# register_rename

<file path="src/rtl/rename_pkg.sv">
// Shared sizes, types and helpers for the register rename stage.
package rename_pkg;

   localparam int ARCH_REGS = 32;
   localparam int PHYS_REGS = 64;
   localparam int AREG_W    = 5;
   localparam int PREG_W    = 6;

   typedef logic [AREG_W-1:0] areg_t;
   typedef logic [PREG_W-1:0] preg_t;
   typedef logic [PREG_W:0]   pcnt_t;

   typedef struct packed {
      preg_t prs1;
      preg_t prs2;
      preg_t prd;
      preg_t old_prd;
      logic  rd_wr;
   } renamed_uop_t;

   // Number of set bits in a free-set vector; used when the free set is bulk-loaded.
   function automatic pcnt_t count_ones(input logic [PHYS_REGS-1:0] vec);
      pcnt_t n;
      n = '0;
      for (int i = 0; i < PHYS_REGS; i++) begin
         n = n + pcnt_t'(vec[i]);
      end
      return n;
   endfunction

endpackage

</file>
<file path="src/rtl/preg_free_list.sv">
// Physical register free list: bit-vector free set, lowest-index allocation,
// running count, single return port and a bulk-load port used for recovery.
// Illegal returns (preg 0 or an already-free preg) leave the state untouched.
module preg_free_list
   import rename_pkg::*;
(
   input  logic                 clk,
   input  logic                 reset,
   input  logic                 alloc_i,
   output logic [PREG_W-1:0]    alloc_preg_o,
   input  logic                 free_valid_i,
   input  logic [PREG_W-1:0]    free_preg_i,
   input  logic                 load_i,
   input  logic [PHYS_REGS-1:0] load_vec_i,
   output logic [PREG_W:0]      count_o
);

   localparam logic [PHYS_REGS-1:0] RESET_FREE =
      {{(PHYS_REGS-ARCH_REGS){1'b1}}, {ARCH_REGS{1'b0}}};
   localparam pcnt_t RESET_COUNT = pcnt_t'(PHYS_REGS - ARCH_REGS);

   logic [PHYS_REGS-1:0] free_q, free_d;
   pcnt_t                count_q, count_d;
   preg_t                pick_s;
   logic                 alloc_fire_s;
   logic                 free_legal_s;

   // Lowest-index free preg; scanning downward lets the lowest set bit win.
   always_comb begin
      pick_s = '0;
      for (int i = PHYS_REGS-1; i >= 0; i--) begin
         pick_s = free_q[i] ? PREG_W'(i) : pick_s;
      end
   end

   assign alloc_fire_s = alloc_i && (|free_q);
   assign free_legal_s = free_valid_i && (free_preg_i != '0) && !free_q[free_preg_i];

   // Next free set and count: a bulk load replaces everything, otherwise apply alloc then free.
   always_comb begin
      free_d  = free_q;
      count_d = count_q;
      if (load_i) begin
         free_d  = load_vec_i;
         count_d = count_ones(load_vec_i);
      end else begin
         if (alloc_fire_s) begin
            free_d[pick_s] = 1'b0;
         end else begin
            free_d = free_d;
         end
         if (free_legal_s) begin
            free_d[free_preg_i] = 1'b1;
         end else begin
            free_d = free_d;
         end
         count_d = count_q - pcnt_t'(alloc_fire_s) + pcnt_t'(free_legal_s);
      end
   end

   // Free-set and count state registers.
   always_ff @(posedge clk) begin
      if (reset) begin
         free_q  <= RESET_FREE;
         count_q <= RESET_COUNT;
      end else begin
         free_q  <= free_d;
         count_q <= count_d;
      end
   end

   assign alloc_preg_o = pick_s;
   assign count_o      = count_q;

   preg_free_list_chk u_chk (
      .clk          (clk),
      .reset        (reset),
      .free_valid_i (free_valid_i),
      .free_preg_i  (free_preg_i),
      .free_vec_i   (free_q)
   );

endmodule

</file>
<file path="src/rtl/preg_free_list_chk.sv">
// Protocol checker for the physical register free list: a returned preg must be
// nonzero and currently busy.
module preg_free_list_chk
   import rename_pkg::*;
(
   input  logic                 clk,
   input  logic                 reset,
   input  logic                 free_valid_i,
   input  logic [PREG_W-1:0]    free_preg_i,
   input  logic [PHYS_REGS-1:0] free_vec_i
);

   illegal_free_a : assert property (@(posedge clk) disable iff (reset)
      free_valid_i |-> ((free_preg_i != '0) && !free_vec_i[free_preg_i]));

endmodule

</file>
<file path="src/rtl/register_rename.sv">
// Register rename stage feeding the reorder buffer: speculative RAT, free-list
// allocation and a one-entry output register.
// Optional feature macro RENAME_RECOVERY_EN adds a committed RAT plus flush
// recovery (ports flush, free_arch_rd, commit_preg).
module register_rename
   import rename_pkg::*;
(
   input  logic              clk,
   input  logic              reset,
   input  logic              in_valid,
   output logic              in_ready,
   input  logic [AREG_W-1:0] in_rs1,
   input  logic [AREG_W-1:0] in_rs2,
   input  logic [AREG_W-1:0] in_rd,
   input  logic              in_rd_wr,
   output logic              out_valid,
   input  logic              out_ready,
   output logic [PREG_W-1:0] out_prs1,
   output logic [PREG_W-1:0] out_prs2,
   output logic [PREG_W-1:0] out_prd,
   output logic [PREG_W-1:0] out_old_prd,
   output logic              out_rd_wr,
   input  logic              free_valid,
   input  logic [PREG_W-1:0] free_preg,
   output logic [PREG_W:0]   free_count
`ifdef RENAME_RECOVERY_EN
   ,
   input  logic              flush,
   input  logic [AREG_W-1:0] free_arch_rd,
   input  logic [PREG_W-1:0] commit_preg
`endif
);

   preg_t        rat_q [ARCH_REGS];
   preg_t        rat_d [ARCH_REGS];
   renamed_uop_t out_q, out_d;
   logic         out_valid_q, out_valid_d;

   preg_t                fl_pick_s;
   pcnt_t                fl_count_s;
   logic                 fl_load_s;
   logic [PHYS_REGS-1:0] fl_load_vec_s;
   logic                 flush_s;
   logic                 in_ready_s;
   logic                 accept_s;
   logic                 wr_eff_s;
   logic                 alloc_s;
   renamed_uop_t         uop_s;

`ifdef RENAME_RECOVERY_EN
   preg_t                crat_q [ARCH_REGS];
   preg_t                crat_d [ARCH_REGS];
   logic [PHYS_REGS-1:0] mapped_s;

   assign flush_s = flush;

   // Committed RAT follows the ROB: each commit records the retiring destination mapping.
   always_comb begin
      crat_d = crat_q;
      if (free_valid && (free_arch_rd != '0)) begin
         crat_d[free_arch_rd] = commit_preg;
      end else begin
         crat_d = crat_d;
      end
   end

   // Pregs referenced by the updated committed RAT; everything else is free after a flush.
   always_comb begin
      mapped_s = '0;
      for (int i = 0; i < ARCH_REGS; i++) begin
         mapped_s[crat_d[i]] = 1'b1;
      end
   end

   assign fl_load_s     = flush;
   assign fl_load_vec_s = ~mapped_s;

   // Committed RAT register; resets to the identity mapping.
   always_ff @(posedge clk) begin
      if (reset) begin
         for (int i = 0; i < ARCH_REGS; i++) begin
            crat_q[i] <= PREG_W'(i);
         end
      end else begin
         crat_q <= crat_d;
      end
   end
`else
   assign flush_s       = 1'b0;
   assign fl_load_s     = 1'b0;
   assign fl_load_vec_s = '0;
`endif

   // Accept only with room in the output register and at least one free preg.
   assign in_ready_s = (!out_valid_q || out_ready) && (fl_count_s != '0) && !flush_s;
   assign accept_s   = in_valid && in_ready_s;
   assign wr_eff_s   = in_rd_wr && (in_rd != '0);
   assign alloc_s    = accept_s && wr_eff_s;

   // Renamed view of the incoming instruction; sources read the RAT before rd is remapped.
   always_comb begin
      uop_s.prs1    = rat_q[in_rs1];
      uop_s.prs2    = rat_q[in_rs2];
      uop_s.prd     = wr_eff_s ? fl_pick_s : '0;
      uop_s.old_prd = wr_eff_s ? rat_q[in_rd] : '0;
      uop_s.rd_wr   = wr_eff_s;
   end

   // Next RAT and output register; flush restores the committed mapping and drops the output.
   always_comb begin
      rat_d       = rat_q;
      out_d       = out_q;
      out_valid_d = out_valid_q;
      if (alloc_s) begin
         rat_d[in_rd] = fl_pick_s;
      end else begin
         rat_d = rat_d;
      end
      if (accept_s) begin
         out_d       = uop_s;
         out_valid_d = 1'b1;
      end else if (out_ready) begin
         out_valid_d = 1'b0;
      end else begin
         out_valid_d = out_valid_q;
      end
`ifdef RENAME_RECOVERY_EN
      if (flush) begin
         rat_d       = crat_d;
         out_valid_d = 1'b0;
      end else begin
         out_valid_d = out_valid_d;
      end
`endif
   end

   // Speculative RAT and output register state.
   always_ff @(posedge clk) begin
      if (reset) begin
         for (int i = 0; i < ARCH_REGS; i++) begin
            rat_q[i] <= PREG_W'(i);
         end
         out_q       <= '0;
         out_valid_q <= 1'b0;
      end else begin
         rat_q       <= rat_d;
         out_q       <= out_d;
         out_valid_q <= out_valid_d;
      end
   end

   preg_free_list u_free_list (
      .clk          (clk),
      .reset        (reset),
      .alloc_i      (alloc_s),
      .alloc_preg_o (fl_pick_s),
      .free_valid_i (free_valid),
      .free_preg_i  (free_preg),
      .load_i       (fl_load_s),
      .load_vec_i   (fl_load_vec_s),
      .count_o      (fl_count_s)
   );

   assign in_ready    = in_ready_s;
   assign out_valid   = out_valid_q;
   assign out_prs1    = out_q.prs1;
   assign out_prs2    = out_q.prs2;
   assign out_prd     = out_q.prd;
   assign out_old_prd = out_q.old_prd;
   assign out_rd_wr   = out_q.rd_wr;
   assign free_count  = fl_count_s;

endmodule

</file>
<file path="config.mk">
export PLATFORM = sky130hd
export DESIGN_NAME = register_rename
export DESIGN_NICKNAME = d
export VERILOG_FILES = /design/src/rtl/rename_pkg.sv /design/src/rtl/preg_free_list.sv /design/src/rtl/preg_free_list_chk.sv /design/src/rtl/register_rename.sv
export SDC_FILE = /design/constraint.sdc
export NUM_CORES = 1
export LEC_CHECK = 0
export CORE_ASPECT_RATIO = 2
export CORE_MARGIN = 2
export CORE_UTILIZATION = 30
export CTS_BUF_LIST = sky130_fd_sc_hd__clkbuf_16
export DETAILED_ROUTE_END_ITERATION = 7
export PLACE_DENSITY = 0.44
export SKIP_CTS_REPAIR_TIMING = 1
export SLEW_MARGIN = 5
export SYNTH_ARGS = -nofsm -noshare
export SYNTH_HDL_FRONTEND = slang
export SYNTH_SLANG_ARGS = --single-unit
</file>
<file path="constraint.sdc">
create_clock -name clk -period 4.2 [get_ports clk]
set_input_delay 0.84 -clock clk [delete_from_list [all_inputs] [get_ports clk]]
set_output_delay 0.84 -clock clk [all_outputs]
set_load 0.05 [all_outputs]
</file>
# ripple_carry_adder_4b

===== src/rtl/ripple_carry_adder_4b_pkg.sv =====
// Shared constants for the registered ripple-carry adder.
package ripple_carry_adder_4b_pkg;

  // Operand and sum width used when the top is instantiated without overrides.
  localparam int unsigned ADDER_WIDTH_DEFAULT = 4;

endpackage


===== src/rtl/ripple_carry_adder_4b_full_adder.sv =====
// One-bit combinational full-adder cell; the building block of the carry chain.
module full_adder
  import ripple_carry_adder_4b_pkg::*;
(
  input  logic a,
  input  logic b,
  input  logic cin,
  output logic s,
  output logic cout
);

  logic prop;

  // Sum and carry from propagate/generate terms.
  always_comb begin
    prop = a ^ b;
    s    = prop ^ cin;
    cout = (a & b) | (cin & prop);
  end

endmodule


===== src/rtl/ripple_carry_adder_4b.sv =====
// Registered WIDTH-bit ripple-carry adder: {cout, s} <= a + b + cin when in_valid.
module ripple_carry_adder_4b
  import ripple_carry_adder_4b_pkg::*;
#(
  parameter int unsigned WIDTH = ADDER_WIDTH_DEFAULT
) (
  input  logic             clk,
  input  logic             rst_n,
  input  logic             in_valid,
  input  logic [WIDTH-1:0] a,
  input  logic [WIDTH-1:0] b,
  input  logic             cin,
  output logic [WIDTH-1:0] s,
  output logic             cout,
  output logic             out_valid
);

  logic [WIDTH-1:0] sum;
  logic             carry_out;

  logic [WIDTH-1:0] s_q, s_d;
  logic             cout_q, cout_d;
  logic             valid_q, valid_d;

  // Each cell keeps its own carry nets so the chain is a plain bit-to-bit ripple
  // with no vector that is both read and written along the chain.
  for (genvar i = 0; i < WIDTH; i++) begin : g_cell
    logic c_in;
    logic c_out;

    if (i == 0) begin : g_first
      assign c_in = cin;
    end else begin : g_next
      assign c_in = g_cell[i-1].c_out;
    end

    full_adder u_fa (
      .a   (a[i]),
      .b   (b[i]),
      .cin (c_in),
      .s   (sum[i]),
      .cout(c_out)
    );
  end

  assign carry_out = g_cell[WIDTH-1].c_out;

  // Capture the new result only on valid operands; otherwise hold.
  always_comb begin
    s_d     = s_q;
    cout_d  = cout_q;
    valid_d = in_valid;
    if (in_valid) begin
      s_d    = sum;
      cout_d = carry_out;
    end
  end

  // Output registers with synchronous active-low reset taking priority.
  always_ff @(posedge clk) begin
    if (!rst_n) begin
      s_q     <= '0;
      cout_q  <= 1'b0;
      valid_q <= 1'b0;
    end else begin
      s_q     <= s_d;
      cout_q  <= cout_d;
      valid_q <= valid_d;
    end
  end

  assign s         = s_q;
  assign cout      = cout_q;
  assign out_valid = valid_q;

endmodule


===== config.mk =====
export PLATFORM = sky130hd
export DESIGN_NAME = ripple_carry_adder_4b
export DESIGN_NICKNAME = d
export VERILOG_FILES = /design/src/rtl/ripple_carry_adder_4b_pkg.sv /design/src/rtl/ripple_carry_adder_4b_full_adder.sv /design/src/rtl/ripple_carry_adder_4b.sv
export SDC_FILE = /design/constraint.sdc
export NUM_CORES = 1
export LEC_CHECK = 0
export CAP_MARGIN = 15
export CORE_AREA = 2 2 39 41
export DETAILED_ROUTE_END_ITERATION = 16
export DIE_AREA = 0 0 41 43
export GPL_TIMING_DRIVEN = 0
export PLACE_DENSITY = 0.64
export SLEW_MARGIN = 20
export SYNTH_ARGS = -nofsm -noshare
export SYNTH_HDL_FRONTEND = slang
export SYNTH_SLANG_ARGS = --single-unit

===== constraint.sdc =====
create_clock -name clk -period 2.6 [get_ports clk]
set_clock_uncertainty 0.1 [all_clocks]
set_input_delay 0.39 -clock clk [delete_from_list [all_inputs] [get_ports clk]]
set_output_delay 0.39 -clock clk [all_outputs]
set_load 0.005 [all_outputs]

# port_host_adapter_flat

### src/rtl/port_host_adapter_if.sv
// Host-side handshake bundle for port_host_adapter.
// The host drives tx_data/tx_valid and rx_ready. The adapter drives tx_ready and the rx head/valid.
interface port_host_adapter_if #(
    parameter int DATA_WIDTH = 32
);
    logic [DATA_WIDTH-1:0] host_tx_data;
    logic                  host_tx_valid;
    logic                  host_tx_ready;
    logic [DATA_WIDTH-1:0] host_rx_data;
    logic                  host_rx_valid;
    logic                  host_rx_ready;

    modport master (
        output host_tx_data,
        output host_tx_valid,
        input  host_tx_ready,
        input  host_rx_data,
        input  host_rx_valid,
        output host_rx_ready
    );

    modport slave (
        input  host_tx_data,
        input  host_tx_valid,
        output host_tx_ready,
        output host_rx_data,
        output host_rx_valid,
        input  host_rx_ready
    );
endinterface

### src/rtl/port_host_adapter.sv
// Host-side adapter for the Mini-SRC CPU I/O ports: queues outport changes for the host,
// holds host-written inport words, and flags when the CPU has halted with all output drained.
module port_host_adapter #(
    parameter int DATA_WIDTH = 32,
    parameter int FIFO_DEPTH = 4,
    parameter int CNT_W      = 3
) (
    input  logic                  clk,
    input  logic                  reset,
    input  logic [DATA_WIDTH-1:0] in_outport_data,
    input  logic                  in_run,
    output logic [DATA_WIDTH-1:0] out_inport_data,
    port_host_adapter_if.slave    host,
    output logic [CNT_W-1:0]      out_count,
    output logic                  out_overflow,
    output logic                  out_done
);

    localparam int               PTR_W    = (FIFO_DEPTH > 1) ? $clog2(FIFO_DEPTH) : 1;
    localparam logic [CNT_W-1:0] FULL_CNT = CNT_W'(FIFO_DEPTH);

    typedef enum logic [1:0] {
        S_IDLE,
        S_RUN,
        S_DRAIN,
        S_DONE
    } state_t;

    state_t                state, state_nxt;
    logic [DATA_WIDTH-1:0] prev_outport;
    logic [DATA_WIDTH-1:0] fifo_mem [FIFO_DEPTH];
    logic [PTR_W-1:0]      wr_ptr;
    logic [PTR_W-1:0]      rd_ptr;
    logic [CNT_W-1:0]      count;
    logic [CNT_W-1:0]      count_nxt;
    logic                  overflow;
    logic                  tx_blocked;

    logic capture;
    logic full;
    logic rx_valid;
    logic pop;
    logic push_ok;
    logic tx_accept;

    assign capture   = (in_outport_data != prev_outport);
    assign full      = (count == FULL_CNT);
    assign rx_valid  = (count != '0);
    assign pop       = rx_valid && host.host_rx_ready;
    // A full FIFO can still take a new value when the head leaves on the same edge.
    assign push_ok   = capture && (!full || pop);
    assign tx_accept = host.host_tx_valid && !tx_blocked;

    always_comb begin
        count_nxt = count;
        case ({push_ok, pop})
            2'b10:   count_nxt = count + 1'b1;
            2'b01:   count_nxt = count - 1'b1;
            default: count_nxt = count;
        endcase
    end

    // Change detector and FIFO control
    always_ff @(posedge clk or negedge reset) begin
        if (!reset) begin
            prev_outport <= '0;
            wr_ptr       <= '0;
            rd_ptr       <= '0;
            count        <= '0;
            overflow     <= 1'b0;
        end else begin
            prev_outport <= in_outport_data;
            count        <= count_nxt;
            if (push_ok) begin
                wr_ptr <= wr_ptr + 1'b1;
            end
            if (pop) begin
                rd_ptr <= rd_ptr + 1'b1;
            end
            if (capture && full && !pop) begin
                overflow <= 1'b1;
            end
        end
    end

    // Storage carries no reset; stale entries are unreachable once the pointers clear.
    always_ff @(posedge clk) begin
        if (push_ok) begin
            fifo_mem[wr_ptr] <= in_outport_data;
        end
    end

    // Inport holding register; the one-cycle block keeps each word stable for two CPU cycles.
    always_ff @(posedge clk or negedge reset) begin
        if (!reset) begin
            out_inport_data <= '0;
            tx_blocked      <= 1'b0;
        end else begin
            tx_blocked <= tx_accept;
            if (tx_accept) begin
                out_inport_data <= host.host_tx_data;
            end
        end
    end

    always_ff @(posedge clk or negedge reset) begin
        if (!reset) begin
            state <= S_IDLE;
        end else begin
            state <= state_nxt;
        end
    end

    // Halt decisions look at post-edge occupancy so same-edge captures and pops both count.
    always_comb begin
        state_nxt = state;
        case (state)
            S_IDLE: begin
                if (in_run) state_nxt = S_RUN;
            end
            S_RUN: begin
                if (!in_run) state_nxt = (count_nxt == '0) ? S_DONE : S_DRAIN;
            end
            S_DRAIN: begin
                if (in_run)                 state_nxt = S_RUN;
                else if (count_nxt == '0)   state_nxt = S_DONE;
            end
            S_DONE: begin
                if (in_run) state_nxt = S_RUN;
            end
            default: state_nxt = S_IDLE;
        endcase
    end

    assign host.host_tx_ready = !tx_blocked;
    assign host.host_rx_valid = rx_valid;
    assign host.host_rx_data  = fifo_mem[rd_ptr];
    assign out_count          = count;
    assign out_overflow       = overflow;
    assign out_done           = (state == S_DONE);

endmodule

### src/flat_wrapper.sv
// flat-port wrapper written by rule: the top's interface ports become plain ports
module port_host_adapter_flat 
#(
    parameter int DATA_WIDTH = 32,
    parameter int FIFO_DEPTH = 4,
    parameter int CNT_W      = 3
)
  (clk, reset, in_outport_data, in_run, out_inport_data, out_count, out_overflow, out_done, host_host_tx_data, host_host_tx_valid, host_host_tx_ready, host_host_rx_data, host_host_rx_valid, host_host_rx_ready);
  port_host_adapter_if #(.DATA_WIDTH(DATA_WIDTH)) host_i ();
  input  logic clk;
  input  logic reset;
  input  logic [DATA_WIDTH-1:0] in_outport_data;
  input  logic in_run;
  output logic [DATA_WIDTH-1:0] out_inport_data;
  output logic [CNT_W-1:0] out_count;
  output logic out_overflow;
  output logic out_done;
  input wire logic [$bits(host_i.host_tx_data)-1:0] host_host_tx_data;
  input wire logic [$bits(host_i.host_tx_valid)-1:0] host_host_tx_valid;
  output wire logic [$bits(host_i.host_tx_ready)-1:0] host_host_tx_ready;
  output wire logic [$bits(host_i.host_rx_data)-1:0] host_host_rx_data;
  output wire logic [$bits(host_i.host_rx_valid)-1:0] host_host_rx_valid;
  input wire logic [$bits(host_i.host_rx_ready)-1:0] host_host_rx_ready;
  assign host_i.host_tx_data = host_host_tx_data;
  assign host_i.host_tx_valid = host_host_tx_valid;
  assign host_host_tx_ready = host_i.host_tx_ready;
  assign host_host_rx_data = host_i.host_rx_data;
  assign host_host_rx_valid = host_i.host_rx_valid;
  assign host_i.host_rx_ready = host_host_rx_ready;
  port_host_adapter #(.DATA_WIDTH(DATA_WIDTH), .FIFO_DEPTH(FIFO_DEPTH), .CNT_W(CNT_W)) u_core (.clk(clk), .reset(reset), .in_outport_data(in_outport_data), .in_run(in_run), .out_inport_data(out_inport_data), .host(host_i), .out_count(out_count), .out_overflow(out_overflow), .out_done(out_done));
endmodule
### config.mk
export PLATFORM = sky130hd
export DESIGN_NAME = port_host_adapter_flat
export DESIGN_NICKNAME = d
export VERILOG_FILES = /design/src/rtl/port_host_adapter_if.sv /design/src/rtl/port_host_adapter.sv /design/src/flat_wrapper.sv
export SDC_FILE = /design/constraint.sdc
export NUM_CORES = 1
export LEC_CHECK = 0
export CORE_AREA = 10 10 142 144
export CTS_CLUSTER_DIAMETER = 50
export DETAILED_ROUTE_END_ITERATION = 6
export DIE_AREA = 0 0 152 154
export PLACE_DENSITY = 0.69
export SLEW_MARGIN = 10
export SYNTH_ARGS = -nofsm -noshare
export SYNTH_HDL_FRONTEND = slang
export SYNTH_SLANG_ARGS = --single-unit
### constraint.sdc
create_clock -name clk -period 8.7 [get_ports clk]
set_clock_uncertainty 0.05 [all_clocks]
set_input_delay 0.87 -clock clk [delete_from_list [all_inputs] [get_ports clk]]
set_output_delay 0.87 -clock clk [all_outputs]
set_load 0.01 [all_outputs]
ripple_carry_adder_4b/gate_families.png
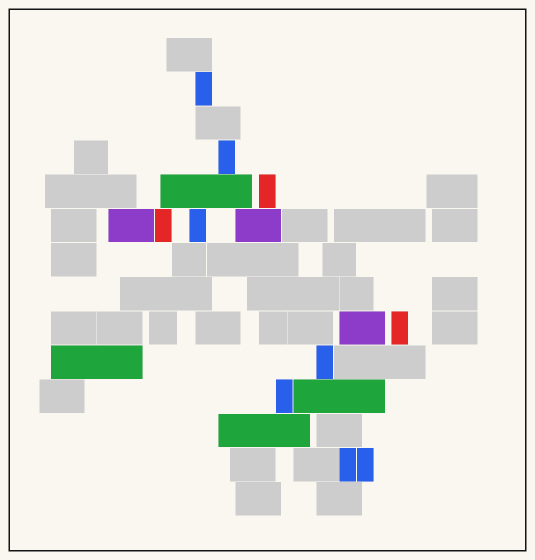
red -> NAND gates  # cells 3, most used nand2_1
purple -> AND-OR and OR-AND gates  # cells 3, most used o211a_1
green -> adder and majority cells  # cells 4, most used fa_1
blue -> inverters  # cells 7, most used inv_1

==> run summary, ripple_carry_adder_4b <==
Status = finished clean
Inverters = 7
Area leader, netlist = dfxtp_1
Top cells by area = dfxtp_1 38%, fa_1 25%, o211a_1 9.4%
Max stage delay on crit path = 0.40 ns
Die y size = 43 µm
Antenna Nets Post-Route = 0
Top Consumer = registers
Final Core Density = 37.7%
Async SR Flop Fraction = 0%
Power Dens Cells = 484 nW/µm²
Period minus WS final = 2.43 ns
Setup TNS = 0 ns
Cell family with most CP delay = adder cells
Mux frac, synth = 6.27%
RSZ-0062 raised after global routing = false
Final setup margin = 0.174 ns
Synthesized Nets = 45
Setup Fix Bufs, Post-CTS = 0
Worst path depth = 10
N_taps = 16
Worst Path Arrival = 2.52 ns
Hold Path Stages = 2
Clock-cell share of area = 4.32%
Max-Cap Viols = 0
Core area = 1380 µm²
Largest family of logic cells by area = adder cells
DRT Pass-1 Iters = 1
Resize count post-CTS = 0
Vias in the first global route = 239
Root buf cell = clkbuf_4
CTS Sinks = 6
Critical Path RT = 2.69 ns
P_clk = 0.0850 mW
Post-Synth AOI/OAI Area = 9.41%
OpenROAD warnings = 26
Routed vias/inst = 3.81
Combinational gate area = 161 µm²
Comb/total area = 30.9%
FP Util = 23.1%
Gr usage total = 8.81%
register_rename/port_nets.png
The bar under the picture is 50 µm long.
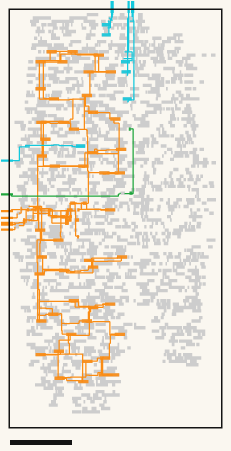
cyan -> `out_prs2`  # direction output, edge 5 top, 1 left, end cells 6, wire 307 µm
orange -> `in_rd`  # direction input, edge left, end cells 68, wire 2210 µm
green -> `in_valid`  # direction input, edge left, end cells 2, wire 154 µm

==> run summary, register_rename <==
N_taps = 744
Status = finished clean
Post-synthesis area per instance = 9.89 µm²
Mapped cell area = 16600 µm²
Clock-cell share of area = 4.31%
Multi-input gates = 1209
Endpoint, Worst Hold = out_rd_wr$_SDFFE_PP0P_
Sequential power = 2.87 mW
Hold Crit Start = out_rd_wr$_SDFFE_PP0P_
Clock share of power = 36.2%
Fillers = 5580
Antenna Nets Post-Route = 0
Sw Ratio = 32.2%
Worst reg-to-reg path cell count = 19
Routed vias/inst = 5.85
H-tree depth = 1
Fin crit share = 92.6%
Core Rows = 122
Comb/total area = 51.7%
Power Dens Cells = 349 nW/µm²
Die y size = 337 µm
Internal power = 4.65 mW
CTS Sinks = 289
port_host_adapter_flat/pdn.png
The bar under the picture is 50 µm long. Pins as bars on the die edge. Tap cells in gray.
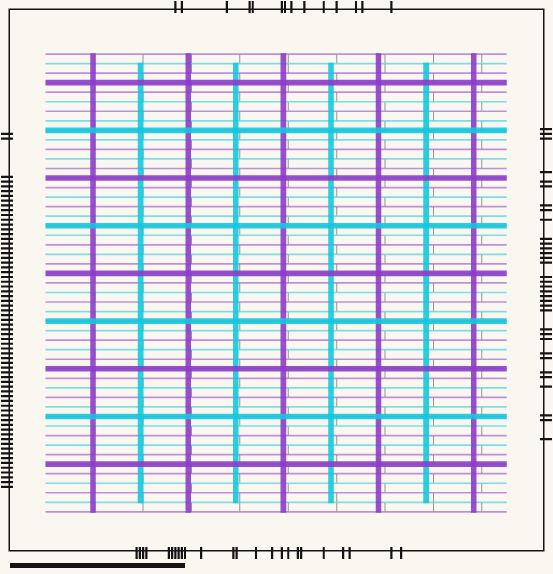
purple -> VSS
cyan -> VDD
rows = 48
met1 rails = 49

==> run summary, port_host_adapter_flat <==
Drt total wl = 16200 µm
Met1 WL = 6930 µm
Setup Crit Path Kind = input port to flop
Status = finished clean
Area share, top type = 50.1%
Yosys chip area = 7680 µm²
Mux frac, synth = 14.4%
Max reg flops = 128
Endpoint, Worst Hold = u_core.out_overflow$_DFFE_PN0P_
Worst path bufs/invs = 1
Comb group = 1.06 mW
Crit start category = input port
Combinational gate area = 1870 µm²
Top-Level Pins = 140
Met2 wire length = 7360 µm
Fin crit share = 48.1%
Worst r2r src = u_core.prev_outport[15]$_DFF_PN0_

# toggle_ctrl

toggle_ctrl/pdn.png
The bar under the picture is 20 µm long. Pins as bars on the die edge. Tap cells in gray.
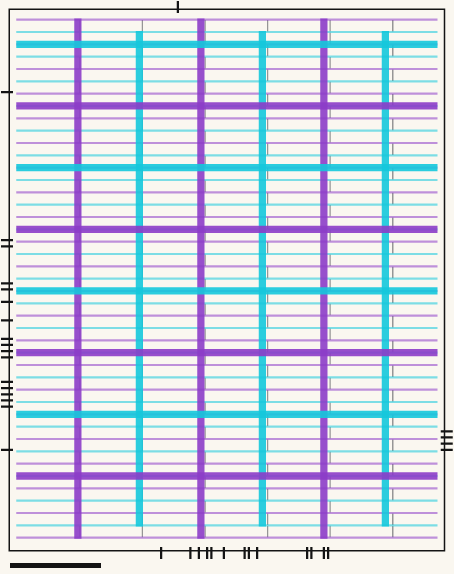

<file path="config.mk">
export PLATFORM = sky130hd
export DESIGN_NAME = toggle_ctrl
export DESIGN_NICKNAME = d
export VERILOG_FILES = /design/src/rtl/toggle_ctrl.sv
export SDC_FILE = /design/constraint.sdc
export NUM_CORES = 1
export LEC_CHECK = 0
export ABC_AREA = 1
export CAP_MARGIN = 15
export CORE_ASPECT_RATIO = 1.25
export CORE_MARGIN = 1
export CORE_UTILIZATION = 35
export CTS_CLUSTER_SIZE = 25
export DETAILED_ROUTE_END_ITERATION = 6
export HOLD_SLACK_MARGIN = 0.06
export PLACE_DENSITY = 0.62
export SLEW_MARGIN = 20
export SYNTH_ARGS = -nofsm -noshare
export SYNTH_HDL_FRONTEND = slang
export SYNTH_SLANG_ARGS = --single-unit
export TNS_END_PERCENT = 30
</file>
<file path="constraint.sdc">
create_clock -name clk -period 6.6 [get_ports clk]
set_input_delay 0.99 -clock clk [delete_from_list [all_inputs] [get_ports clk]]
set_output_delay 0.99 -clock clk [all_outputs]
set_load 0.01 [all_outputs]
</file>
<file path="src/rtl/toggle_ctrl.sv">
// toggle_ctrl: programmable square-wave generator. Produces bursts of q toggles
// spaced cfg_div cycles apart, or a continuous toggle stream when cfg_count is 0.
// Latency: start at edge k gives the first q change at edge k+N; tick/done are registered.
// Backpressure: config is accepted only while cfg_ready (IDLE); start/stop are ignored when not applicable.
//
// Ports:
//   clk, reset              clock, async active-high reset
//   cfg_valid/cfg_ready     config handshake carrying cfg_div (N) and cfg_count (0 = continuous)
//   start, stop             single-cycle run control
//   pause                   level; freezes the prescaler while high
//   q, tick, busy, done     toggle output, post-toggle pulse, running flag, burst-complete pulse
module toggle_ctrl #(
  parameter int DIV_W = 16,
  parameter int CNT_W = 8
) (
  input  logic             clk,
  input  logic             reset,
  input  logic             cfg_valid,
  output logic             cfg_ready,
  input  logic [DIV_W-1:0] cfg_div,
  input  logic [CNT_W-1:0] cfg_count,
  input  logic             start,
  input  logic             stop,
  input  logic             pause,
  output logic             q,
  output logic             tick,
  output logic             busy,
  output logic             done
);

  typedef enum logic [1:0] {
    IDLE  = 2'd0,
    RUN   = 2'd1,
    PAUSE = 2'd2
  } state_t;

  localparam logic [DIV_W-1:0] DIV_ONE = {{(DIV_W-1){1'b0}}, 1'b1};
  localparam logic [CNT_W-1:0] CNT_ONE = {{(CNT_W-1){1'b0}}, 1'b1};

  state_t           state_q, state_d;
  logic [DIV_W-1:0] pre_q, pre_d;
  logic [CNT_W-1:0] rem_q, rem_d;
  logic [DIV_W-1:0] div_q, div_d;
  logic [CNT_W-1:0] cnt_q, cnt_d;
  logic             q_q, q_d;
  logic             tick_q, tick_d;
  logic             done_q, done_d;

  logic terminal;
  logic advance;

  // div_q is never 0, so div_q-1 is always a valid terminal count.
  assign terminal = (pre_q == (div_q - DIV_ONE));

  // The prescaler steps on every busy cycle with pause low. In RUN a terminal
  // count still completes when pause rises, so the toggle lands before PAUSE.
  always_comb begin
    advance = 1'b0;
    if (state_q == RUN)   advance = !pause || terminal;
    if (state_q == PAUSE) advance = !pause;
  end

  always_comb begin
    state_d = state_q;
    pre_d   = pre_q;
    rem_d   = rem_q;
    div_d   = div_q;
    cnt_d   = cnt_q;
    q_d     = q_q;
    tick_d  = 1'b0;
    done_d  = 1'b0;

    case (state_q)
      IDLE: begin
        if (cfg_valid) begin
          div_d = (cfg_div == '0) ? DIV_ONE : cfg_div;
          cnt_d = cfg_count;
        end
        if (start) begin
          state_d = RUN;
          pre_d   = '0;
          q_d     = 1'b0;
          // A config offered alongside start belongs to this run.
          rem_d   = cfg_valid ? cfg_count : cnt_q;
        end
      end

      RUN, PAUSE: begin
        state_d = pause ? PAUSE : RUN;
        if (advance) begin
          if (terminal) begin
            pre_d  = '0;
            q_d    = ~q_q;
            tick_d = 1'b1;
            // Finite burst: count down; the last toggle ends the run.
            if (cnt_q != '0 && rem_q != '0) begin
              rem_d = rem_q - CNT_ONE;
              if (rem_q == CNT_ONE) begin
                done_d  = 1'b1;
                state_d = IDLE;
              end
            end
          end else begin
            pre_d = pre_q + DIV_ONE;
          end
        end
        // Any toggle due this cycle still happens; stop only prevents later ones.
        if (stop) state_d = IDLE;
      end

      default: state_d = IDLE;
    endcase
  end

  always_ff @(posedge clk or posedge reset) begin
    if (reset) begin
      state_q <= IDLE;
      pre_q   <= '0;
      rem_q   <= '0;
      div_q   <= DIV_ONE;
      cnt_q   <= '0;
      q_q     <= 1'b0;
      tick_q  <= 1'b0;
      done_q  <= 1'b0;
    end else begin
      state_q <= state_d;
      pre_q   <= pre_d;
      rem_q   <= rem_d;
      div_q   <= div_d;
      cnt_q   <= cnt_d;
      q_q     <= q_d;
      tick_q  <= tick_d;
      done_q  <= done_d;
    end
  end

  assign q         = q_q;
  assign tick      = tick_q;
  assign done      = done_q;
  assign busy      = (state_q != IDLE);
  assign cfg_ready = (state_q == IDLE);

endmodule

</file>
# layer_seq_ctrl

File: config.mk
export PLATFORM = sky130hd
export DESIGN_NAME = layer_seq_ctrl
export DESIGN_NICKNAME = d
export VERILOG_FILES = /design/src/rtl/layer_seq_ctrl.sv
export SDC_FILE = /design/constraint.sdc
export NUM_CORES = 1
export LEC_CHECK = 0
export ABC_AREA = 0
export CAP_MARGIN = 25
export CELL_PAD_IN_SITES_DETAIL_PLACEMENT = 0
export CELL_PAD_IN_SITES_GLOBAL_PLACEMENT = 1
export CORE_MARGIN = 2
export CORE_UTILIZATION = 25
export CTS_BUF_LIST = sky130_fd_sc_hd__clkbuf_16
export CTS_CLUSTER_DIAMETER = 200
export CTS_CLUSTER_SIZE = 28
export DETAILED_ROUTE_END_ITERATION = 8
export GPL_TIMING_DRIVEN = 0
export PLACE_DENSITY = 0.6
export SYNTH_ARGS = -nofsm -noshare
export SYNTH_HDL_FRONTEND = slang
export SYNTH_SLANG_ARGS = --single-unit
File: constraint.sdc
create_clock -name clk -period 4.7 [get_ports clk]
set_input_delay 1.175 -clock clk [delete_from_list [all_inputs] [get_ports clk]]
set_output_delay 1.175 -clock clk [all_outputs]
set_load 0.1 [all_outputs]
File: src/rtl/layer_seq_ctrl.sv
// layer_seq_ctrl: sequences one input feature vector through a shared,
// externally supplied LUT engine, one neuron per cycle, and collects the
// per-neuron 2-bit results into an output vector.
//
// Ports
//   clk, rst            : clock, synchronous active-high reset
//   s_data/s_valid/s_ready : input vector handshake (2 bits per feature)
//   lut_req/lut_neuron/lut_addr : LUT request, neuron select, 3x2-bit address
//   lut_data            : LUT result, valid LUT_LAT cycles after its request
//   m_data/m_valid/m_ready : output vector handshake (2 bits per neuron)
//   cfg_we/cfg_neuron/cfg_slot/cfg_idx : fan-in table write port
//   cfg_err             : one-cycle pulse when a table write is rejected
//   busy                : block is not idle
//
// state | meaning
// ------+-------------------------------------------------------------
// IDLE  | waiting for an input vector; table writes allowed
// ISSUE | one LUT request per cycle, neuron 0 .. NUM_NEURONS-1
// DRAIN | waiting for the last in-flight result to be captured
// OUT   | output vector valid and held until m_ready
module layer_seq_ctrl #(
  parameter  int NUM_FEATURES = 16,
  parameter  int NUM_NEURONS  = 8,
  parameter  int LUT_LAT      = 1,
  localparam int FW = (NUM_FEATURES > 1) ? $clog2(NUM_FEATURES) : 1,
  localparam int NW = (NUM_NEURONS  > 1) ? $clog2(NUM_NEURONS)  : 1
) (
  input  logic                      clk,
  input  logic                      rst,
  input  logic [2*NUM_FEATURES-1:0] s_data,
  input  logic                      s_valid,
  output logic                      s_ready,
  output logic                      lut_req,
  output logic [NW-1:0]             lut_neuron,
  output logic [5:0]                lut_addr,
  input  logic [1:0]                lut_data,
  output logic [2*NUM_NEURONS-1:0]  m_data,
  output logic                      m_valid,
  input  logic                      m_ready,
  input  logic                      cfg_we,
  input  logic [NW-1:0]             cfg_neuron,
  input  logic [1:0]                cfg_slot,
  input  logic [FW-1:0]             cfg_idx,
  output logic                      cfg_err,
  output logic                      busy
);

  localparam logic [NW:0]   NEURONS_EXT = (NW+1)'(NUM_NEURONS);
  localparam logic [NW-1:0] LAST_N      = NW'(NUM_NEURONS - 1);

  typedef enum logic [1:0] {IDLE, ISSUE, DRAIN, OUT} state_t;

  state_t                        state_q;
  logic [NW-1:0]                 cnt_q;
  logic [2*NUM_FEATURES-1:0]     data_q;
  logic [2*NUM_NEURONS-1:0]      m_data_q;
  logic                          cfg_err_q;
  logic [LUT_LAT-1:0]            pipe_vld_q;
  logic [LUT_LAT-1:0][NW-1:0]    pipe_idx_q;
  logic [FW-1:0]                 tbl_q [NUM_NEURONS][3];

  logic                          accept;
  logic                          cfg_ok;
  logic                          cfg_wr;
  logic [31:0]                   cfg_idx_ext;
  logic [FW-1:0]                 cfg_idx_mod;
  logic                          cap_vld;
  logic [NW-1:0]                 cap_idx;

  assign s_ready    = (state_q == IDLE) & ~rst;
  assign busy       = (state_q != IDLE);
  assign m_valid    = (state_q == OUT);
  assign m_data     = m_data_q;
  assign cfg_err    = cfg_err_q;
  assign accept     = s_valid & s_ready;

  assign lut_req    = (state_q == ISSUE);
  assign lut_neuron = lut_req ? cnt_q : '0;

  // Write is only legal while idle; a write on the accept edge is still idle,
  // so the new entry is visible from the first request of that vector.
  assign cfg_ok      = (state_q == IDLE) && (cfg_slot != 2'd3) &&
                       ({1'b0, cfg_neuron} < NEURONS_EXT);
  assign cfg_wr      = cfg_we & cfg_ok;
  assign cfg_idx_ext = 32'(cfg_idx);
  assign cfg_idx_mod = FW'(cfg_idx_ext % 32'(NUM_FEATURES));

  // Oldest stage of the request delay line lines up with lut_data.
  assign cap_vld = pipe_vld_q[LUT_LAT-1];
  assign cap_idx = pipe_idx_q[LUT_LAT-1];

  for (genvar k = 0; k < 3; k++) begin : g_addr
    logic [FW-1:0] feat;
    assign feat = tbl_q[cnt_q][k];
    assign lut_addr[2*k +: 2] = lut_req ? data_q[{feat, 1'b0} +: 2] : 2'b00;
  end

  for (genvar n = 0; n < NUM_NEURONS; n++) begin : g_tbl_row
    for (genvar k = 0; k < 3; k++) begin : g_tbl_slot
      always_ff @(posedge clk) begin
        if (rst) begin
          tbl_q[n][k] <= FW'((3*n + k) % NUM_FEATURES);
        end else if (cfg_wr && (cfg_neuron == NW'(n)) && (cfg_slot == 2'(k))) begin
          tbl_q[n][k] <= cfg_idx_mod;
        end
      end
    end
  end

  always_ff @(posedge clk) begin
    if (rst) begin
      state_q    <= IDLE;
      cnt_q      <= '0;
      data_q     <= '0;
      m_data_q   <= '0;
      cfg_err_q  <= 1'b0;
      pipe_vld_q <= '0;
      pipe_idx_q <= '0;
    end else begin
      cfg_err_q  <= cfg_we & ~cfg_ok;
      // Shift in at the low end; the cast drops the stage falling off the top.
      pipe_vld_q <= LUT_LAT'({pipe_vld_q, lut_req});
      pipe_idx_q <= (LUT_LAT*NW)'({pipe_idx_q, cnt_q});

      if (cap_vld) begin
        m_data_q[{cap_idx, 1'b0} +: 2] <= lut_data;
      end

      case (state_q)
        IDLE: begin
          if (accept) begin
            data_q  <= s_data;
            cnt_q   <= '0;
            state_q <= ISSUE;
          end
        end
        ISSUE: begin
          cnt_q <= cnt_q + 1'b1;
          if (cnt_q == LAST_N) begin
            state_q <= DRAIN;
          end
        end
        DRAIN: begin
          if (cap_vld && (cap_idx == LAST_N)) begin
            state_q <= OUT;
          end
        end
        OUT: begin
          if (m_ready) begin
            state_q <= IDLE;
          end
        end
        default: state_q <= IDLE;
      endcase
    end
  end

endmodule

# wallace_mul_sched

==> config.mk <==
export PLATFORM = sky130hd
export DESIGN_NAME = wallace_mul_sched
export DESIGN_NICKNAME = d
export VERILOG_FILES = /design/src/rtl/wallace_mul_pkg.sv /design/src/rtl/wallace_mul_rr_arb.sv /design/src/rtl/wallace_mul_tree.sv /design/src/rtl/wallace_mul_sched.sv
export SDC_FILE = /design/constraint.sdc
export NUM_CORES = 1
export LEC_CHECK = 0
export ABC_CLOCK_PERIOD_IN_PS = 6500
export CORE_MARGIN = 2
export CORE_UTILIZATION = 49
export DETAILED_ROUTE_END_ITERATION = 16
export PLACE_DENSITY = 0.75
export SYNTH_ARGS = -nofsm -noshare
export SYNTH_HDL_FRONTEND = slang
export SYNTH_SLANG_ARGS = --single-unit
==> constraint.sdc <==
create_clock -name clk -period 6.5 [get_ports clk]
set_input_delay 1.3 -clock clk [delete_from_list [all_inputs] [get_ports clk]]
set_output_delay 1.3 -clock clk [all_outputs]
set_load 0.02 [all_outputs]
==> src/rtl/wallace_mul_pkg.sv <==
// Shared constants and state encoding for the wallace_mul_sched scheduler.
package wallace_mul_pkg;

  localparam int NUM_REQ    = 2;
  localparam int DEF_WIDTH  = 8;
  localparam int DEF_SETTLE = 2;

  typedef enum logic [1:0] {
    IDLE = 2'd0,
    WAIT = 2'd1,
    DONE = 2'd2
  } state_e;

endpackage

==> src/rtl/wallace_mul_rr_arb.sv <==
// Two-way round-robin arbiter: on a tie the requester that did not win last time is granted.
module wallace_mul_rr_arb
  import wallace_mul_pkg::*;
(
  input  logic [NUM_REQ-1:0] req_valid_i,
  input  logic               last_grant_i,
  input  logic               enable_i,
  output logic [NUM_REQ-1:0] grant_o,
  output logic               grant_idx_o
);

  always_comb begin
    grant_o     = '0;
    grant_idx_o = (req_valid_i == 2'b11) ? ~last_grant_i : req_valid_i[1];
    if (enable_i && req_valid_i[grant_idx_o]) begin
      grant_o[grant_idx_o] = 1'b1;
    end
  end

endmodule

==> src/rtl/wallace_mul_tree.sv <==
// Combinational unsigned Wallace-tree multiplier: 3:2 row compression (FA/HA) then a PG ripple adder.
module wallace_mul_tree #(
  parameter int WIDTH = 8
) (
  input  logic [WIDTH-1:0]   a_i,
  input  logic [WIDTH-1:0]   b_i,
  output logic [2*WIDTH-1:0] p_o
);

  localparam int PW = 2 * WIDTH;
  localparam int NR = WIDTH + 3;

  logic [PW-1:0] rows [NR];
  logic [PW-1:0] nxt  [NR];
  logic [PW-1:0] gen, prop, carry;
  int            cnt, ncnt;

  // Rows stay non-negative and sum to the product, so the carry row's dropped MSB is always zero.
  always_comb begin
    for (int i = 0; i < NR; i++) begin
      rows[i] = '0;
      nxt[i]  = '0;
    end
    for (int i = 0; i < WIDTH; i++) begin
      rows[i] = PW'(a_i & {WIDTH{b_i[i]}}) << i;
    end
    cnt  = WIDTH;
    ncnt = 0;
    for (int lvl = 0; lvl < WIDTH; lvl++) begin
      ncnt = 0;
      for (int i = 0; i < NR; i++) begin
        nxt[i] = '0;
      end
      for (int r = 0; r < WIDTH; r += 3) begin
        if (r + 2 < cnt) begin
          nxt[ncnt]     = rows[r] ^ rows[r+1] ^ rows[r+2];
          nxt[ncnt + 1] = ((rows[r] & rows[r+1]) | (rows[r] & rows[r+2]) |
                           (rows[r+1] & rows[r+2])) << 1;
          ncnt += 2;
        end else begin
          if (r < cnt) begin
            nxt[ncnt] = rows[r];
            ncnt += 1;
          end
          if (r + 1 < cnt) begin
            nxt[ncnt] = rows[r+1];
            ncnt += 1;
          end
        end
      end
      if (cnt > 2) begin
        rows = nxt;
        cnt  = ncnt;
      end
    end

    gen      = rows[0] & rows[1];
    prop     = rows[0] ^ rows[1];
    carry    = '0;
    for (int i = 0; i < PW - 1; i++) begin
      carry[i+1] = gen[i] | (prop[i] & carry[i]);
    end
    p_o = prop ^ carry;
  end

endmodule

==> src/rtl/wallace_mul_sched.sv <==
// Round-robin scheduler sharing one multicycle Wallace multiplier between two requesters.
// Optional perf counters enabled by defining WALLACE_MUL_SCHED_PERF_EN.
module wallace_mul_sched
  import wallace_mul_pkg::*;
#(
  parameter int WIDTH  = DEF_WIDTH,
  parameter int SETTLE = DEF_SETTLE
) (
  input  logic                       clk,
  input  logic                       rst,
  input  logic [NUM_REQ-1:0]         req_valid,
  output logic [NUM_REQ-1:0]         req_ready,
  input  logic [NUM_REQ*WIDTH-1:0]   req_a,
  input  logic [NUM_REQ*WIDTH-1:0]   req_b,
  output logic                       res_valid,
  input  logic                       res_ready,
  output logic [2*WIDTH-1:0]         res_product,
  output logic                       res_id,
  output logic                       busy
`ifdef WALLACE_MUL_SCHED_PERF_EN
  , output logic [15:0]              op_count
  , output logic [NUM_REQ-1:0]       grant_hist
`endif
);

  localparam logic [3:0] SETTLE_M1 = 4'(SETTLE - 1);

  state_e               state_q, state_d;
  logic [3:0]           cnt_q, cnt_d;
  logic [WIDTH-1:0]     a_q, a_d, b_q, b_d;
  logic                 gid_q, gid_d;
  logic                 last_q, last_d;
  logic [2*WIDTH-1:0]   prod_q, prod_d;
  logic                 rid_q, rid_d;
  logic                 rvalid_q, rvalid_d;
  logic [NUM_REQ-1:0]   grant;
  logic                 gidx;
  logic                 accept;
  logic [2*WIDTH-1:0]   mul_p;

  wallace_mul_rr_arb u_arb (
    .req_valid_i  (req_valid),
    .last_grant_i (last_q),
    .enable_i     (state_q == IDLE),
    .grant_o      (grant),
    .grant_idx_o  (gidx)
  );

  wallace_mul_tree #(.WIDTH(WIDTH)) u_tree (
    .a_i (a_q),
    .b_i (b_q),
    .p_o (mul_p)
  );

  assign accept = |grant;

  always_comb begin
    state_d  = state_q;
    cnt_d    = cnt_q;
    a_d      = a_q;
    b_d      = b_q;
    gid_d    = gid_q;
    last_d   = last_q;
    prod_d   = prod_q;
    rid_d    = rid_q;
    rvalid_d = rvalid_q;
    unique case (state_q)
      IDLE: begin
        if (accept) begin
          a_d     = gidx ? req_a[WIDTH +: WIDTH] : req_a[0 +: WIDTH];
          b_d     = gidx ? req_b[WIDTH +: WIDTH] : req_b[0 +: WIDTH];
          gid_d   = gidx;
          last_d  = gidx;
          cnt_d   = SETTLE_M1;
          state_d = WAIT;
        end
      end
      WAIT: begin
        // Operands have been stable for SETTLE edges once the counter reaches zero.
        if (cnt_q == 4'd0) begin
          prod_d   = mul_p;
          rid_d    = gid_q;
          rvalid_d = 1'b1;
          state_d  = DONE;
        end else begin
          cnt_d = cnt_q - 4'd1;
        end
      end
      DONE: begin
        if (res_ready) begin
          rvalid_d = 1'b0;
          state_d  = IDLE;
        end
      end
      default: state_d = IDLE;
    endcase
  end

  always_ff @(posedge clk) begin
    if (rst) begin
      state_q  <= IDLE;
      cnt_q    <= '0;
      a_q      <= '0;
      b_q      <= '0;
      gid_q    <= 1'b0;
      last_q   <= 1'b1;
      prod_q   <= '0;
      rid_q    <= 1'b0;
      rvalid_q <= 1'b0;
    end else begin
      state_q  <= state_d;
      cnt_q    <= cnt_d;
      a_q      <= a_d;
      b_q      <= b_d;
      gid_q    <= gid_d;
      last_q   <= last_d;
      prod_q   <= prod_d;
      rid_q    <= rid_d;
      rvalid_q <= rvalid_d;
    end
  end

  assign req_ready   = grant;
  assign res_valid   = rvalid_q;
  assign res_product = prod_q;
  assign res_id      = rid_q;
  assign busy        = (state_q != IDLE);

`ifdef WALLACE_MUL_SCHED_PERF_EN
  logic [15:0]        ops_q;
  logic [NUM_REQ-1:0] hist_q;

  always_ff @(posedge clk) begin
    if (rst) begin
      ops_q  <= '0;
      hist_q <= '0;
    end else begin
      if (rvalid_q && res_ready) begin
        ops_q <= ops_q + 16'd1;
      end
      hist_q <= hist_q | grant;
    end
  end

  assign op_count   = ops_q;
  assign grant_hist = hist_q;
`endif

endmodule

wallace_mul_sched/port_nets.png
The bar under the picture is 20 µm long.
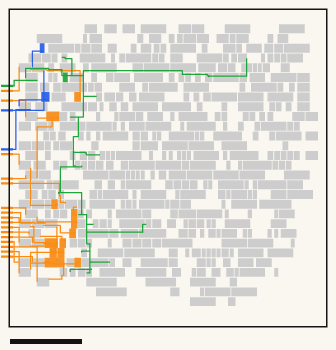
blue -> `req_ready`  # direction output, edge left, end cells 2, wire 53.8 µm
orange -> `req_a`  # direction input, edge left, end cells 16, wire 310 µm
green -> `busy`  # direction output, edge left, end cells 1, wire 217 µm

==> run summary, wallace_mul_sched <==
Status = finished clean
Area leader, netlist = fa_1
Max-Cap Viols = 0
Hold Path Stages = 2
Final hold vios = 0
Largest net degree at the start of global routing = 42
Inverters = 48
Worst r2r src = a_q[1]$_SDFFE_PP0P_
Comb/total area = 54.3%
Slowest cell on crit path = fa_1
Synthesized Nets = 499
Setup TNS = 0 ns
Top logic cell by instance count in the layout = clkdlybuf4s50_1
Synth Warn # = 0
Max reg flops = 16
And+or+nand+nor area frac = 20.4%
Post-Synth XOR/XNOR Area = 0.252%
Multi-input gates = 279
Worst IR Drop VDD = 126 µV
Total power = 0.747 mW
Largest family of logic cells by area = adder cells
Yosys stat cell total = 397
Hold Crit Start = gid_q$_SDFFE_PP0P_
# DRC = 0
Drt total wl = 8390 µm
Final Core Density = 63.9%
Global-route wire length before repair = 14100 µm
Gr ovfl total = 0
Gr usage total = 23.2%
Async SR Flop Fraction = 0%
Total CTS buffers = 5
# nets final = 557
Layout cells sized above 1 = 12.3%
Hold_buf cts = 0
Max stage delay on crit path = 0.56 ns
Placed cell area = 4220 µm²
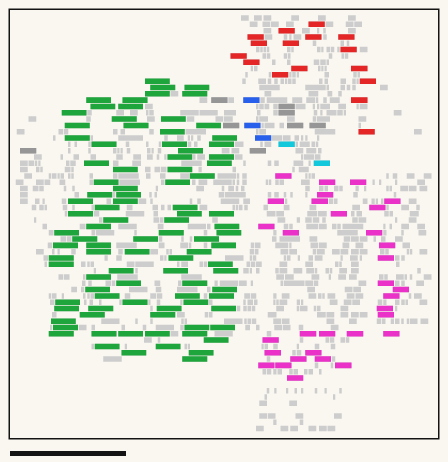
layer_seq_ctrl/registers.png
The bar under the picture is 50 µm long.
blue -> `cnt_q`  # sequential cells 3
green -> `tbl_q`  # sequential cells 96
magenta -> `data_q`  # sequential cells 32
cyan -> `state_q`  # sequential cells 2
red -> `m_data`  # sequential cells 16

layer_seq_ctrl/pdn.png
The bar under the picture is 50 µm long. Pins as bars on the die edge. Tap cells in gray.
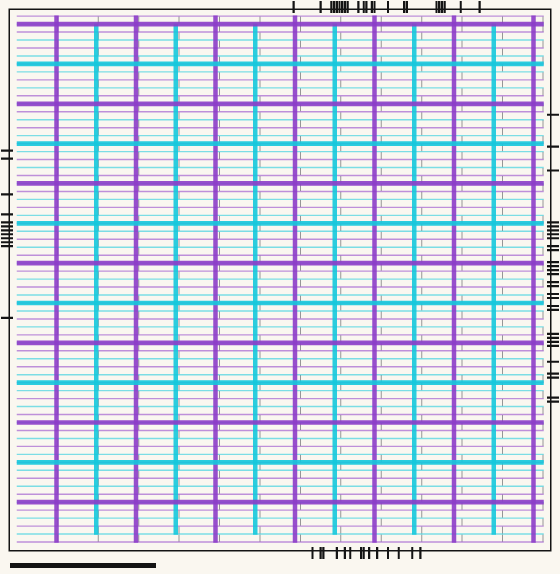
purple -> VSS
cyan -> VDD
met4 straps = 13
signal pins = 78

==> run summary, layer_seq_ctrl <==
Clock-cell share of area = 5.95%
DR vias = 6140
Core area = 32300 µm²
Combinational power share = 29.0%
Storage element area = 4100 µm²
Distinct lib cells = 44
Max-Cap Viols = 0
Inverters = 16
Setup TNS = 0 ns
CP endpoint = lut_addr[5]
Comb/total area = 36.6%
Leakage = 3.15 nW
Multi-input gates = 539
Final setup vio count = 0
Yosys stat cell total = 773
Placed cell area = 9450 µm²
Final Skew = 0.0125 ns
Post-route cell area = 10000 µm²
Clock share of power = 32.9%
Status = finished clean
Synth Warn # = 0
Worst IR Drop VDD = 267 µV
Top logic cell by instance count in the layout = nand2_1
Mapped cell area = 8130 µm²
RSZ-0062 raised after global routing = false
Worst r2r src = state_q[0]$_SDFFE_PP0P_
Top Layout Cells = 103 x nand2_1, 96 x edfxtp_1, 78 x mux2i_1, 71 x clkdlybuf4s50_1, 61 x dfxtp_1
# DRC = 0
# clk buffers = 17
Comb group = 1.25 mW
Top reg by flops = tbl_q
Sequential power = 1.64 mW
Gr busiest metal = met2
toggle_ctrl/port_nets.png
The bar under the picture is 20 µm long.
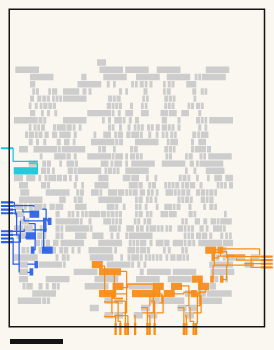
cyan -> `done`  # direction output, edge left, end cells 1, wire 20.4 µm
blue -> `cfg_count`  # direction input, edge left, end cells 9, wire 127 µm
orange -> `cfg_div`  # direction input, edge 12 bottom, 4 right, end cells 20, wire 411 µm

## Picture notes: toggle_ctrl/pdn.png
purple -> VSS
cyan -> VDD
met5 straps = 8
met1 rails = 43
met4 straps = 6
tap cells = 132

==> run summary, toggle_ctrl <==
Synth flops = 53
Gr ovfl total = 0
Top logic cell by instance count in the layout = nand2_1
N_taps = 132
Power Dens Cells = 406 nW/µm²
OpenROAD warnings = 30
Slew @ Worst Pin = 0.942 ns
Gate count after technology mapping = 542
Buffers on Ports = 34
Top Consumer = combinational logic
Max transition margin = 37.1%
Bufs w/o clock = 36
Setup Crit Path Kind = flop to primary output
Net Switching = 0.865 mW
Fillers = 1087
Resize count post-CTS = 0
Global-route wire length before repair = 16000 µm
Type of element capturing the critical path = primary output
Post-route cell area = 4430 µm²
Status = finished clean
Antenna diodes = 0
Core Rows = 42
CTS Sinks = 53
Die Wd = 95.7 µm
Top-count cell post-synth = nand2_1
Top-Level Pins = 35
Met1 WL = 4020 µm
Sequential power = 0.572 mW
Largest area class, layout = combinational gates

==> notes/layouts.md <==
Pictures saved along the way, in no particular order.

Local utilization.
shot_01.png
The bar under the picture is 20 µm long. The die is cut into 10 by 12 equal tiles; white is low, dark blue is high, 0 to 100% covered.
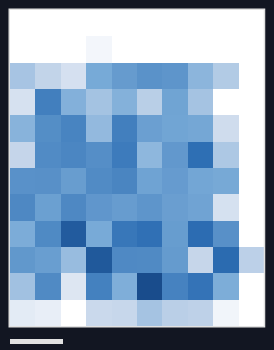
shot_02.png
The bar under the picture is 50 µm long. The die is cut into 18 by 18 equal tiles; white is low, dark blue is high, 0 to 100% covered.
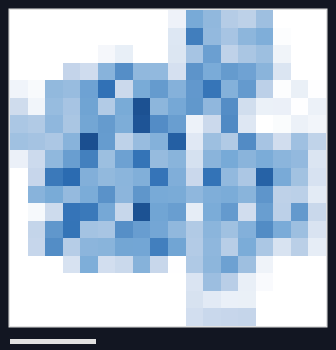
shot_03.png
The bar under the picture is 20 µm long. The die is cut into 9 by 9 equal tiles; white is low, dark blue is high, 0 to 100% covered.
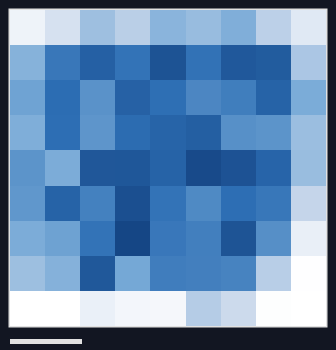
toggle_ctrl is shot_01.png.
wallace_mul_sched is shot_03.png.
layer_seq_ctrl is shot_02.png.
The one with the lowest utilization is shot_02.png.
The one with the largest die is shot_02.png.

Key to shot_01.png:
emptiest ninth of the die = upper right
nearly empty tiles = 25%
fullest tile = 89%


# branch_fwd_unit

branch_fwd_unit/port_nets.png
The bar under the picture is 20 µm long.
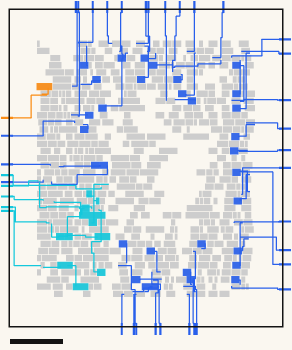

File: src/rtl/branch_fwd_pkg.sv
// Shared types and constants for the ID-stage branch operand forwarding unit.
package branch_fwd_pkg;

    typedef enum logic [1:0] {
        FWD_RF = 2'd0,
        FWD_M  = 2'd1,
        FWD_W  = 2'd2
    } fwd_sel_e;

    typedef enum logic {
        IDLE = 1'b0,
        WAIT = 1'b1
    } state_e;

    localparam int MAX_STALL = 2;

    function automatic logic [1:0] max_cost(input logic [1:0] a, input logic [1:0] b);
        return (a > b) ? a : b;
    endfunction

endpackage

File: src/rtl/branch_fwd_sel.sv
// Per-operand forwarding select, operand mux and hazard cost for one branch source register.
module branch_fwd_sel
    import branch_fwd_pkg::*;
#(
    parameter int XLEN = 32,
    parameter int RA_W = 5
) (
    input  logic            branch_i,
    input  logic [RA_W-1:0] rs_addr_i,
    input  logic [XLEN-1:0] rs_data_i,
    input  logic [RA_W-1:0] ex_rd_i,
    input  logic            ex_we_i,
    input  logic            ex_ld_i,
    input  logic [RA_W-1:0] m_rd_i,
    input  logic            m_we_i,
    input  logic            m_ld_i,
    input  logic [RA_W-1:0] w_rd_i,
    input  logic            w_we_i,
    input  logic [XLEN-1:0] alu_m_i,
    input  logic [XLEN-1:0] wb_w_i,
    output logic [XLEN-1:0] operand_o,
    output fwd_sel_e        sel_o,
    output logic [1:0]      cost_o
);

    logic rs_nz;
    logic ex_hit;
    logic m_hit;
    logic w_hit;

    // x0 is hardwired zero: it never matches a producer and never costs a stall.
    assign rs_nz  = |rs_addr_i;
    assign ex_hit = rs_nz & ex_we_i & (ex_rd_i == rs_addr_i);
    assign m_hit  = rs_nz & m_we_i  & (m_rd_i  == rs_addr_i);
    assign w_hit  = rs_nz & w_we_i  & (w_rd_i  == rs_addr_i);

    always_comb begin
        sel_o     = FWD_RF;
        operand_o = rs_data_i;
        if (m_hit && !m_ld_i) begin
            sel_o     = FWD_M;
            operand_o = alu_m_i;
        end else if (w_hit) begin
            sel_o     = FWD_W;
            operand_o = wb_w_i;
        end
    end

    // The youngest producer (EX) decides the cost before an older load in M.
    always_comb begin
        cost_o = 2'd0;
        if (branch_i) begin
            if (ex_hit) begin
                cost_o = ex_ld_i ? 2'd2 : 2'd1;
            end else if (m_hit && m_ld_i) begin
                cost_o = 2'd1;
            end
        end
    end

endmodule

File: src/rtl/branch_fwd_unit.sv
// ID-stage branch operand forwarding and stall control; define BRANCH_FWD_STATS_EN to add
// saturating stall-cycle and forward-event counters.
module branch_fwd_unit
    import branch_fwd_pkg::*;
#(
    parameter int XLEN = 32,
    parameter int RA_W = 5
) (
    input  logic            clk_i,
    input  logic            rst_i,
    input  logic            branch_i,
    input  logic            flush_i,
    input  logic [RA_W-1:0] rs1_addr_i,
    input  logic [RA_W-1:0] rs2_addr_i,
    input  logic [XLEN-1:0] rs1_data_i,
    input  logic [XLEN-1:0] rs2_data_i,
    input  logic [RA_W-1:0] ex_rd_i,
    input  logic [RA_W-1:0] m_rd_i,
    input  logic [RA_W-1:0] w_rd_i,
    input  logic            ex_we_i,
    input  logic            m_we_i,
    input  logic            w_we_i,
    input  logic            ex_ld_i,
    input  logic            m_ld_i,
    input  logic [XLEN-1:0] alu_m_i,
    input  logic [XLEN-1:0] wb_w_i,
    output logic [XLEN-1:0] a_operand_o,
    output logic [XLEN-1:0] b_operand_o,
    output logic [1:0]      sel_a_o,
    output logic [1:0]      sel_b_o,
    output logic            stall_o,
    output logic            opnd_valid_o,
    output state_e          dbg_state_o
`ifdef BRANCH_FWD_STATS_EN
    ,
    output logic [31:0]     stall_cyc_o,
    output logic [31:0]     fwd_evt_o
`endif
);

    logic [XLEN-1:0] a_fwd;
    logic [XLEN-1:0] b_fwd;
    fwd_sel_e        sel_a;
    fwd_sel_e        sel_b;
    logic [1:0]      cost_a;
    logic [1:0]      cost_b;
    logic [1:0]      n_stall;

    state_e     state_q, state_d;
    logic [1:0] cnt_q, cnt_d;

    branch_fwd_sel #(.XLEN(XLEN), .RA_W(RA_W)) u_sel_a (
        .branch_i  (branch_i),
        .rs_addr_i (rs1_addr_i),
        .rs_data_i (rs1_data_i),
        .ex_rd_i   (ex_rd_i),
        .ex_we_i   (ex_we_i),
        .ex_ld_i   (ex_ld_i),
        .m_rd_i    (m_rd_i),
        .m_we_i    (m_we_i),
        .m_ld_i    (m_ld_i),
        .w_rd_i    (w_rd_i),
        .w_we_i    (w_we_i),
        .alu_m_i   (alu_m_i),
        .wb_w_i    (wb_w_i),
        .operand_o (a_fwd),
        .sel_o     (sel_a),
        .cost_o    (cost_a)
    );

    branch_fwd_sel #(.XLEN(XLEN), .RA_W(RA_W)) u_sel_b (
        .branch_i  (branch_i),
        .rs_addr_i (rs2_addr_i),
        .rs_data_i (rs2_data_i),
        .ex_rd_i   (ex_rd_i),
        .ex_we_i   (ex_we_i),
        .ex_ld_i   (ex_ld_i),
        .m_rd_i    (m_rd_i),
        .m_we_i    (m_we_i),
        .m_ld_i    (m_ld_i),
        .w_rd_i    (w_rd_i),
        .w_we_i    (w_we_i),
        .alu_m_i   (alu_m_i),
        .wb_w_i    (wb_w_i),
        .operand_o (b_fwd),
        .sel_o     (sel_b),
        .cost_o    (cost_b)
    );

    assign n_stall = max_cost(cost_a, cost_b);

    // Reset forces the plain register-file path; flush leaves operands visible but never stalls.
    assign a_operand_o = rst_i ? rs1_data_i : a_fwd;
    assign b_operand_o = rst_i ? rs2_data_i : b_fwd;
    assign sel_a_o     = rst_i ? FWD_RF : sel_a;
    assign sel_b_o     = rst_i ? FWD_RF : sel_b;

    assign stall_o = !rst_i && !flush_i &&
                     ((state_q == WAIT) || (n_stall != 2'd0));

    // opnd_valid_o: one-cycle qualifier, high when ID holds a branch whose operands are final
    // (not stalled, not flushed); the consumer samples operands only in cycles where it is high.
    assign opnd_valid_o = !rst_i && branch_i && !stall_o && !flush_i;
    assign dbg_state_o  = state_q;

    // The IDLE cycle that detects the hazard is the first stall; WAIT covers the rest.
    always_comb begin
        state_d = state_q;
        cnt_d   = cnt_q;
        if (flush_i) begin
            state_d = IDLE;
            cnt_d   = 2'd0;
        end else begin
            case (state_q)
                IDLE: begin
                    if (n_stall == 2'(MAX_STALL)) begin
                        state_d = WAIT;
                        cnt_d   = 2'(MAX_STALL - 1);
                    end
                end
                WAIT: begin
                    cnt_d = cnt_q - 2'd1;
                    if (cnt_q <= 2'd1) begin
                        state_d = IDLE;
                        cnt_d   = 2'd0;
                    end
                end
                default: begin
                    state_d = IDLE;
                    cnt_d   = 2'd0;
                end
            endcase
        end
    end

    always_ff @(posedge clk_i) begin
        if (rst_i) begin
            state_q <= IDLE;
            cnt_q   <= 2'd0;
        end else begin
            state_q <= state_d;
            cnt_q   <= cnt_d;
        end
    end

`ifdef BRANCH_FWD_STATS_EN
    logic [31:0] stall_cyc_q;
    logic [31:0] fwd_evt_q;

    always_ff @(posedge clk_i) begin
        if (rst_i) begin
            stall_cyc_q <= 32'd0;
            fwd_evt_q   <= 32'd0;
        end else begin
            if (stall_o && (stall_cyc_q != '1)) begin
                stall_cyc_q <= stall_cyc_q + 32'd1;
            end
            if (opnd_valid_o && ((sel_a != FWD_RF) || (sel_b != FWD_RF)) &&
                (fwd_evt_q != '1)) begin
                fwd_evt_q <= fwd_evt_q + 32'd1;
            end
        end
    end

    assign stall_cyc_o = stall_cyc_q;
    assign fwd_evt_o   = fwd_evt_q;
`endif

endmodule

File: config.mk
export PLATFORM = sky130hd
export DESIGN_NAME = branch_fwd_unit
export DESIGN_NICKNAME = d
export VERILOG_FILES = /design/src/rtl/branch_fwd_pkg.sv /design/src/rtl/branch_fwd_sel.sv /design/src/rtl/branch_fwd_unit.sv
export SDC_FILE = /design/constraint.sdc
export NUM_CORES = 1
export LEC_CHECK = 0
export CORE_ASPECT_RATIO = 1.2
export CORE_MARGIN = 10
export CORE_UTILIZATION = 27
export DETAILED_ROUTE_END_ITERATION = 12
export GPL_ROUTABILITY_DRIVEN = 0
export PLACE_DENSITY = 0.78
export SYNTH_ARGS = -nofsm -noshare
export SYNTH_HDL_FRONTEND = slang
export SYNTH_SLANG_ARGS = --single-unit
File: constraint.sdc
create_clock -name clk_i -period 2.7 [get_ports clk_i]
set_clock_uncertainty 0.15 [all_clocks]
set_input_delay 0.405 -clock clk_i [delete_from_list [all_inputs] [get_ports clk_i]]
set_output_delay 0.405 -clock clk_i [all_outputs]
set_load 0.02 [all_outputs]
# voice_allocator

==> src/rtl/piano_pkg.sv <==
// Shared definitions for the voice allocator: sizes, index/age types,
// the scheduler state encoding and a saturating age helper.
package piano_pkg;

    localparam int NUM_KEYS   = 13;
    localparam int NUM_VOICES = 4;
    localparam int KEY_W      = 4;
    localparam int AGE_W      = 8;
    localparam int VOICE_W    = (NUM_VOICES > 1) ? $clog2(NUM_VOICES) : 1;

    typedef logic [KEY_W-1:0]   key_idx_t;
    typedef logic [AGE_W-1:0]   age_t;
    typedef logic [VOICE_W-1:0] voice_idx_t;

    typedef enum logic {
        SCAN  = 1'b0,
        MUTED = 1'b1
    } state_e;

    localparam key_idx_t LAST_KEY = key_idx_t'(NUM_KEYS - 1);
    localparam age_t     AGE_MAX  = '1;

    // Age advances by one per sweep and sticks at its maximum.
    function automatic age_t age_inc(input age_t a);
        return (a == AGE_MAX) ? a : a + 1'b1;
    endfunction

endpackage

==> src/rtl/voice_select.sv <==
// Combinational voice picker: lowest-index free voice, and the oldest
// voice (highest age, ties resolved to the lowest index) as steal victim.
module voice_select
    import piano_pkg::*;
(
    input  logic [NUM_VOICES-1:0]            voice_active,
    input  logic [NUM_VOICES-1:0][AGE_W-1:0] ages,
    output logic                             free_found,
    output voice_idx_t                       free_idx,
    output voice_idx_t                       oldest_idx
);

    age_t oldest_age;

    // Priority scan from voice 0 upwards; strict compare keeps ties at the lower index.
    always_comb begin
        free_found = 1'b0;
        free_idx   = '0;
        oldest_idx = '0;
        oldest_age = ages[0];
        for (int v = 0; v < NUM_VOICES; v++) begin
            if (!voice_active[v] && !free_found) begin
                free_found = 1'b1;
                free_idx   = voice_idx_t'(v);
            end
        end
        for (int v = 1; v < NUM_VOICES; v++) begin
            if (ages[v] > oldest_age) begin
                oldest_age = ages[v];
                oldest_idx = voice_idx_t'(v);
            end
        end
    end

endmodule

==> src/rtl/voice_allocator.sv <==
// Polyphony scheduler: sweeps keys_held one key per cycle, binds newly held
// keys to free voices, releases voices whose key went up, and pulses
// voice_start / voice_stop for the tone generators.
// Build option: define VOICE_STEAL_EN to steal the oldest voice when all
// voices are busy; otherwise such a press is ignored until a voice frees.
//
// Interface timing: all outputs are registered. voice_start/voice_stop are
// single-cycle pulses that appear the cycle after the key's index is scanned;
// voice_active/voice_key hold steady between events.
module voice_allocator
    import piano_pkg::*;
(
    input  logic                          clk,
    input  logic                          reset,
    input  logic [NUM_KEYS-1:0]           keys_held,
    input  logic                          mute,
    output logic [NUM_VOICES-1:0]         voice_active,
    output logic [NUM_VOICES*KEY_W-1:0]   voice_key,
    output logic [NUM_VOICES-1:0]         voice_start,
    output logic [NUM_VOICES-1:0]         voice_stop
);

    state_e                           state_q, state_d;
    key_idx_t                         scan_idx_q, scan_idx_d;
    logic [NUM_VOICES-1:0]            active_q, active_d;
    logic [NUM_VOICES-1:0]            start_q, start_d;
    logic [NUM_VOICES-1:0]            stop_q, stop_d;
    logic [NUM_VOICES-1:0][KEY_W-1:0] key_q, key_d;
    logic [NUM_VOICES-1:0][AGE_W-1:0] age_q, age_d;
    // Key -> voice map: which keys currently own a voice, and which one.
    logic [NUM_KEYS-1:0]              map_valid_q, map_valid_d;
    logic [NUM_KEYS-1:0][VOICE_W-1:0] map_voice_q, map_voice_d;

    logic       free_found;
    voice_idx_t free_idx;
    voice_idx_t oldest_idx;
    logic       steal_ok;
    logic       key_down;
    logic       key_owned;
    logic       last_key;
    voice_idx_t alloc_tgt;
    voice_idx_t rel_voice;

    voice_select u_voice_select (
        .voice_active (active_q),
        .ages         (age_q),
        .free_found   (free_found),
        .free_idx     (free_idx),
        .oldest_idx   (oldest_idx)
    );

`ifdef VOICE_STEAL_EN
    assign steal_ok = 1'b1;
`else
    assign steal_ok = 1'b0;
`endif

    assign key_down  = keys_held[scan_idx_q];
    assign key_owned = map_valid_q[scan_idx_q];
    assign rel_voice = map_voice_q[scan_idx_q];
    assign last_key  = (scan_idx_q == LAST_KEY);
    // With no free voice the target is the steal victim (only used when stealing).
    assign alloc_tgt = free_found ? free_idx : oldest_idx;

    // Next-state logic: mute handling, sweep advance, ageing, allocate/release.
    always_comb begin
        state_d     = state_q;
        scan_idx_d  = scan_idx_q;
        active_d    = active_q;
        key_d       = key_q;
        age_d       = age_q;
        start_d     = '0;
        stop_d      = '0;
        map_valid_d = map_valid_q;
        map_voice_d = map_voice_q;

        case (state_q)
            SCAN: begin
                if (mute) begin
                    // Mute beats any allocation this cycle; silence everything at once.
                    state_d     = MUTED;
                    scan_idx_d  = '0;
                    stop_d      = active_q;
                    active_d    = '0;
                    map_valid_d = '0;
                end else begin
                    if (last_key) begin
                        scan_idx_d = '0;
                        for (int v = 0; v < NUM_VOICES; v++) begin
                            if (active_q[v]) begin
                                age_d[v] = age_inc(age_q[v]);
                            end
                        end
                    end else begin
                        scan_idx_d = scan_idx_q + 1'b1;
                    end

                    if (key_down && !key_owned) begin
                        if (free_found || steal_ok) begin
                            if (!free_found) begin
                                // Stealing: the victim's key loses its binding and re-requests later.
                                stop_d[alloc_tgt]             = 1'b1;
                                map_valid_d[key_q[alloc_tgt]] = 1'b0;
                            end
                            active_d[alloc_tgt]     = 1'b1;
                            key_d[alloc_tgt]        = scan_idx_q;
                            age_d[alloc_tgt]        = '0;
                            start_d[alloc_tgt]      = 1'b1;
                            map_valid_d[scan_idx_q] = 1'b1;
                            map_voice_d[scan_idx_q] = alloc_tgt;
                        end
                    end else if (!key_down && key_owned) begin
                        // voice_key is left as-is so the generator can finish its note.
                        active_d[rel_voice]     = 1'b0;
                        stop_d[rel_voice]       = 1'b1;
                        map_valid_d[scan_idx_q] = 1'b0;
                    end
                end
            end

            MUTED: begin
                if (!mute) begin
                    state_d    = SCAN;
                    scan_idx_d = '0;
                end
            end

            default: begin
                state_d = SCAN;
            end
        endcase
    end

    // State and output registers; reset silently discards everything.
    always_ff @(posedge clk) begin
        if (reset) begin
            state_q     <= SCAN;
            scan_idx_q  <= '0;
            active_q    <= '0;
            start_q     <= '0;
            stop_q      <= '0;
            key_q       <= '0;
            age_q       <= '0;
            map_valid_q <= '0;
            map_voice_q <= '0;
        end else begin
            state_q     <= state_d;
            scan_idx_q  <= scan_idx_d;
            active_q    <= active_d;
            start_q     <= start_d;
            stop_q      <= stop_d;
            key_q       <= key_d;
            age_q       <= age_d;
            map_valid_q <= map_valid_d;
            map_voice_q <= map_voice_d;
        end
    end

    assign voice_active = active_q;
    assign voice_key    = key_q;
    assign voice_start  = start_q;
    assign voice_stop   = stop_q;

endmodule

==> config.mk <==
export PLATFORM = sky130hd
export DESIGN_NAME = voice_allocator
export DESIGN_NICKNAME = d
export VERILOG_FILES = /design/src/rtl/piano_pkg.sv /design/src/rtl/voice_select.sv /design/src/rtl/voice_allocator.sv
export SDC_FILE = /design/constraint.sdc
export NUM_CORES = 1
export LEC_CHECK = 0
export CORE_MARGIN = 4
export CORE_UTILIZATION = 50
export DETAILED_ROUTE_END_ITERATION = 6
export PLACE_DENSITY = 0.74
export SKIP_CTS_REPAIR_TIMING = 1
export SLEW_MARGIN = 20
export SYNTH_ARGS = -nofsm -noshare
export SYNTH_HDL_FRONTEND = slang
export SYNTH_SLANG_ARGS = --single-unit
==> constraint.sdc <==
create_clock -name clk -period 9 [get_ports clk]
set_clock_uncertainty 0.15 [all_clocks]
set_input_delay 1.8 -clock clk [delete_from_list [all_inputs] [get_ports clk]]
set_output_delay 1.8 -clock clk [all_outputs]
set_load 0.05 [all_outputs]
voice_allocator/pdn.png
The bar under the picture is 20 µm long. Pins as bars on the die edge. Tap cells in gray.
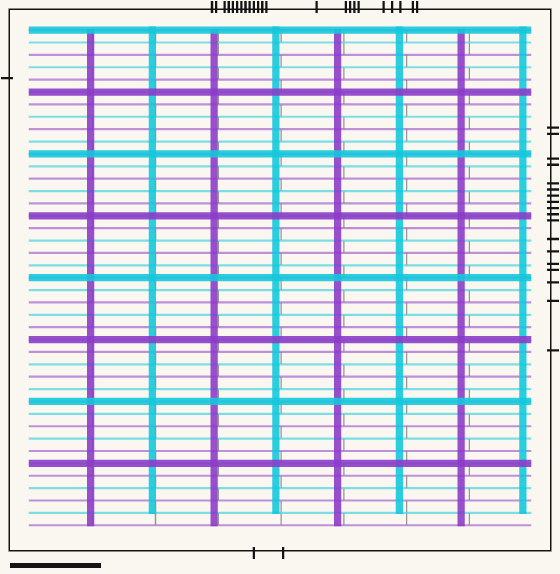
purple -> VSS
cyan -> VDD
rows = 40
met4 straps = 8
met5 straps = 8

voice_allocator/density.png
The bar under the picture is 20 µm long. The die is cut into 12 by 12 equal tiles; white is low, dark blue is high, 0 to 100% covered.
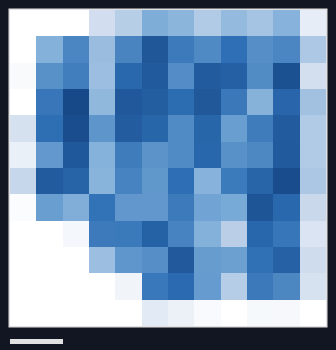
emptiest ninth of the die = lower left
nearly empty tiles = 15%
tiles over 75% full = 22%

==> run summary, voice_allocator <==
EDFF count, synth = 0
CTS Sinks = 104
Antenna diodes = 0
Synthesized Nets = 750
Clk pin slew, worst setup/hold paths = 0.08 ns
Initial antenna violation count = 0
Fillers = 1070
Clock share of power = 44.0%
Bufs w/o clock = 52
Max FO, Critical Path = 8
Combinational gate area = 3690 µm²
Core Rows = 40
H-tree depth = 3
Worst reg-to-reg path cell count = 20
Top reg by flops = age_q
Period minus WS final = 5.23 ns
Largest net degree at the start of global routing = 73
P_clk = 0.435 mW
Synth Warn # = 0
Top Layout Cells = 104 x dfxtp_1, 56 x nand2_1, 54 x a21oi_1, 47 x nor2_1, 42 x clkdlybuf4s50_1
Yosys adder share = 6.54%
Area leader, netlist = dfxtp_1
Final hold vios = 0
Flops = 104
OpenROAD warnings = 29
Worst r2r src = age_q[6]$_SDFFE_PP0P_
Max stage delay on crit path = 0.57 ns
Post-route cell area = 6870 µm²
Area Overhead vs Synth = 12.2%
Worst path bufs/invs = 1
Post-synth top cells = 104 x dfxtp_1, 56 x nand2_1, 54 x a21oi_1, 47 x nor2_1, 39 x a31oi_1
Gate count after technology mapping = 702
Top cells by area = dfxtp_1 34%, ha_1 6.5%, a21oi_1 4.4%
Most used DFF post-synth = dfxtp_1
Final setup vio count = 0
Status = finished clean
# DRC = 0
Total CTS buffers = 9
Type of element capturing the critical path = flop
CP dominant cell by count = ha_1
Sequential power = 0.467 mW
Mapped cell area = 6120 µm²
Storage element area = 2080 µm²
Combinational power share = 8.7%
branch_fwd_unit/density.png
The bar under the picture is 20 µm long. The die is cut into 10 by 12 equal tiles; white is low, dark blue is high, 0 to 100% covered.
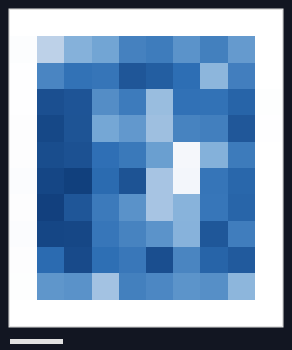
mean over tiles = 45%
fullest tile = 94%
densest ninth of the die = middle left
nearly empty tiles = 33%
tiles over 75% full = 22%

## Picture notes: branch_fwd_unit/port_nets.png
orange -> `opnd_valid_o`  # direction output, edge left, end cells 1, wire 26.9 µm
blue -> `rs2_data_i`  # direction input, edge 11 top, 10 right, 8 bottom, 3 left, end cells 32, wire 1070 µm
cyan -> `m_rd_i`  # direction input, edge left, end cells 11, wire 282 µm

==> run summary, branch_fwd_unit <==
Status = complete, but fails checks
Violated checks = setup timing
Placed cell area = 4950 µm²
Final setup margin = -0.658 ns
Slew @ Worst Pin = 0.376 ns
Gr ovfl total = 0
Yosys stat cell total = 291
Inverters = 4
Power Dens Cells = 167 nW/µm²
Top Layout Cells = 133 x clkdlybuf4s50_1, 71 x buf_6, 64 x o22a_1, 57 x buf_4, 39 x nand2_1
Synthesized Nets = 456
Drt total wl = 15400 µm
And+or+nand+nor area frac = 17.9%
Final setup vio count = 41
Sequential power = 0.0449 mW
Max Root-Sink Buffers = 2
Largest area class, layout = buffers
Async SR Flop Fraction = 0%
Met1 global-route usage = 23.1%
Internal power = 0.587 mW

# ppt_fire_sequencer_flat

ppt_fire_sequencer_flat/density.png
The bar under the picture is 50 µm long. The die is cut into 13 by 13 equal tiles; white is low, dark blue is high, 0 to 100% covered.
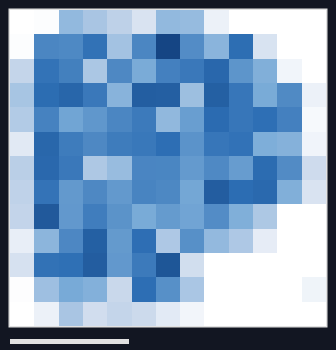

<file path="src/rtl/ppt_fire_sequencer_pkg.sv">
// ppt_pkg: shared state encoding, default widths and register-map reset config
package ppt_pkg;
  localparam int DIV_W  = 5;
  localparam int TIME_W = 14;
  localparam int CNT_W  = 8;
  typedef enum logic [1:0] {IDLE, PULSE, GAP, DONE} state_t;
  localparam logic [DIV_W-1:0]  CLK_DIV = DIV_W'(9);
  localparam logic [TIME_W-1:0] PERIOD  = TIME_W'(128);
  localparam logic [TIME_W-1:0] WIDTH   = TIME_W'(1);
  localparam logic [CNT_W-1:0]  COUNT   = CNT_W'(16);
endpackage

</file>
<file path="src/rtl/ppt_fire_sequencer_if.sv">
// ppt_fire_sequencer_if: config/run from the register map, progress back to it
interface ppt_fire_sequencer_if #(
  parameter int DIV_W  = ppt_pkg::DIV_W,
  parameter int TIME_W = ppt_pkg::TIME_W,
  parameter int CNT_W  = ppt_pkg::CNT_W
);
  logic [DIV_W-1:0]  clk_div;
  logic [TIME_W-1:0] period;
  logic [TIME_W-1:0] width;
  logic [CNT_W-1:0]  count;
  logic              run;
  logic              pulse_out;
  logic [CNT_W-1:0]  count_done;
  logic              done;
  logic              busy;
  modport master (output clk_div, period, width, count, run, input pulse_out, count_done, done, busy);
  modport slave  (input clk_div, period, width, count, run, output pulse_out, count_done, done, busy);
endinterface

</file>
<file path="src/rtl/ppt_prescaler.sv">
// ppt_prescaler: one-cycle tick every 2**(clk_div+1) enabled cycles
module ppt_prescaler #(
  parameter int DIV_W = 5
) (
  input  logic             clk,
  input  logic             rstn,
  input  logic             clr,
  input  logic             en,
  input  logic [DIV_W-1:0] clk_div,
  output logic             tick
);
  localparam int CW = 2 ** DIV_W;
  localparam logic [CW-1:0] ONES = '1;
  logic [CW-1:0] cnt_q, cnt_d, mask;
  // mask covers bits [clk_div:0]; tick when those bits are all ones
  always_comb begin
    mask = ONES >> (DIV_W'(CW - 1) - clk_div);
    tick = en && ((cnt_q & mask) == mask);
    cnt_d = clr ? '0 : en ? cnt_q + CW'(1) : cnt_q;
  end
  // free-running prescale counter
  always_ff @(posedge clk or negedge rstn)
    if (!rstn) cnt_q <= '0;
    else cnt_q <= cnt_d;
endmodule

</file>
<file path="src/rtl/ppt_fire_sequencer.sv">
// ppt_fire_sequencer: timed PPT fire pulse train driven by latched register-map config
module ppt_fire_sequencer #(
  parameter int DIV_W  = ppt_pkg::DIV_W,
  parameter int TIME_W = ppt_pkg::TIME_W,
  parameter int CNT_W  = ppt_pkg::CNT_W
) (
  input logic                 clk,
  input logic                 rstn,
  ppt_fire_sequencer_if.slave bus
);
  import ppt_pkg::*;
  state_t state_q, state_d;
  logic [DIV_W-1:0] div_q, div_d;
  logic [TIME_W-1:0] per_q, per_d, wid_q, wid_d, tcnt_q, tcnt_d, wid_eff;
  logic [CNT_W-1:0] num_q, num_d, cnt_done_q, cnt_done_d;
  logic pulse_q, pulse_d, done_q, done_d, busy_q, busy_d;
  logic tick, active, degen;
  assign active = state_q == PULSE || state_q == GAP;
  assign wid_eff = (bus.width > bus.period - TIME_W'(1)) ? bus.period - TIME_W'(1) : bus.width;
  assign degen = bus.period < TIME_W'(2) || bus.width == '0 || bus.count == '0;
  assign bus.pulse_out = pulse_q;
  assign bus.count_done = cnt_done_q;
  assign bus.done = done_q;
  assign bus.busy = busy_q;
  ppt_prescaler #(.DIV_W(DIV_W)) u_prescaler (
    .clk    (clk),
    .rstn   (rstn),
    .clr    (!active),
    .en     (active),
    .clk_div(div_q),
    .tick   (tick)
  );
  // sequencer next state: latch config on start, count ticks through pulse and gap
  always_comb begin
    state_d = state_q;
    div_d = div_q;
    per_d = per_q;
    wid_d = wid_q;
    num_d = num_q;
    tcnt_d = tcnt_q;
    cnt_done_d = cnt_done_q;
    pulse_d = pulse_q;
    done_d = done_q;
    busy_d = busy_q;
    case (state_q)
      IDLE: if (bus.run) begin
        div_d = bus.clk_div;
        per_d = bus.period;
        wid_d = wid_eff;
        num_d = bus.count;
        cnt_done_d = '0;
        tcnt_d = '0;
        state_d = degen ? DONE : PULSE;
        pulse_d = !degen;
        busy_d = !degen;
        done_d = degen;
      end
      PULSE, GAP: if (!bus.run) begin
        state_d = IDLE;
        pulse_d = 1'b0;
        busy_d = 1'b0;
        done_d = 1'b0;
      end else if (tick) begin
        tcnt_d = tcnt_q + TIME_W'(1);
        if (state_q == PULSE && tcnt_q == wid_q - TIME_W'(1)) begin
          pulse_d = 1'b0;
          cnt_done_d = cnt_done_q + CNT_W'(1);
          state_d = GAP;
        end
        if (state_q == GAP && tcnt_q == per_q - TIME_W'(1)) begin
          if (cnt_done_q == num_q) begin
            state_d = DONE;
            done_d = 1'b1;
            busy_d = 1'b0;
          end else begin
            tcnt_d = '0;
            pulse_d = 1'b1;
            state_d = PULSE;
          end
        end
      end
      DONE: if (!bus.run) begin
        state_d = IDLE;
        done_d = 1'b0;
      end
      default: state_d = IDLE;
    endcase
  end
  // state, latched config and registered outputs
  always_ff @(posedge clk or negedge rstn)
    if (!rstn) begin
      state_q <= IDLE;
      div_q <= '0;
      per_q <= '0;
      wid_q <= '0;
      num_q <= '0;
      tcnt_q <= '0;
      cnt_done_q <= '0;
      pulse_q <= 1'b0;
      done_q <= 1'b0;
      busy_q <= 1'b0;
    end else begin
      state_q <= state_d;
      div_q <= div_d;
      per_q <= per_d;
      wid_q <= wid_d;
      num_q <= num_d;
      tcnt_q <= tcnt_d;
      cnt_done_q <= cnt_done_d;
      pulse_q <= pulse_d;
      done_q <= done_d;
      busy_q <= busy_d;
    end
endmodule

</file>
<file path="src/flat_wrapper.sv">
// flat-port wrapper written by rule: the top's interface ports become plain ports
module ppt_fire_sequencer_flat import ppt_pkg::*;
#(
  parameter int DIV_W  = ppt_pkg::DIV_W,
  parameter int TIME_W = ppt_pkg::TIME_W,
  parameter int CNT_W  = ppt_pkg::CNT_W
)
  (clk, rstn, bus_clk_div, bus_period, bus_width, bus_count, bus_run, bus_pulse_out, bus_count_done, bus_done, bus_busy);
  ppt_fire_sequencer_if #(.DIV_W(DIV_W), .TIME_W(TIME_W), .CNT_W(CNT_W)) bus_i ();
  input logic clk;
  input logic rstn;
  input wire logic [$bits(bus_i.clk_div)-1:0] bus_clk_div;
  input wire logic [$bits(bus_i.period)-1:0] bus_period;
  input wire logic [$bits(bus_i.width)-1:0] bus_width;
  input wire logic [$bits(bus_i.count)-1:0] bus_count;
  input wire logic [$bits(bus_i.run)-1:0] bus_run;
  output wire logic [$bits(bus_i.pulse_out)-1:0] bus_pulse_out;
  output wire logic [$bits(bus_i.count_done)-1:0] bus_count_done;
  output wire logic [$bits(bus_i.done)-1:0] bus_done;
  output wire logic [$bits(bus_i.busy)-1:0] bus_busy;
  assign bus_i.clk_div = bus_clk_div;
  assign bus_i.period = bus_period;
  assign bus_i.width = bus_width;
  assign bus_i.count = bus_count;
  assign bus_i.run = bus_run;
  assign bus_pulse_out = bus_i.pulse_out;
  assign bus_count_done = bus_i.count_done;
  assign bus_done = bus_i.done;
  assign bus_busy = bus_i.busy;
  ppt_fire_sequencer #(.DIV_W(DIV_W), .TIME_W(TIME_W), .CNT_W(CNT_W)) u_core (.clk(clk), .rstn(rstn), .bus(bus_i));
endmodule
</file>
<file path="config.mk">
export PLATFORM = sky130hd
export DESIGN_NAME = ppt_fire_sequencer_flat
export DESIGN_NICKNAME = d
export VERILOG_FILES = /design/src/rtl/ppt_fire_sequencer_pkg.sv /design/src/rtl/ppt_fire_sequencer_if.sv /design/src/rtl/ppt_prescaler.sv /design/src/rtl/ppt_fire_sequencer.sv /design/src/flat_wrapper.sv
export SDC_FILE = /design/constraint.sdc
export NUM_CORES = 1
export LEC_CHECK = 0
export CAP_MARGIN = 20
export CORE_MARGIN = 5
export CORE_UTILIZATION = 45
export CTS_CLUSTER_SIZE = 24
export DETAILED_ROUTE_END_ITERATION = 12
export PLACE_DENSITY = 0.65
export SYNTH_ARGS = -nofsm -noshare
export SYNTH_HDL_FRONTEND = slang
export SYNTH_HIERARCHICAL = 1
export SYNTH_SLANG_ARGS = --single-unit
export TNS_END_PERCENT = 20
</file>
<file path="constraint.sdc">
create_clock -name clk -period 4.93 [get_ports clk]
set_clock_uncertainty 0.05 [all_clocks]
set_input_delay 1.2325 -clock clk [delete_from_list [all_inputs] [get_ports clk]]
set_output_delay 1.2325 -clock clk [all_outputs]
set_load 0.02 [all_outputs]
</file>
# adiabatic_nor_pipe

`config.mk`:
```
export PLATFORM = sky130hd
export DESIGN_NAME = adiabatic_nor_pipe
export DESIGN_NICKNAME = d
export VERILOG_FILES = /design/src/rtl/adiabatic_nor_pipe.sv
export SDC_FILE = /design/constraint.sdc
export NUM_CORES = 1
export LEC_CHECK = 0
export ABC_AREA = 0
export CAP_MARGIN = 40
export CORE_MARGIN = 4
export CORE_UTILIZATION = 47
export DETAILED_ROUTE_END_ITERATION = 8
export PLACE_DENSITY = 0.79
export SYNTH_ARGS = -nofsm -noshare
export SYNTH_HDL_FRONTEND = slang
export SYNTH_SLANG_ARGS = --single-unit
```
`constraint.sdc`:
```
create_clock -name clk -period 1.85 [get_ports clk]
set_input_delay 0.2775 -clock clk [delete_from_list [all_inputs] [get_ports clk]]
set_output_delay 0.2775 -clock clk [all_outputs]
set_load 0.02 [all_outputs]
```
`src/rtl/adiabatic_nor_pipe.sv`:
```
// Purpose : multi-lane NOR gate followed by an adiabatic buffer pipeline driven by a
//           four-phase power clock (WAIT -> EVAL -> HOLD -> RECOVER).
// Latency : a word captured in WAIT cycle t appears in cycle t+2+4*(STAGES-1); en=0 adds a cycle each.
// Backpressure: none; a capture happens in every enabled WAIT cycle and in_ready only marks that slot.
//
// Ports   : clk, reset (sync, active-high), en (power-clock advance), in_valid/in_data (lane i
//           inputs at [i*FANIN +: FANIN]), in_ready, phase, out_valid, out (one bit per lane).
// Build   : define ADIABATIC_RECOVERY_EN to force out to zero whenever out_valid is low;
//           otherwise out continuously shows the last-stage register.
module adiabatic_nor_pipe #(
    parameter int WIDTH  = 4,
    parameter int FANIN  = 2,
    parameter int STAGES = 3
) (
    input  logic                   clk,
    input  logic                   reset,
    input  logic                   en,
    input  logic                   in_valid,
    input  logic [WIDTH*FANIN-1:0] in_data,
    output logic                   in_ready,
    output logic [1:0]             phase,
    output logic                   out_valid,
    output logic [WIDTH-1:0]       out
);

    typedef enum logic [1:0] {
        PH_WAIT    = 2'd0,
        PH_EVAL    = 2'd1,
        PH_HOLD    = 2'd2,
        PH_RECOVER = 2'd3
    } phase_e;

    phase_e                         phase_q, phase_d;
    logic [STAGES-1:0][WIDTH-1:0]   data_q, data_d;
    logic [STAGES-1:0]              vld_q, vld_d;
    logic [WIDTH-1:0]               nor_res;
    logic                           capture;

    // Every stage moves on the same WAIT edge, so a word advances one stage per power-clock period.
    assign capture = (phase_q == PH_WAIT) && en;

    always_comb begin
        nor_res = '0;
        for (int i = 0; i < WIDTH; i++) begin
            nor_res[i] = ~(|in_data[i*FANIN +: FANIN]);
        end
    end

    always_comb begin
        phase_d = phase_q;
        if (en) begin
            case (phase_q)
                PH_WAIT:    phase_d = PH_EVAL;
                PH_EVAL:    phase_d = PH_HOLD;
                PH_HOLD:    phase_d = PH_RECOVER;
                PH_RECOVER: phase_d = PH_WAIT;
                default:    phase_d = PH_WAIT;
            endcase
        end
    end

    always_comb begin
        data_d = data_q;
        vld_d  = vld_q;
        if (capture) begin
            // Stage 0 loads even for a bubble; its data is simply ignored downstream.
            data_d[0] = nor_res;
            vld_d[0]  = in_valid;
            for (int k = 1; k < STAGES; k++) begin
                data_d[k] = data_q[k-1];
                vld_d[k]  = vld_q[k-1];
            end
        end
    end

    always_ff @(posedge clk) begin
        if (reset) begin
            phase_q <= PH_WAIT;
            data_q  <= '0;
            vld_q   <= '0;
        end else begin
            phase_q <= phase_d;
            data_q  <= data_d;
            vld_q   <= vld_d;
        end
    end

    assign in_ready  = capture;
    assign phase     = phase_q;
    assign out_valid = (phase_q == PH_HOLD) && vld_q[STAGES-1];

`ifdef ADIABATIC_RECOVERY_EN
    // Outside a valid HOLD the output charge is returned to the supply, so the bus reads zero.
    assign out = out_valid ? data_q[STAGES-1] : '0;
`else
    assign out = data_q[STAGES-1];
`endif

endmodule

```
# bcd_ascii_streamer

**config.mk**
```make
export PLATFORM = sky130hd
export DESIGN_NAME = bcd_ascii_streamer
export DESIGN_NICKNAME = d
export VERILOG_FILES = /design/src/rtl/bcd_ascii_streamer.sv
export SDC_FILE = /design/constraint.sdc
export NUM_CORES = 1
export LEC_CHECK = 0
export CAP_MARGIN = 20
export CORE_MARGIN = 2
export CORE_UTILIZATION = 34
export CTS_BUF_LIST = sky130_fd_sc_hd__clkbuf_8
export CTS_CLUSTER_DIAMETER = 200
export DETAILED_ROUTE_END_ITERATION = 10
export SYNTH_ARGS = -nofsm -noshare
export SYNTH_HDL_FRONTEND = slang
export SYNTH_SLANG_ARGS = --single-unit
```
**constraint.sdc**
```tcl
create_clock -name clk -period 3.05 [get_ports clk]
set_input_delay 0.915 -clock clk [delete_from_list [all_inputs] [get_ports clk]]
set_output_delay 0.915 -clock clk [all_outputs]
set_load 0.03 [all_outputs]
```
**src/rtl/bcd_ascii_streamer.sv**
```systemverilog
// bcd_ascii_streamer
//
// Takes a packed BCD word and streams it out as ASCII characters, most
// significant digit first. Leading zeros can be replaced by PAD_CHAR. A word
// containing any nibble above 9 is dropped. Each drop raises a one-cycle err
// pulse and bumps a saturating counter.
//
// Handshakes (both sides): a transfer happens on a rising clk edge where
// valid && ready are both high. A source that raises valid keeps its data
// stable until that transfer. On the output side, out_valid is never
// withdrawn before the transfer.
//
// Ports:
//   clk, rst_n           clock, asynchronous active-low reset
//   in_valid/in_ready    input word handshake (in_ready high only in IDLE)
//   bcd_in               DIGITS packed BCD digits, digit 0 in bits [3:0]
//   blank_en             leading-zero blanking, captured with the word
//   out_valid/out_ready  output character handshake
//   out_data             ASCII character (8'h00 when idle)
//   out_last             marks the character of digit 0
//   err                  one-cycle pulse per rejected word
//   err_count            saturating count of rejected words
//   busy                 high in SEND (state visibility for checkers)
module bcd_ascii_streamer #(
    parameter int          DIGITS    = 4,
    parameter logic [7:0]  PAD_CHAR  = 8'h20,
    parameter int          ERR_CNT_W = 8
) (
    input  logic                   clk,
    input  logic                   rst_n,
    input  logic                   in_valid,
    output logic                   in_ready,
    input  logic [4*DIGITS-1:0]    bcd_in,
    input  logic                   blank_en,
    output logic                   out_valid,
    input  logic                   out_ready,
    output logic [7:0]             out_data,
    output logic                   out_last,
    output logic                   err,
    output logic [ERR_CNT_W-1:0]   err_count,
    output logic                   busy
);

    localparam int IDX_W = (DIGITS > 1) ? $clog2(DIGITS) : 1;
    localparam logic [IDX_W-1:0] IDX_TOP = IDX_W'(DIGITS - 1);

    typedef enum logic {
        IDLE = 1'b0,
        SEND = 1'b1
    } state_t;

    state_t                 state_q, state_d;
    logic [4*DIGITS-1:0]    word_q, word_d;
    logic                   blank_q, blank_d;
    logic [IDX_W-1:0]       idx_q, idx_d;
    logic                   err_q, err_d;
    logic [ERR_CNT_W-1:0]   err_count_q, err_count_d;

    logic                   bad_word;
    logic [3:0]             digit;
    logic                   hi_zero;
    logic [7:0]             char;

    // Any nibble above 9 makes the whole incoming word invalid.
    always_comb begin
        bad_word = 1'b0;
        for (int j = 0; j < DIGITS; j++) begin
            if (bcd_in[j*4 +: 4] > 4'd9) begin
                bad_word = 1'b1;
            end
        end
    end

    // Select the current digit. hi_zero is set when this digit and every
    // digit above it are zero, meaning it is still a leading zero.
    always_comb begin
        digit   = 4'd0;
        hi_zero = 1'b1;
        for (int j = 0; j < DIGITS; j++) begin
            if (idx_q == IDX_W'(j)) begin
                digit = word_q[j*4 +: 4];
            end
            if ((IDX_W'(j) >= idx_q) && (word_q[j*4 +: 4] != 4'd0)) begin
                hi_zero = 1'b0;
            end
        end
    end

    // Digit 0 is never blanked, so an all-zero word still prints one '0'.
    always_comb begin
        if (blank_q && hi_zero && (idx_q != '0)) begin
            char = PAD_CHAR;
        end else begin
            char = 8'h30 + {4'h0, digit};
        end
    end

    always_comb begin
        state_d     = state_q;
        word_d      = word_q;
        blank_d     = blank_q;
        idx_d       = idx_q;
        err_d       = 1'b0;
        err_count_d = err_count_q;
        case (state_q)
            IDLE: begin
                // in_ready is high throughout IDLE, so in_valid alone means accept.
                if (in_valid) begin
                    if (bad_word) begin
                        err_d = 1'b1;
                        if (err_count_q != '1) begin
                            err_count_d = err_count_q + 1'b1;
                        end
                    end else begin
                        word_d  = bcd_in;
                        blank_d = blank_en;
                        idx_d   = IDX_TOP;
                        state_d = SEND;
                    end
                end
            end
            SEND: begin
                if (out_ready) begin
                    if (idx_q == '0) begin
                        state_d = IDLE;
                    end else begin
                        idx_d = idx_q - 1'b1;
                    end
                end
            end
            default: state_d = IDLE;
        endcase
    end

    always_ff @(posedge clk or negedge rst_n) begin
        if (!rst_n) begin
            state_q     <= IDLE;
            word_q      <= '0;
            blank_q     <= 1'b0;
            idx_q       <= '0;
            err_q       <= 1'b0;
            err_count_q <= '0;
        end else begin
            state_q     <= state_d;
            word_q      <= word_d;
            blank_q     <= blank_d;
            idx_q       <= idx_d;
            err_q       <= err_d;
            err_count_q <= err_count_d;
        end
    end

    assign in_ready  = (state_q == IDLE);
    assign busy      = (state_q == SEND);
    assign out_valid = busy;
    assign out_data  = busy ? char : 8'h00;
    assign out_last  = busy && (idx_q == '0);
    assign err       = err_q;
    assign err_count = err_count_q;

endmodule

```
# uart_tx_port

## src/rtl/mips_io_pkg.sv

```systemverilog
// Shared encodings and constants for the MIPS core I/O stages.
// UART_TX_PARITY_EN (optional define) adds an even-parity bit to each UART frame.
package mips_io_pkg;

  typedef enum logic [2:0] {
    ST_IDLE   = 3'd0,
    ST_START  = 3'd1,
    ST_DATA   = 3'd2,
    ST_PARITY = 3'd3,
    ST_STOP   = 3'd4
  } uart_state_t;

  localparam int   UART_DATA_BITS   = 8;
  localparam logic UART_IDLE_LEVEL  = 1'b1;
  localparam logic UART_START_LEVEL = 1'b0;

`ifdef UART_TX_PARITY_EN
  localparam int UART_FRAME_BITS = 11;
`else
  localparam int UART_FRAME_BITS = 10;
`endif

  function automatic logic even_parity(input logic [UART_DATA_BITS-1:0] d);
    return ^d;
  endfunction

endpackage

```

## src/rtl/baud_tick_gen.sv

```systemverilog
// Bit-time timer: counts 0..BAUD_DIV-1 and pulses Tick on the wrap cycle.
// Restart holds the count at 0 so the next period starts cleanly.
module baud_tick_gen
  #(parameter int BAUD_DIV = 434)
  (
    input  logic clk,
    input  logic reset,
    input  logic Restart,
    output logic Tick
  );

  localparam int CW = (BAUD_DIV < 2) ? 1 : $clog2(BAUD_DIV);
  localparam logic [CW-1:0] LAST = CW'(BAUD_DIV - 1);

  logic [CW-1:0] cnt;

  always_ff @(posedge clk or negedge reset) begin
    if (!reset) begin
      cnt <= '0;
    end else if (Restart || (cnt == LAST)) begin
      cnt <= '0;
    end else begin
      cnt <= cnt + 1'b1;
    end
  end

  assign Tick = !Restart && (cnt == LAST);

endmodule

```

## src/rtl/uart_tx_port.sv

```systemverilog
// Serializes one 32-bit output-port word into NUM_BYTES 8N1 UART frames, byte 0 first.
// Define UART_TX_PARITY_EN to insert an even-parity bit between data and stop.
//
// state     | meaning
// ST_IDLE   | line high, WrReady high, waiting for a word
// ST_START  | start bit (low) of the current byte
// ST_DATA   | 8 data bits, LSB first
// ST_PARITY | even parity of the byte (only with UART_TX_PARITY_EN)
// ST_STOP   | stop bit (high); then next byte or back to idle
module uart_tx_port
  import mips_io_pkg::*;
  #(
    parameter int BAUD_DIV   = 434,
    parameter int NUM_BYTES  = 4,
    parameter int DATA_WIDTH = 32
  )
  (
    input  logic                  clk,
    input  logic                  reset,
    input  logic [DATA_WIDTH-1:0] DataIn,
    input  logic                  WrValid,
    output logic                  WrReady,
    output logic                  Tx,
    output logic                  Busy,
    output logic [2:0]            BytesLeft
  );

  generate
    if (BAUD_DIV < 2) begin : g_bad_baud
      $error("uart_tx_port: BAUD_DIV must be >= 2");
    end
    if ((NUM_BYTES < 1) || (NUM_BYTES > 4)) begin : g_bad_bytes
      $error("uart_tx_port: NUM_BYTES must be in 1..4");
    end
    if (DATA_WIDTH != 8 * 4) begin : g_bad_width
      $error("uart_tx_port: DATA_WIDTH must be 32");
    end
  endgenerate

  uart_state_t                 state;
  logic [DATA_WIDTH-1:0]       word_q;
  logic [UART_DATA_BITS-2:0]   shreg;
  logic [2:0]                  bit_cnt;
  logic                        tick;
  logic                        restart;

  // Every non-idle state lasts whole baud periods, so the counter wrap doubles
  // as the state-entry restart; only idle needs to hold it at zero.
  assign restart = (state == ST_IDLE);

  baud_tick_gen #(.BAUD_DIV(BAUD_DIV)) u_baud (
    .clk     (clk),
    .reset   (reset),
    .Restart (restart),
    .Tick    (tick)
  );

  always_ff @(posedge clk or negedge reset) begin
    if (!reset) begin
      state     <= ST_IDLE;
      word_q    <= '0;
      shreg     <= '0;
      bit_cnt   <= '0;
      Tx        <= UART_IDLE_LEVEL;
      WrReady   <= 1'b1;
      Busy      <= 1'b0;
      BytesLeft <= '0;
    end else begin
      case (state)
        ST_IDLE: begin
          if (WrValid && WrReady) begin
            word_q    <= DataIn;
            state     <= ST_START;
            Tx        <= UART_START_LEVEL;
            WrReady   <= 1'b0;
            Busy      <= 1'b1;
            BytesLeft <= 3'(NUM_BYTES);
          end
        end

        ST_START: begin
          if (tick) begin
            state   <= ST_DATA;
            Tx      <= word_q[0];
            shreg   <= word_q[UART_DATA_BITS-1:1];
            bit_cnt <= '0;
          end
        end

        ST_DATA: begin
          if (tick) begin
            if (bit_cnt == 3'(UART_DATA_BITS - 1)) begin
`ifdef UART_TX_PARITY_EN
              state <= ST_PARITY;
              Tx    <= even_parity(word_q[UART_DATA_BITS-1:0]);
`else
              state <= ST_STOP;
              Tx    <= UART_IDLE_LEVEL;
`endif
            end else begin
              Tx      <= shreg[0];
              shreg   <= shreg >> 1;
              bit_cnt <= bit_cnt + 1'b1;
            end
          end
        end

`ifdef UART_TX_PARITY_EN
        ST_PARITY: begin
          if (tick) begin
            state <= ST_STOP;
            Tx    <= UART_IDLE_LEVEL;
          end
        end
`endif

        ST_STOP: begin
          if (tick) begin
            BytesLeft <= BytesLeft - 3'd1;
            word_q    <= word_q >> UART_DATA_BITS;
            if (BytesLeft == 3'd1) begin
              state   <= ST_IDLE;
              WrReady <= 1'b1;
              Busy    <= 1'b0;
            end else begin
              state <= ST_START;
              Tx    <= UART_START_LEVEL;
            end
          end
        end

        default: begin
          state     <= ST_IDLE;
          Tx        <= UART_IDLE_LEVEL;
          WrReady   <= 1'b1;
          Busy      <= 1'b0;
          BytesLeft <= '0;
        end
      endcase
    end
  end

endmodule

```

## config.mk

```make
export PLATFORM = sky130hd
export DESIGN_NAME = uart_tx_port
export DESIGN_NICKNAME = d
export VERILOG_FILES = /design/src/rtl/mips_io_pkg.sv /design/src/rtl/baud_tick_gen.sv /design/src/rtl/uart_tx_port.sv
export SDC_FILE = /design/constraint.sdc
export NUM_CORES = 1
export LEC_CHECK = 0
export CAP_MARGIN = 25
export CORE_MARGIN = 2
export CORE_UTILIZATION = 49
export DETAILED_ROUTE_END_ITERATION = 10
export PLACE_DENSITY = 0.76
export SLEW_MARGIN = 20
export SYNTH_ARGS = -nofsm -noshare
export SYNTH_HDL_FRONTEND = slang
export SYNTH_SLANG_ARGS = --single-unit
```

## constraint.sdc

```tcl
create_clock -name clk -period 1.7 [get_ports clk]
set_input_delay 0.17 -clock clk [delete_from_list [all_inputs] [get_ports clk]]
set_output_delay 0.17 -clock clk [all_outputs]
set_load 0.05 [all_outputs]
```


==> notes/layouts.md <==
Pictures saved along the way, in no particular order.

I/O nets highlighted.
image #1
The bar under the picture is 50 µm long.
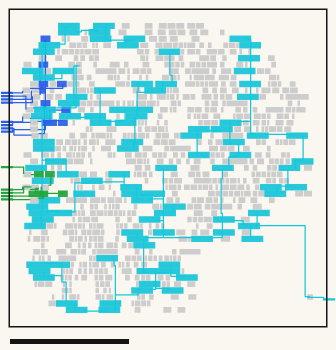
image #2
The bar under the picture is 20 µm long.
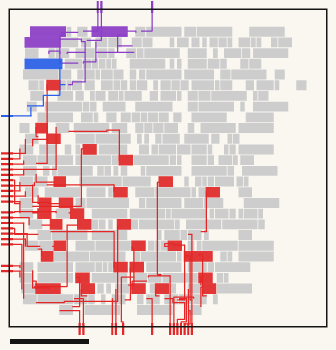
image #3
The bar under the picture is 20 µm long.
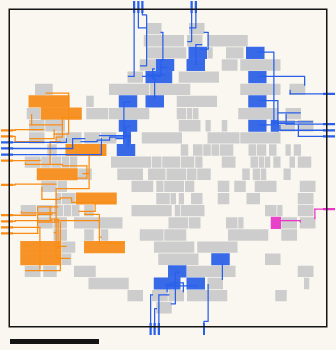
image #4
The bar under the picture is 20 µm long.
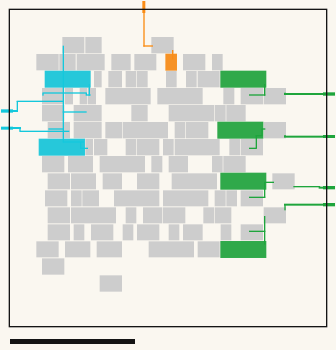
For adiabatic_nor_pipe, see image #4.
For ppt_fire_sequencer_flat, see image #1.
For uart_tx_port, see image #2.
For bcd_ascii_streamer, see image #3.

Key to image #3:
blue -> `bcd_in`  # direction input, edge 5 top, 4 bottom, 4 right, 3 left, end cells 20, wire 341 µm
magenta -> `out_last`  # direction output, edge right, end cells 1, wire 9.20 µm
orange -> `err_count`  # direction output, edge left, end cells 8, wire 290 µm

ppt_fire_sequencer_flat/pdn.png
The bar under the picture is 50 µm long. Pins as bars on the die edge. Tap cells in gray.
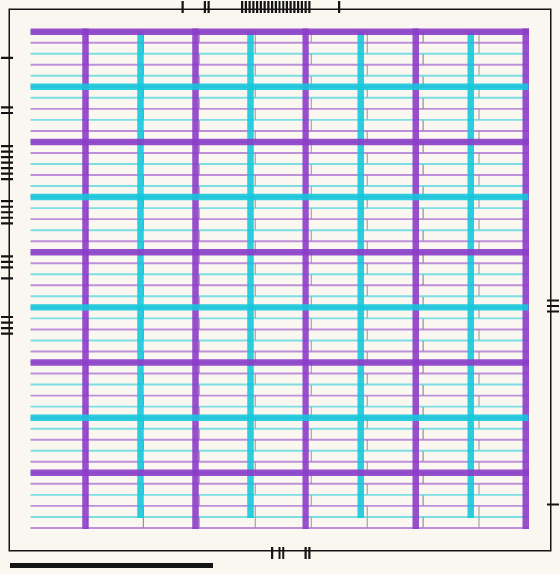
cyan -> VDD
purple -> VSS
tap cells = 188
rows = 45
met5 straps = 9
met1 rails = 46

## Picture notes: ppt_fire_sequencer_flat/density.png
fullest tile = 91%
emptiest ninth of the die = lower right
densest ninth of the die = center
nearly empty tiles = 18%
tiles over 75% full = 11%
mean over tiles = 43%

==> run summary, ppt_fire_sequencer_flat <==
Status = finished clean
Post-synth top cells = 100 x dfrtp_1, 60 x nor2_1, 49 x xor2_1, 48 x nand2_1, 45 x a21oi_1
Top routing layer in use = met4
Die Wd = 133 µm
N_taps = 188
DRT Pass-1 Iters = 7
# clk buffers = 9
Storage element area = 2500 µm²
Worst reg-to-reg path cell count = 10
Flops = 100
Total power = 3.56 mW
CP dominant cell by count = or3_1
Top logic cell by instance count in the layout = dfrtp_1
Clk latency late pin = 0.36 ns
DP HPWL = 13400 µm
CP endpoint = u_core/wid_q[7]$_DFFE_PN0P_
Reg2reg setup slack = 1.19 ns
RR Endpoint = u_core/tcnt_q[12]$_DFFE_PN0P_
Resize count post-CTS = 0
Post-Synth AOI/OAI Area = 15.8%
Hold Path Stages = 1
Layout Cells excl Fill = 986
Final setup vio count = 0
Max reg flops = 32
Slowest cell on crit path = or4_1
Cell family with most CP delay = simple AND/OR/NAND/NOR gates
CP Cell Sequence = clkdlybuf4s50_1, or3_1, or3_1, or3_1, xor2_1, ha_1, nand4_1, or4_1, o31ai_4, buf_4, nand4_1, o311ai_0
Post-synthesis area per instance = 9.03 µm²
Sw Ratio = 42.2%
Post-Synth XOR/XNOR Area = 9.75%
Area Overhead vs Synth = 14.9%
Largest area class, layout = combinational gates
Yosys stat cell total = 756
Synth flops = 100
Synthesized Nets = 824
Max FO, Critical Path = 12
Endpoint, Worst Hold = u_core/num_q[6]$_DFFE_PN0P_
Chip area = 17700 µm²
# DRC = 0
Top Consumer = combinational logic
Largest family of logic cells by area = simple AND/OR/NAND/NOR gates
Met3 Routed Length = 810 µm
Max stage delay on crit path = 0.60 ns
Top cells by area = dfrtp_1 37%, xor2_1 6.3%, ha_1 4.4%
Final Wtd Congestion = 0.920
Peak Freq = 0.220 GHz
Worst Path Arrival = 4.73 ns
Yosys chip area = 6830 µm²
Crit start category = input port
Bufs w/o clock = 67
# nets final = 861
FP Util = 45.4%
Buffering overhead = 8.10%
Top Layout Cells = 100 x dfrtp_1, 60 x nor2_1, 53 x clkdlybuf4s50_1, 49 x xor2_1, 47 x nand2_1
Final Core Density = 52.2%
Routed vias/inst = 6.10
Root buf cell = clkbuf_16
Leakage = 3.22 nW
Inverters = 25
OpenROAD warnings = 29
Mux frac, synth = 4.73%
RSZ-0062 raised after global routing = false
Global-route wire length before repair = 30700 µm
DR vias = 6010
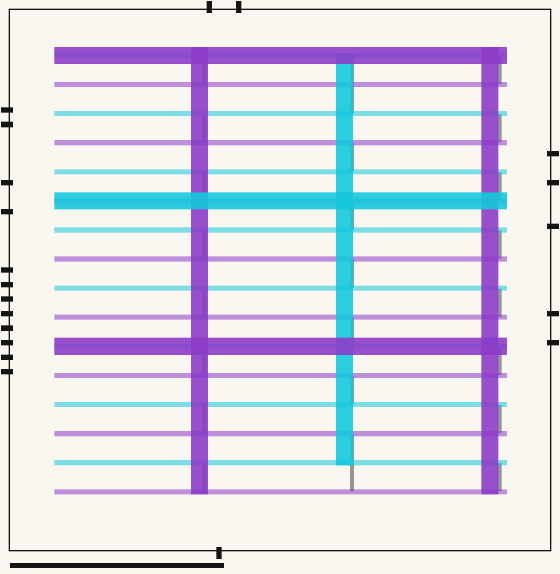
adiabatic_nor_pipe/pdn.png
The bar under the picture is 20 µm long. Pins as bars on the die edge. Tap cells in gray.
purple -> VSS
cyan -> VDD
met4 straps = 3
tap cells = 25
signal pins = 20
met1 rails = 16
rows = 15

adiabatic_nor_pipe/density.png
The bar under the picture is 20 µm long. The die is cut into 10 by 10 equal tiles; white is low, dark blue is high, 0 to 100% covered.
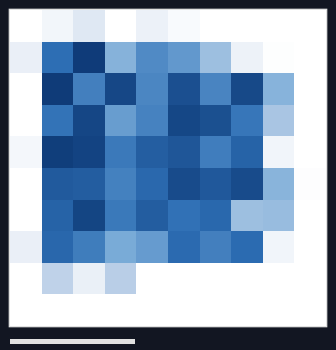
emptiest ninth of the die = lower right
mean over tiles = 39%
fullest tile = 96%
densest ninth of the die = center
tiles over 75% full = 26%

==> run summary, adiabatic_nor_pipe <==
Top-count cell post-synth = dfxtp_1
P_clk = 0.203 mW
Worst reg-to-reg path cell count = 5
Clk pin slew, worst setup/hold paths = 0.10 ns
Mapped cell area = 848 µm²
Most used DFF post-synth = dfxtp_1
Clock-cell share of area = 2.68%
DRT Pass-1 Iters = 4
# clk buffers = 3
Post-synth seq share = 40.1%
Setup Fix Bufs, Post-CTS = 0
Flops = 17
Max Root-Sink Buffers = 2
Clock share of power = 28.2%
Worst path depth = 4
Seq/total area = 33.1%
Met1 WL = 696 µm
Status = finished clean
Period minus WS final = 1.68 ns
Final Core Density = 59.6%
RSZ-0062 raised after global routing = false
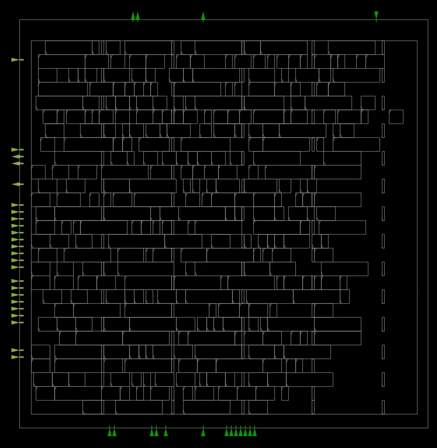
uart_tx_port/final_placement.png
fillers: 422
Flops: 60
core area: 5570 µm²
Final Core Density: 68.7%

==> run summary, uart_tx_port <==
Post-route cell area = 3830 µm²
Max stage delay on crit path = 0.38 ns
Synthesized Nets = 318
Max-slew violations = 0
Root buf cell = clkbuf_8
Iteration-0 DRC Markers = 139
M3 GR Usage = 4.49%
RR Endpoint = Busy$_DFFE_PN0P_
Routed vias/inst = 5.32
Worst reg-to-reg path cell count = 8
Max-Cap Viols = 0
Status = complete, but fails checks
Worst IR Drop VDD = 730 µV
Post-Synth AOI/OAI Area = 13.4%
Drt total wl = 6130 µm
Buffering overhead = 17.9%
Cell family with most CP delay = simple AND/OR/NAND/NOR gates
Sw Ratio = 19.6%
Post-Synth XOR/XNOR Area = 2.46%
Net Switching = 0.596 mW
OpenROAD warnings = 30
Setup Crit Path Kind = flop to flop
Met2 Track Usage GR = 30.5%
Core Rows = 27
Final setup margin = -0.0501 ns
CP endpoint = Busy$_DFFE_PN0P_
Comb group = 0.131 mW
Setup Fix Bufs, Post-CTS = 0
Synth flops = 60
Top logic cell by instance count in the layout = dfrtp_1
Worst Path Arrival = 1.97 ns
Met2 wire length = 2910 µm
EDFF count, synth = 0
Mapped cell area = 2850 µm²
Bufs w/o clock = 70
Slew @ Worst Pin = 0.508 ns
CP startpoint = u_baud.cnt[1]$_DFF_PN0_
Die Wd = 80.3 µm
Internal power = 2.45 mW
# clk buffers = 12
Yosys stat cell total = 277
Top Registers = word_q: 32 flops, u_baud.cnt: 9 flops, shreg: 7 flops
Leakage = 1.70 nW
Clk pin slew, worst setup/hold paths = 0.07 ns
Post-synthesis area per instance = 10.3 µm²
Top reg by flops = word_q
Gr ovfl total = 0
Async SR Flop Fraction = 100%
Buffers on Ports = 40
Gate count after technology mapping = 277
# DRC = 0
Final setup vio count = 17
Mux frac, synth = 11.3%
Violated checks = setup timing
Top Consumer = the clock network
Placement Setup Slack = -0.0312 ns
bcd_ascii_streamer/final_placement.png
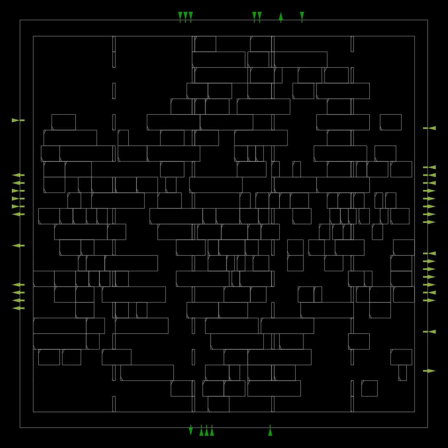
Core Rows: 24
core area: 4320 µm²

==> run summary, bcd_ascii_streamer <==
Status = finished clean
Cell family with most CP delay = buffers and inverters
Hold Crit Start = word_q[0]$_DFFE_PN0P_
Initial antenna violation count = 0
Yosys stat cell total = 134
Worst path depth = 7
Leakage = 0.874 nW
Final Wtd Congestion = 0.877
Most used DFF post-synth = dfrtp_1
Synth Warn # = 0
Largest area class, layout = registers
Endpoint, Worst Hold = word_q[0]$_DFFE_PN0P_
Setup TNS = 0 ns
Sw Ratio = 38.5%
Yosys chip area = 1520 µm²
Worst Path Arrival = 1.98 ns
Area Overhead vs Synth = 36.9%
Final Core Density = 48.0%
Max Root-Sink Buffers = 2
Hold_buf cts = 0
Met1 WL = 1430 µm
Iteration-0 DRC Markers = 45
CP Cell Sequence = inv_1, ha_1, nor2b_1, o22ai_1, o21ai_2, inv_1, dlygate4sd2_1
Hold Path Stages = 1
Top routing layer in use = met4
Top-Level Pins = 42
Synth flops = 29


## Gallery

Local utilization.
panel A
The bar under the picture is 20 µm long. The die is cut into 8 by 8 equal tiles; white is low, dark blue is high, 0 to 100% covered.
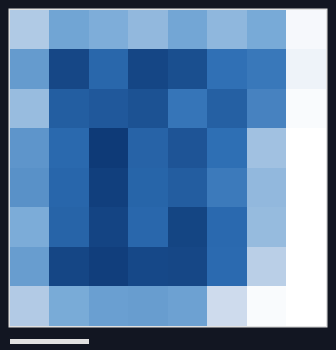
panel B
The bar under the picture is 50 µm long. The die is cut into 15 by 15 equal tiles; white is low, dark blue is high, 0 to 100% covered.
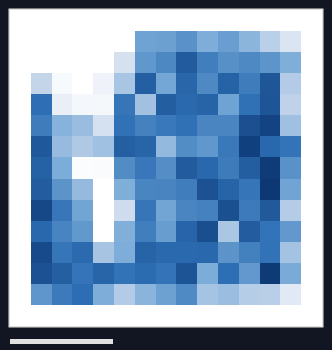
panel C
The bar under the picture is 10 µm long. The die is cut into 8 by 9 equal tiles; white is low, dark blue is high, 0 to 100% covered.
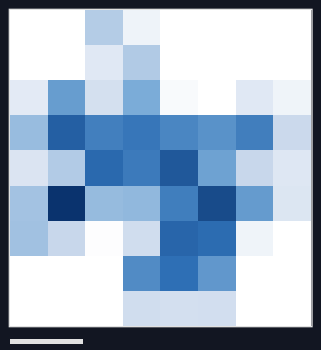
panel D
The bar under the picture is 50 µm long. The die is cut into 17 by 34 equal tiles; white is low, dark blue is high, 0 to 100% covered.
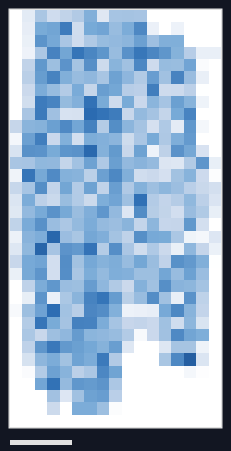
panel E
The bar under the picture is 20 µm long. The die is cut into 7 by 7 equal tiles; white is low, dark blue is high, 0 to 100% covered.
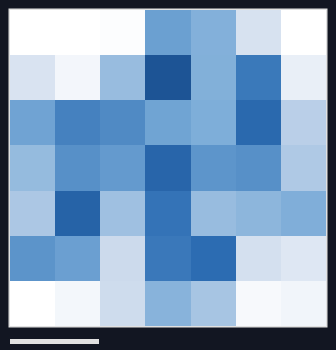
Of these, smallest die: panel C
- port_host_adapter_flat = panel B
- ripple_carry_adder_4b = panel C
- bcd_ascii_streamer = panel E
- uart_tx_port = panel A
- register_rename = panel D

Key to panel B:
densest ninth of the die = center
mean over tiles = 42%
tiles over 75% full = 20%
emptiest ninth of the die = upper left
nearly empty tiles = 31%


## Gallery

Sequential cells grouped by signal name.
(a)
The bar under the picture is 50 µm long.
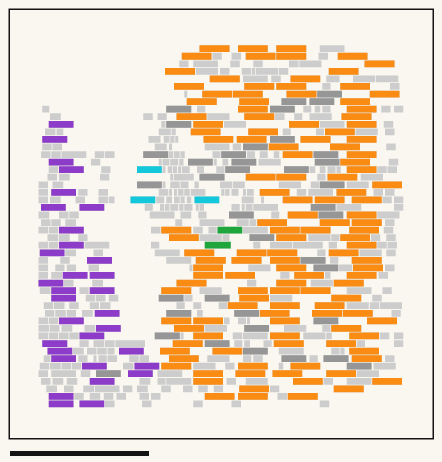
(b)
The bar under the picture is 50 µm long.
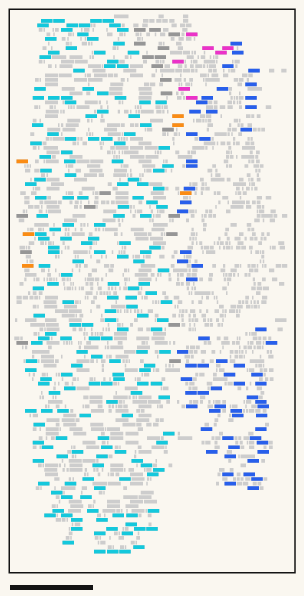
(c)
The bar under the picture is 20 µm long.
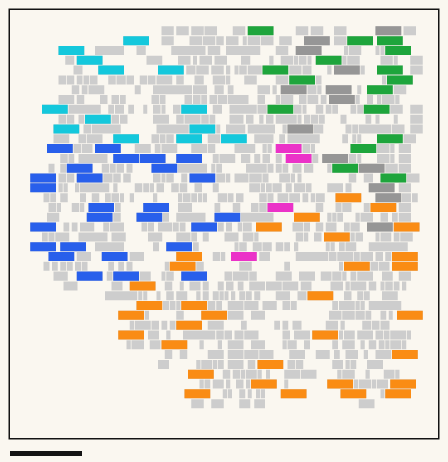
(d)
The bar under the picture is 50 µm long.
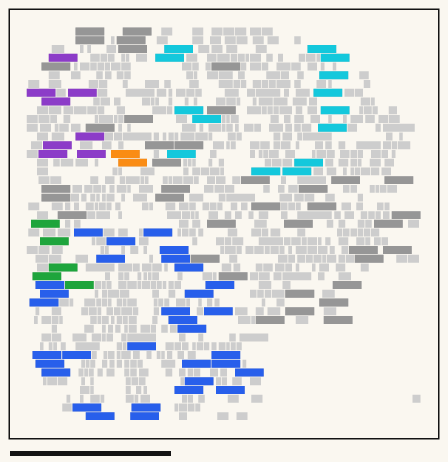
(e)
The bar under the picture is 20 µm long.
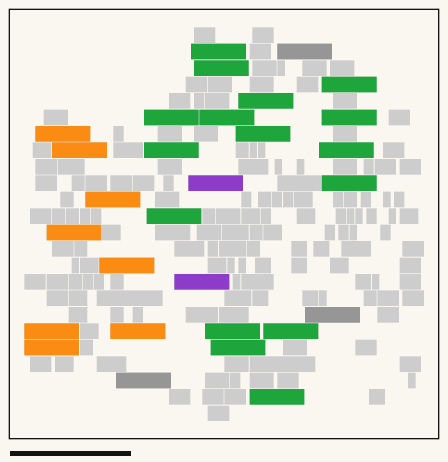
(f)
The bar under the picture is 20 µm long.
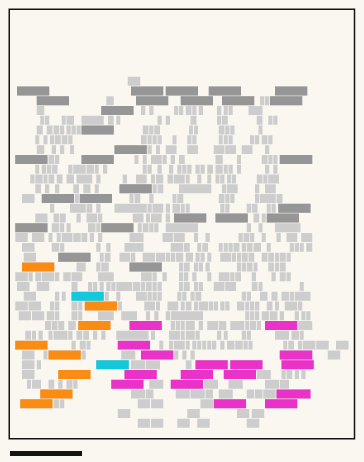
Of these, fewest cells: (e)
Of these, most cells: (b)
(b) -> register_rename
(d) -> ppt_fire_sequencer_flat
(c) -> voice_allocator
(e) -> bcd_ascii_streamer
(f) -> toggle_ctrl
(a) -> port_host_adapter_flat

Key to (a):
purple -> `u_core.out_inport_data`  # sequential cells 32
cyan -> `u_core.out_count`  # sequential cells 3
green -> `u_core.rd_ptr`  # sequential cells 2
orange -> `u_core.fifo_mem`  # sequential cells 128

Power figures rest on the tool's default switching activity, not on a simulated workload.
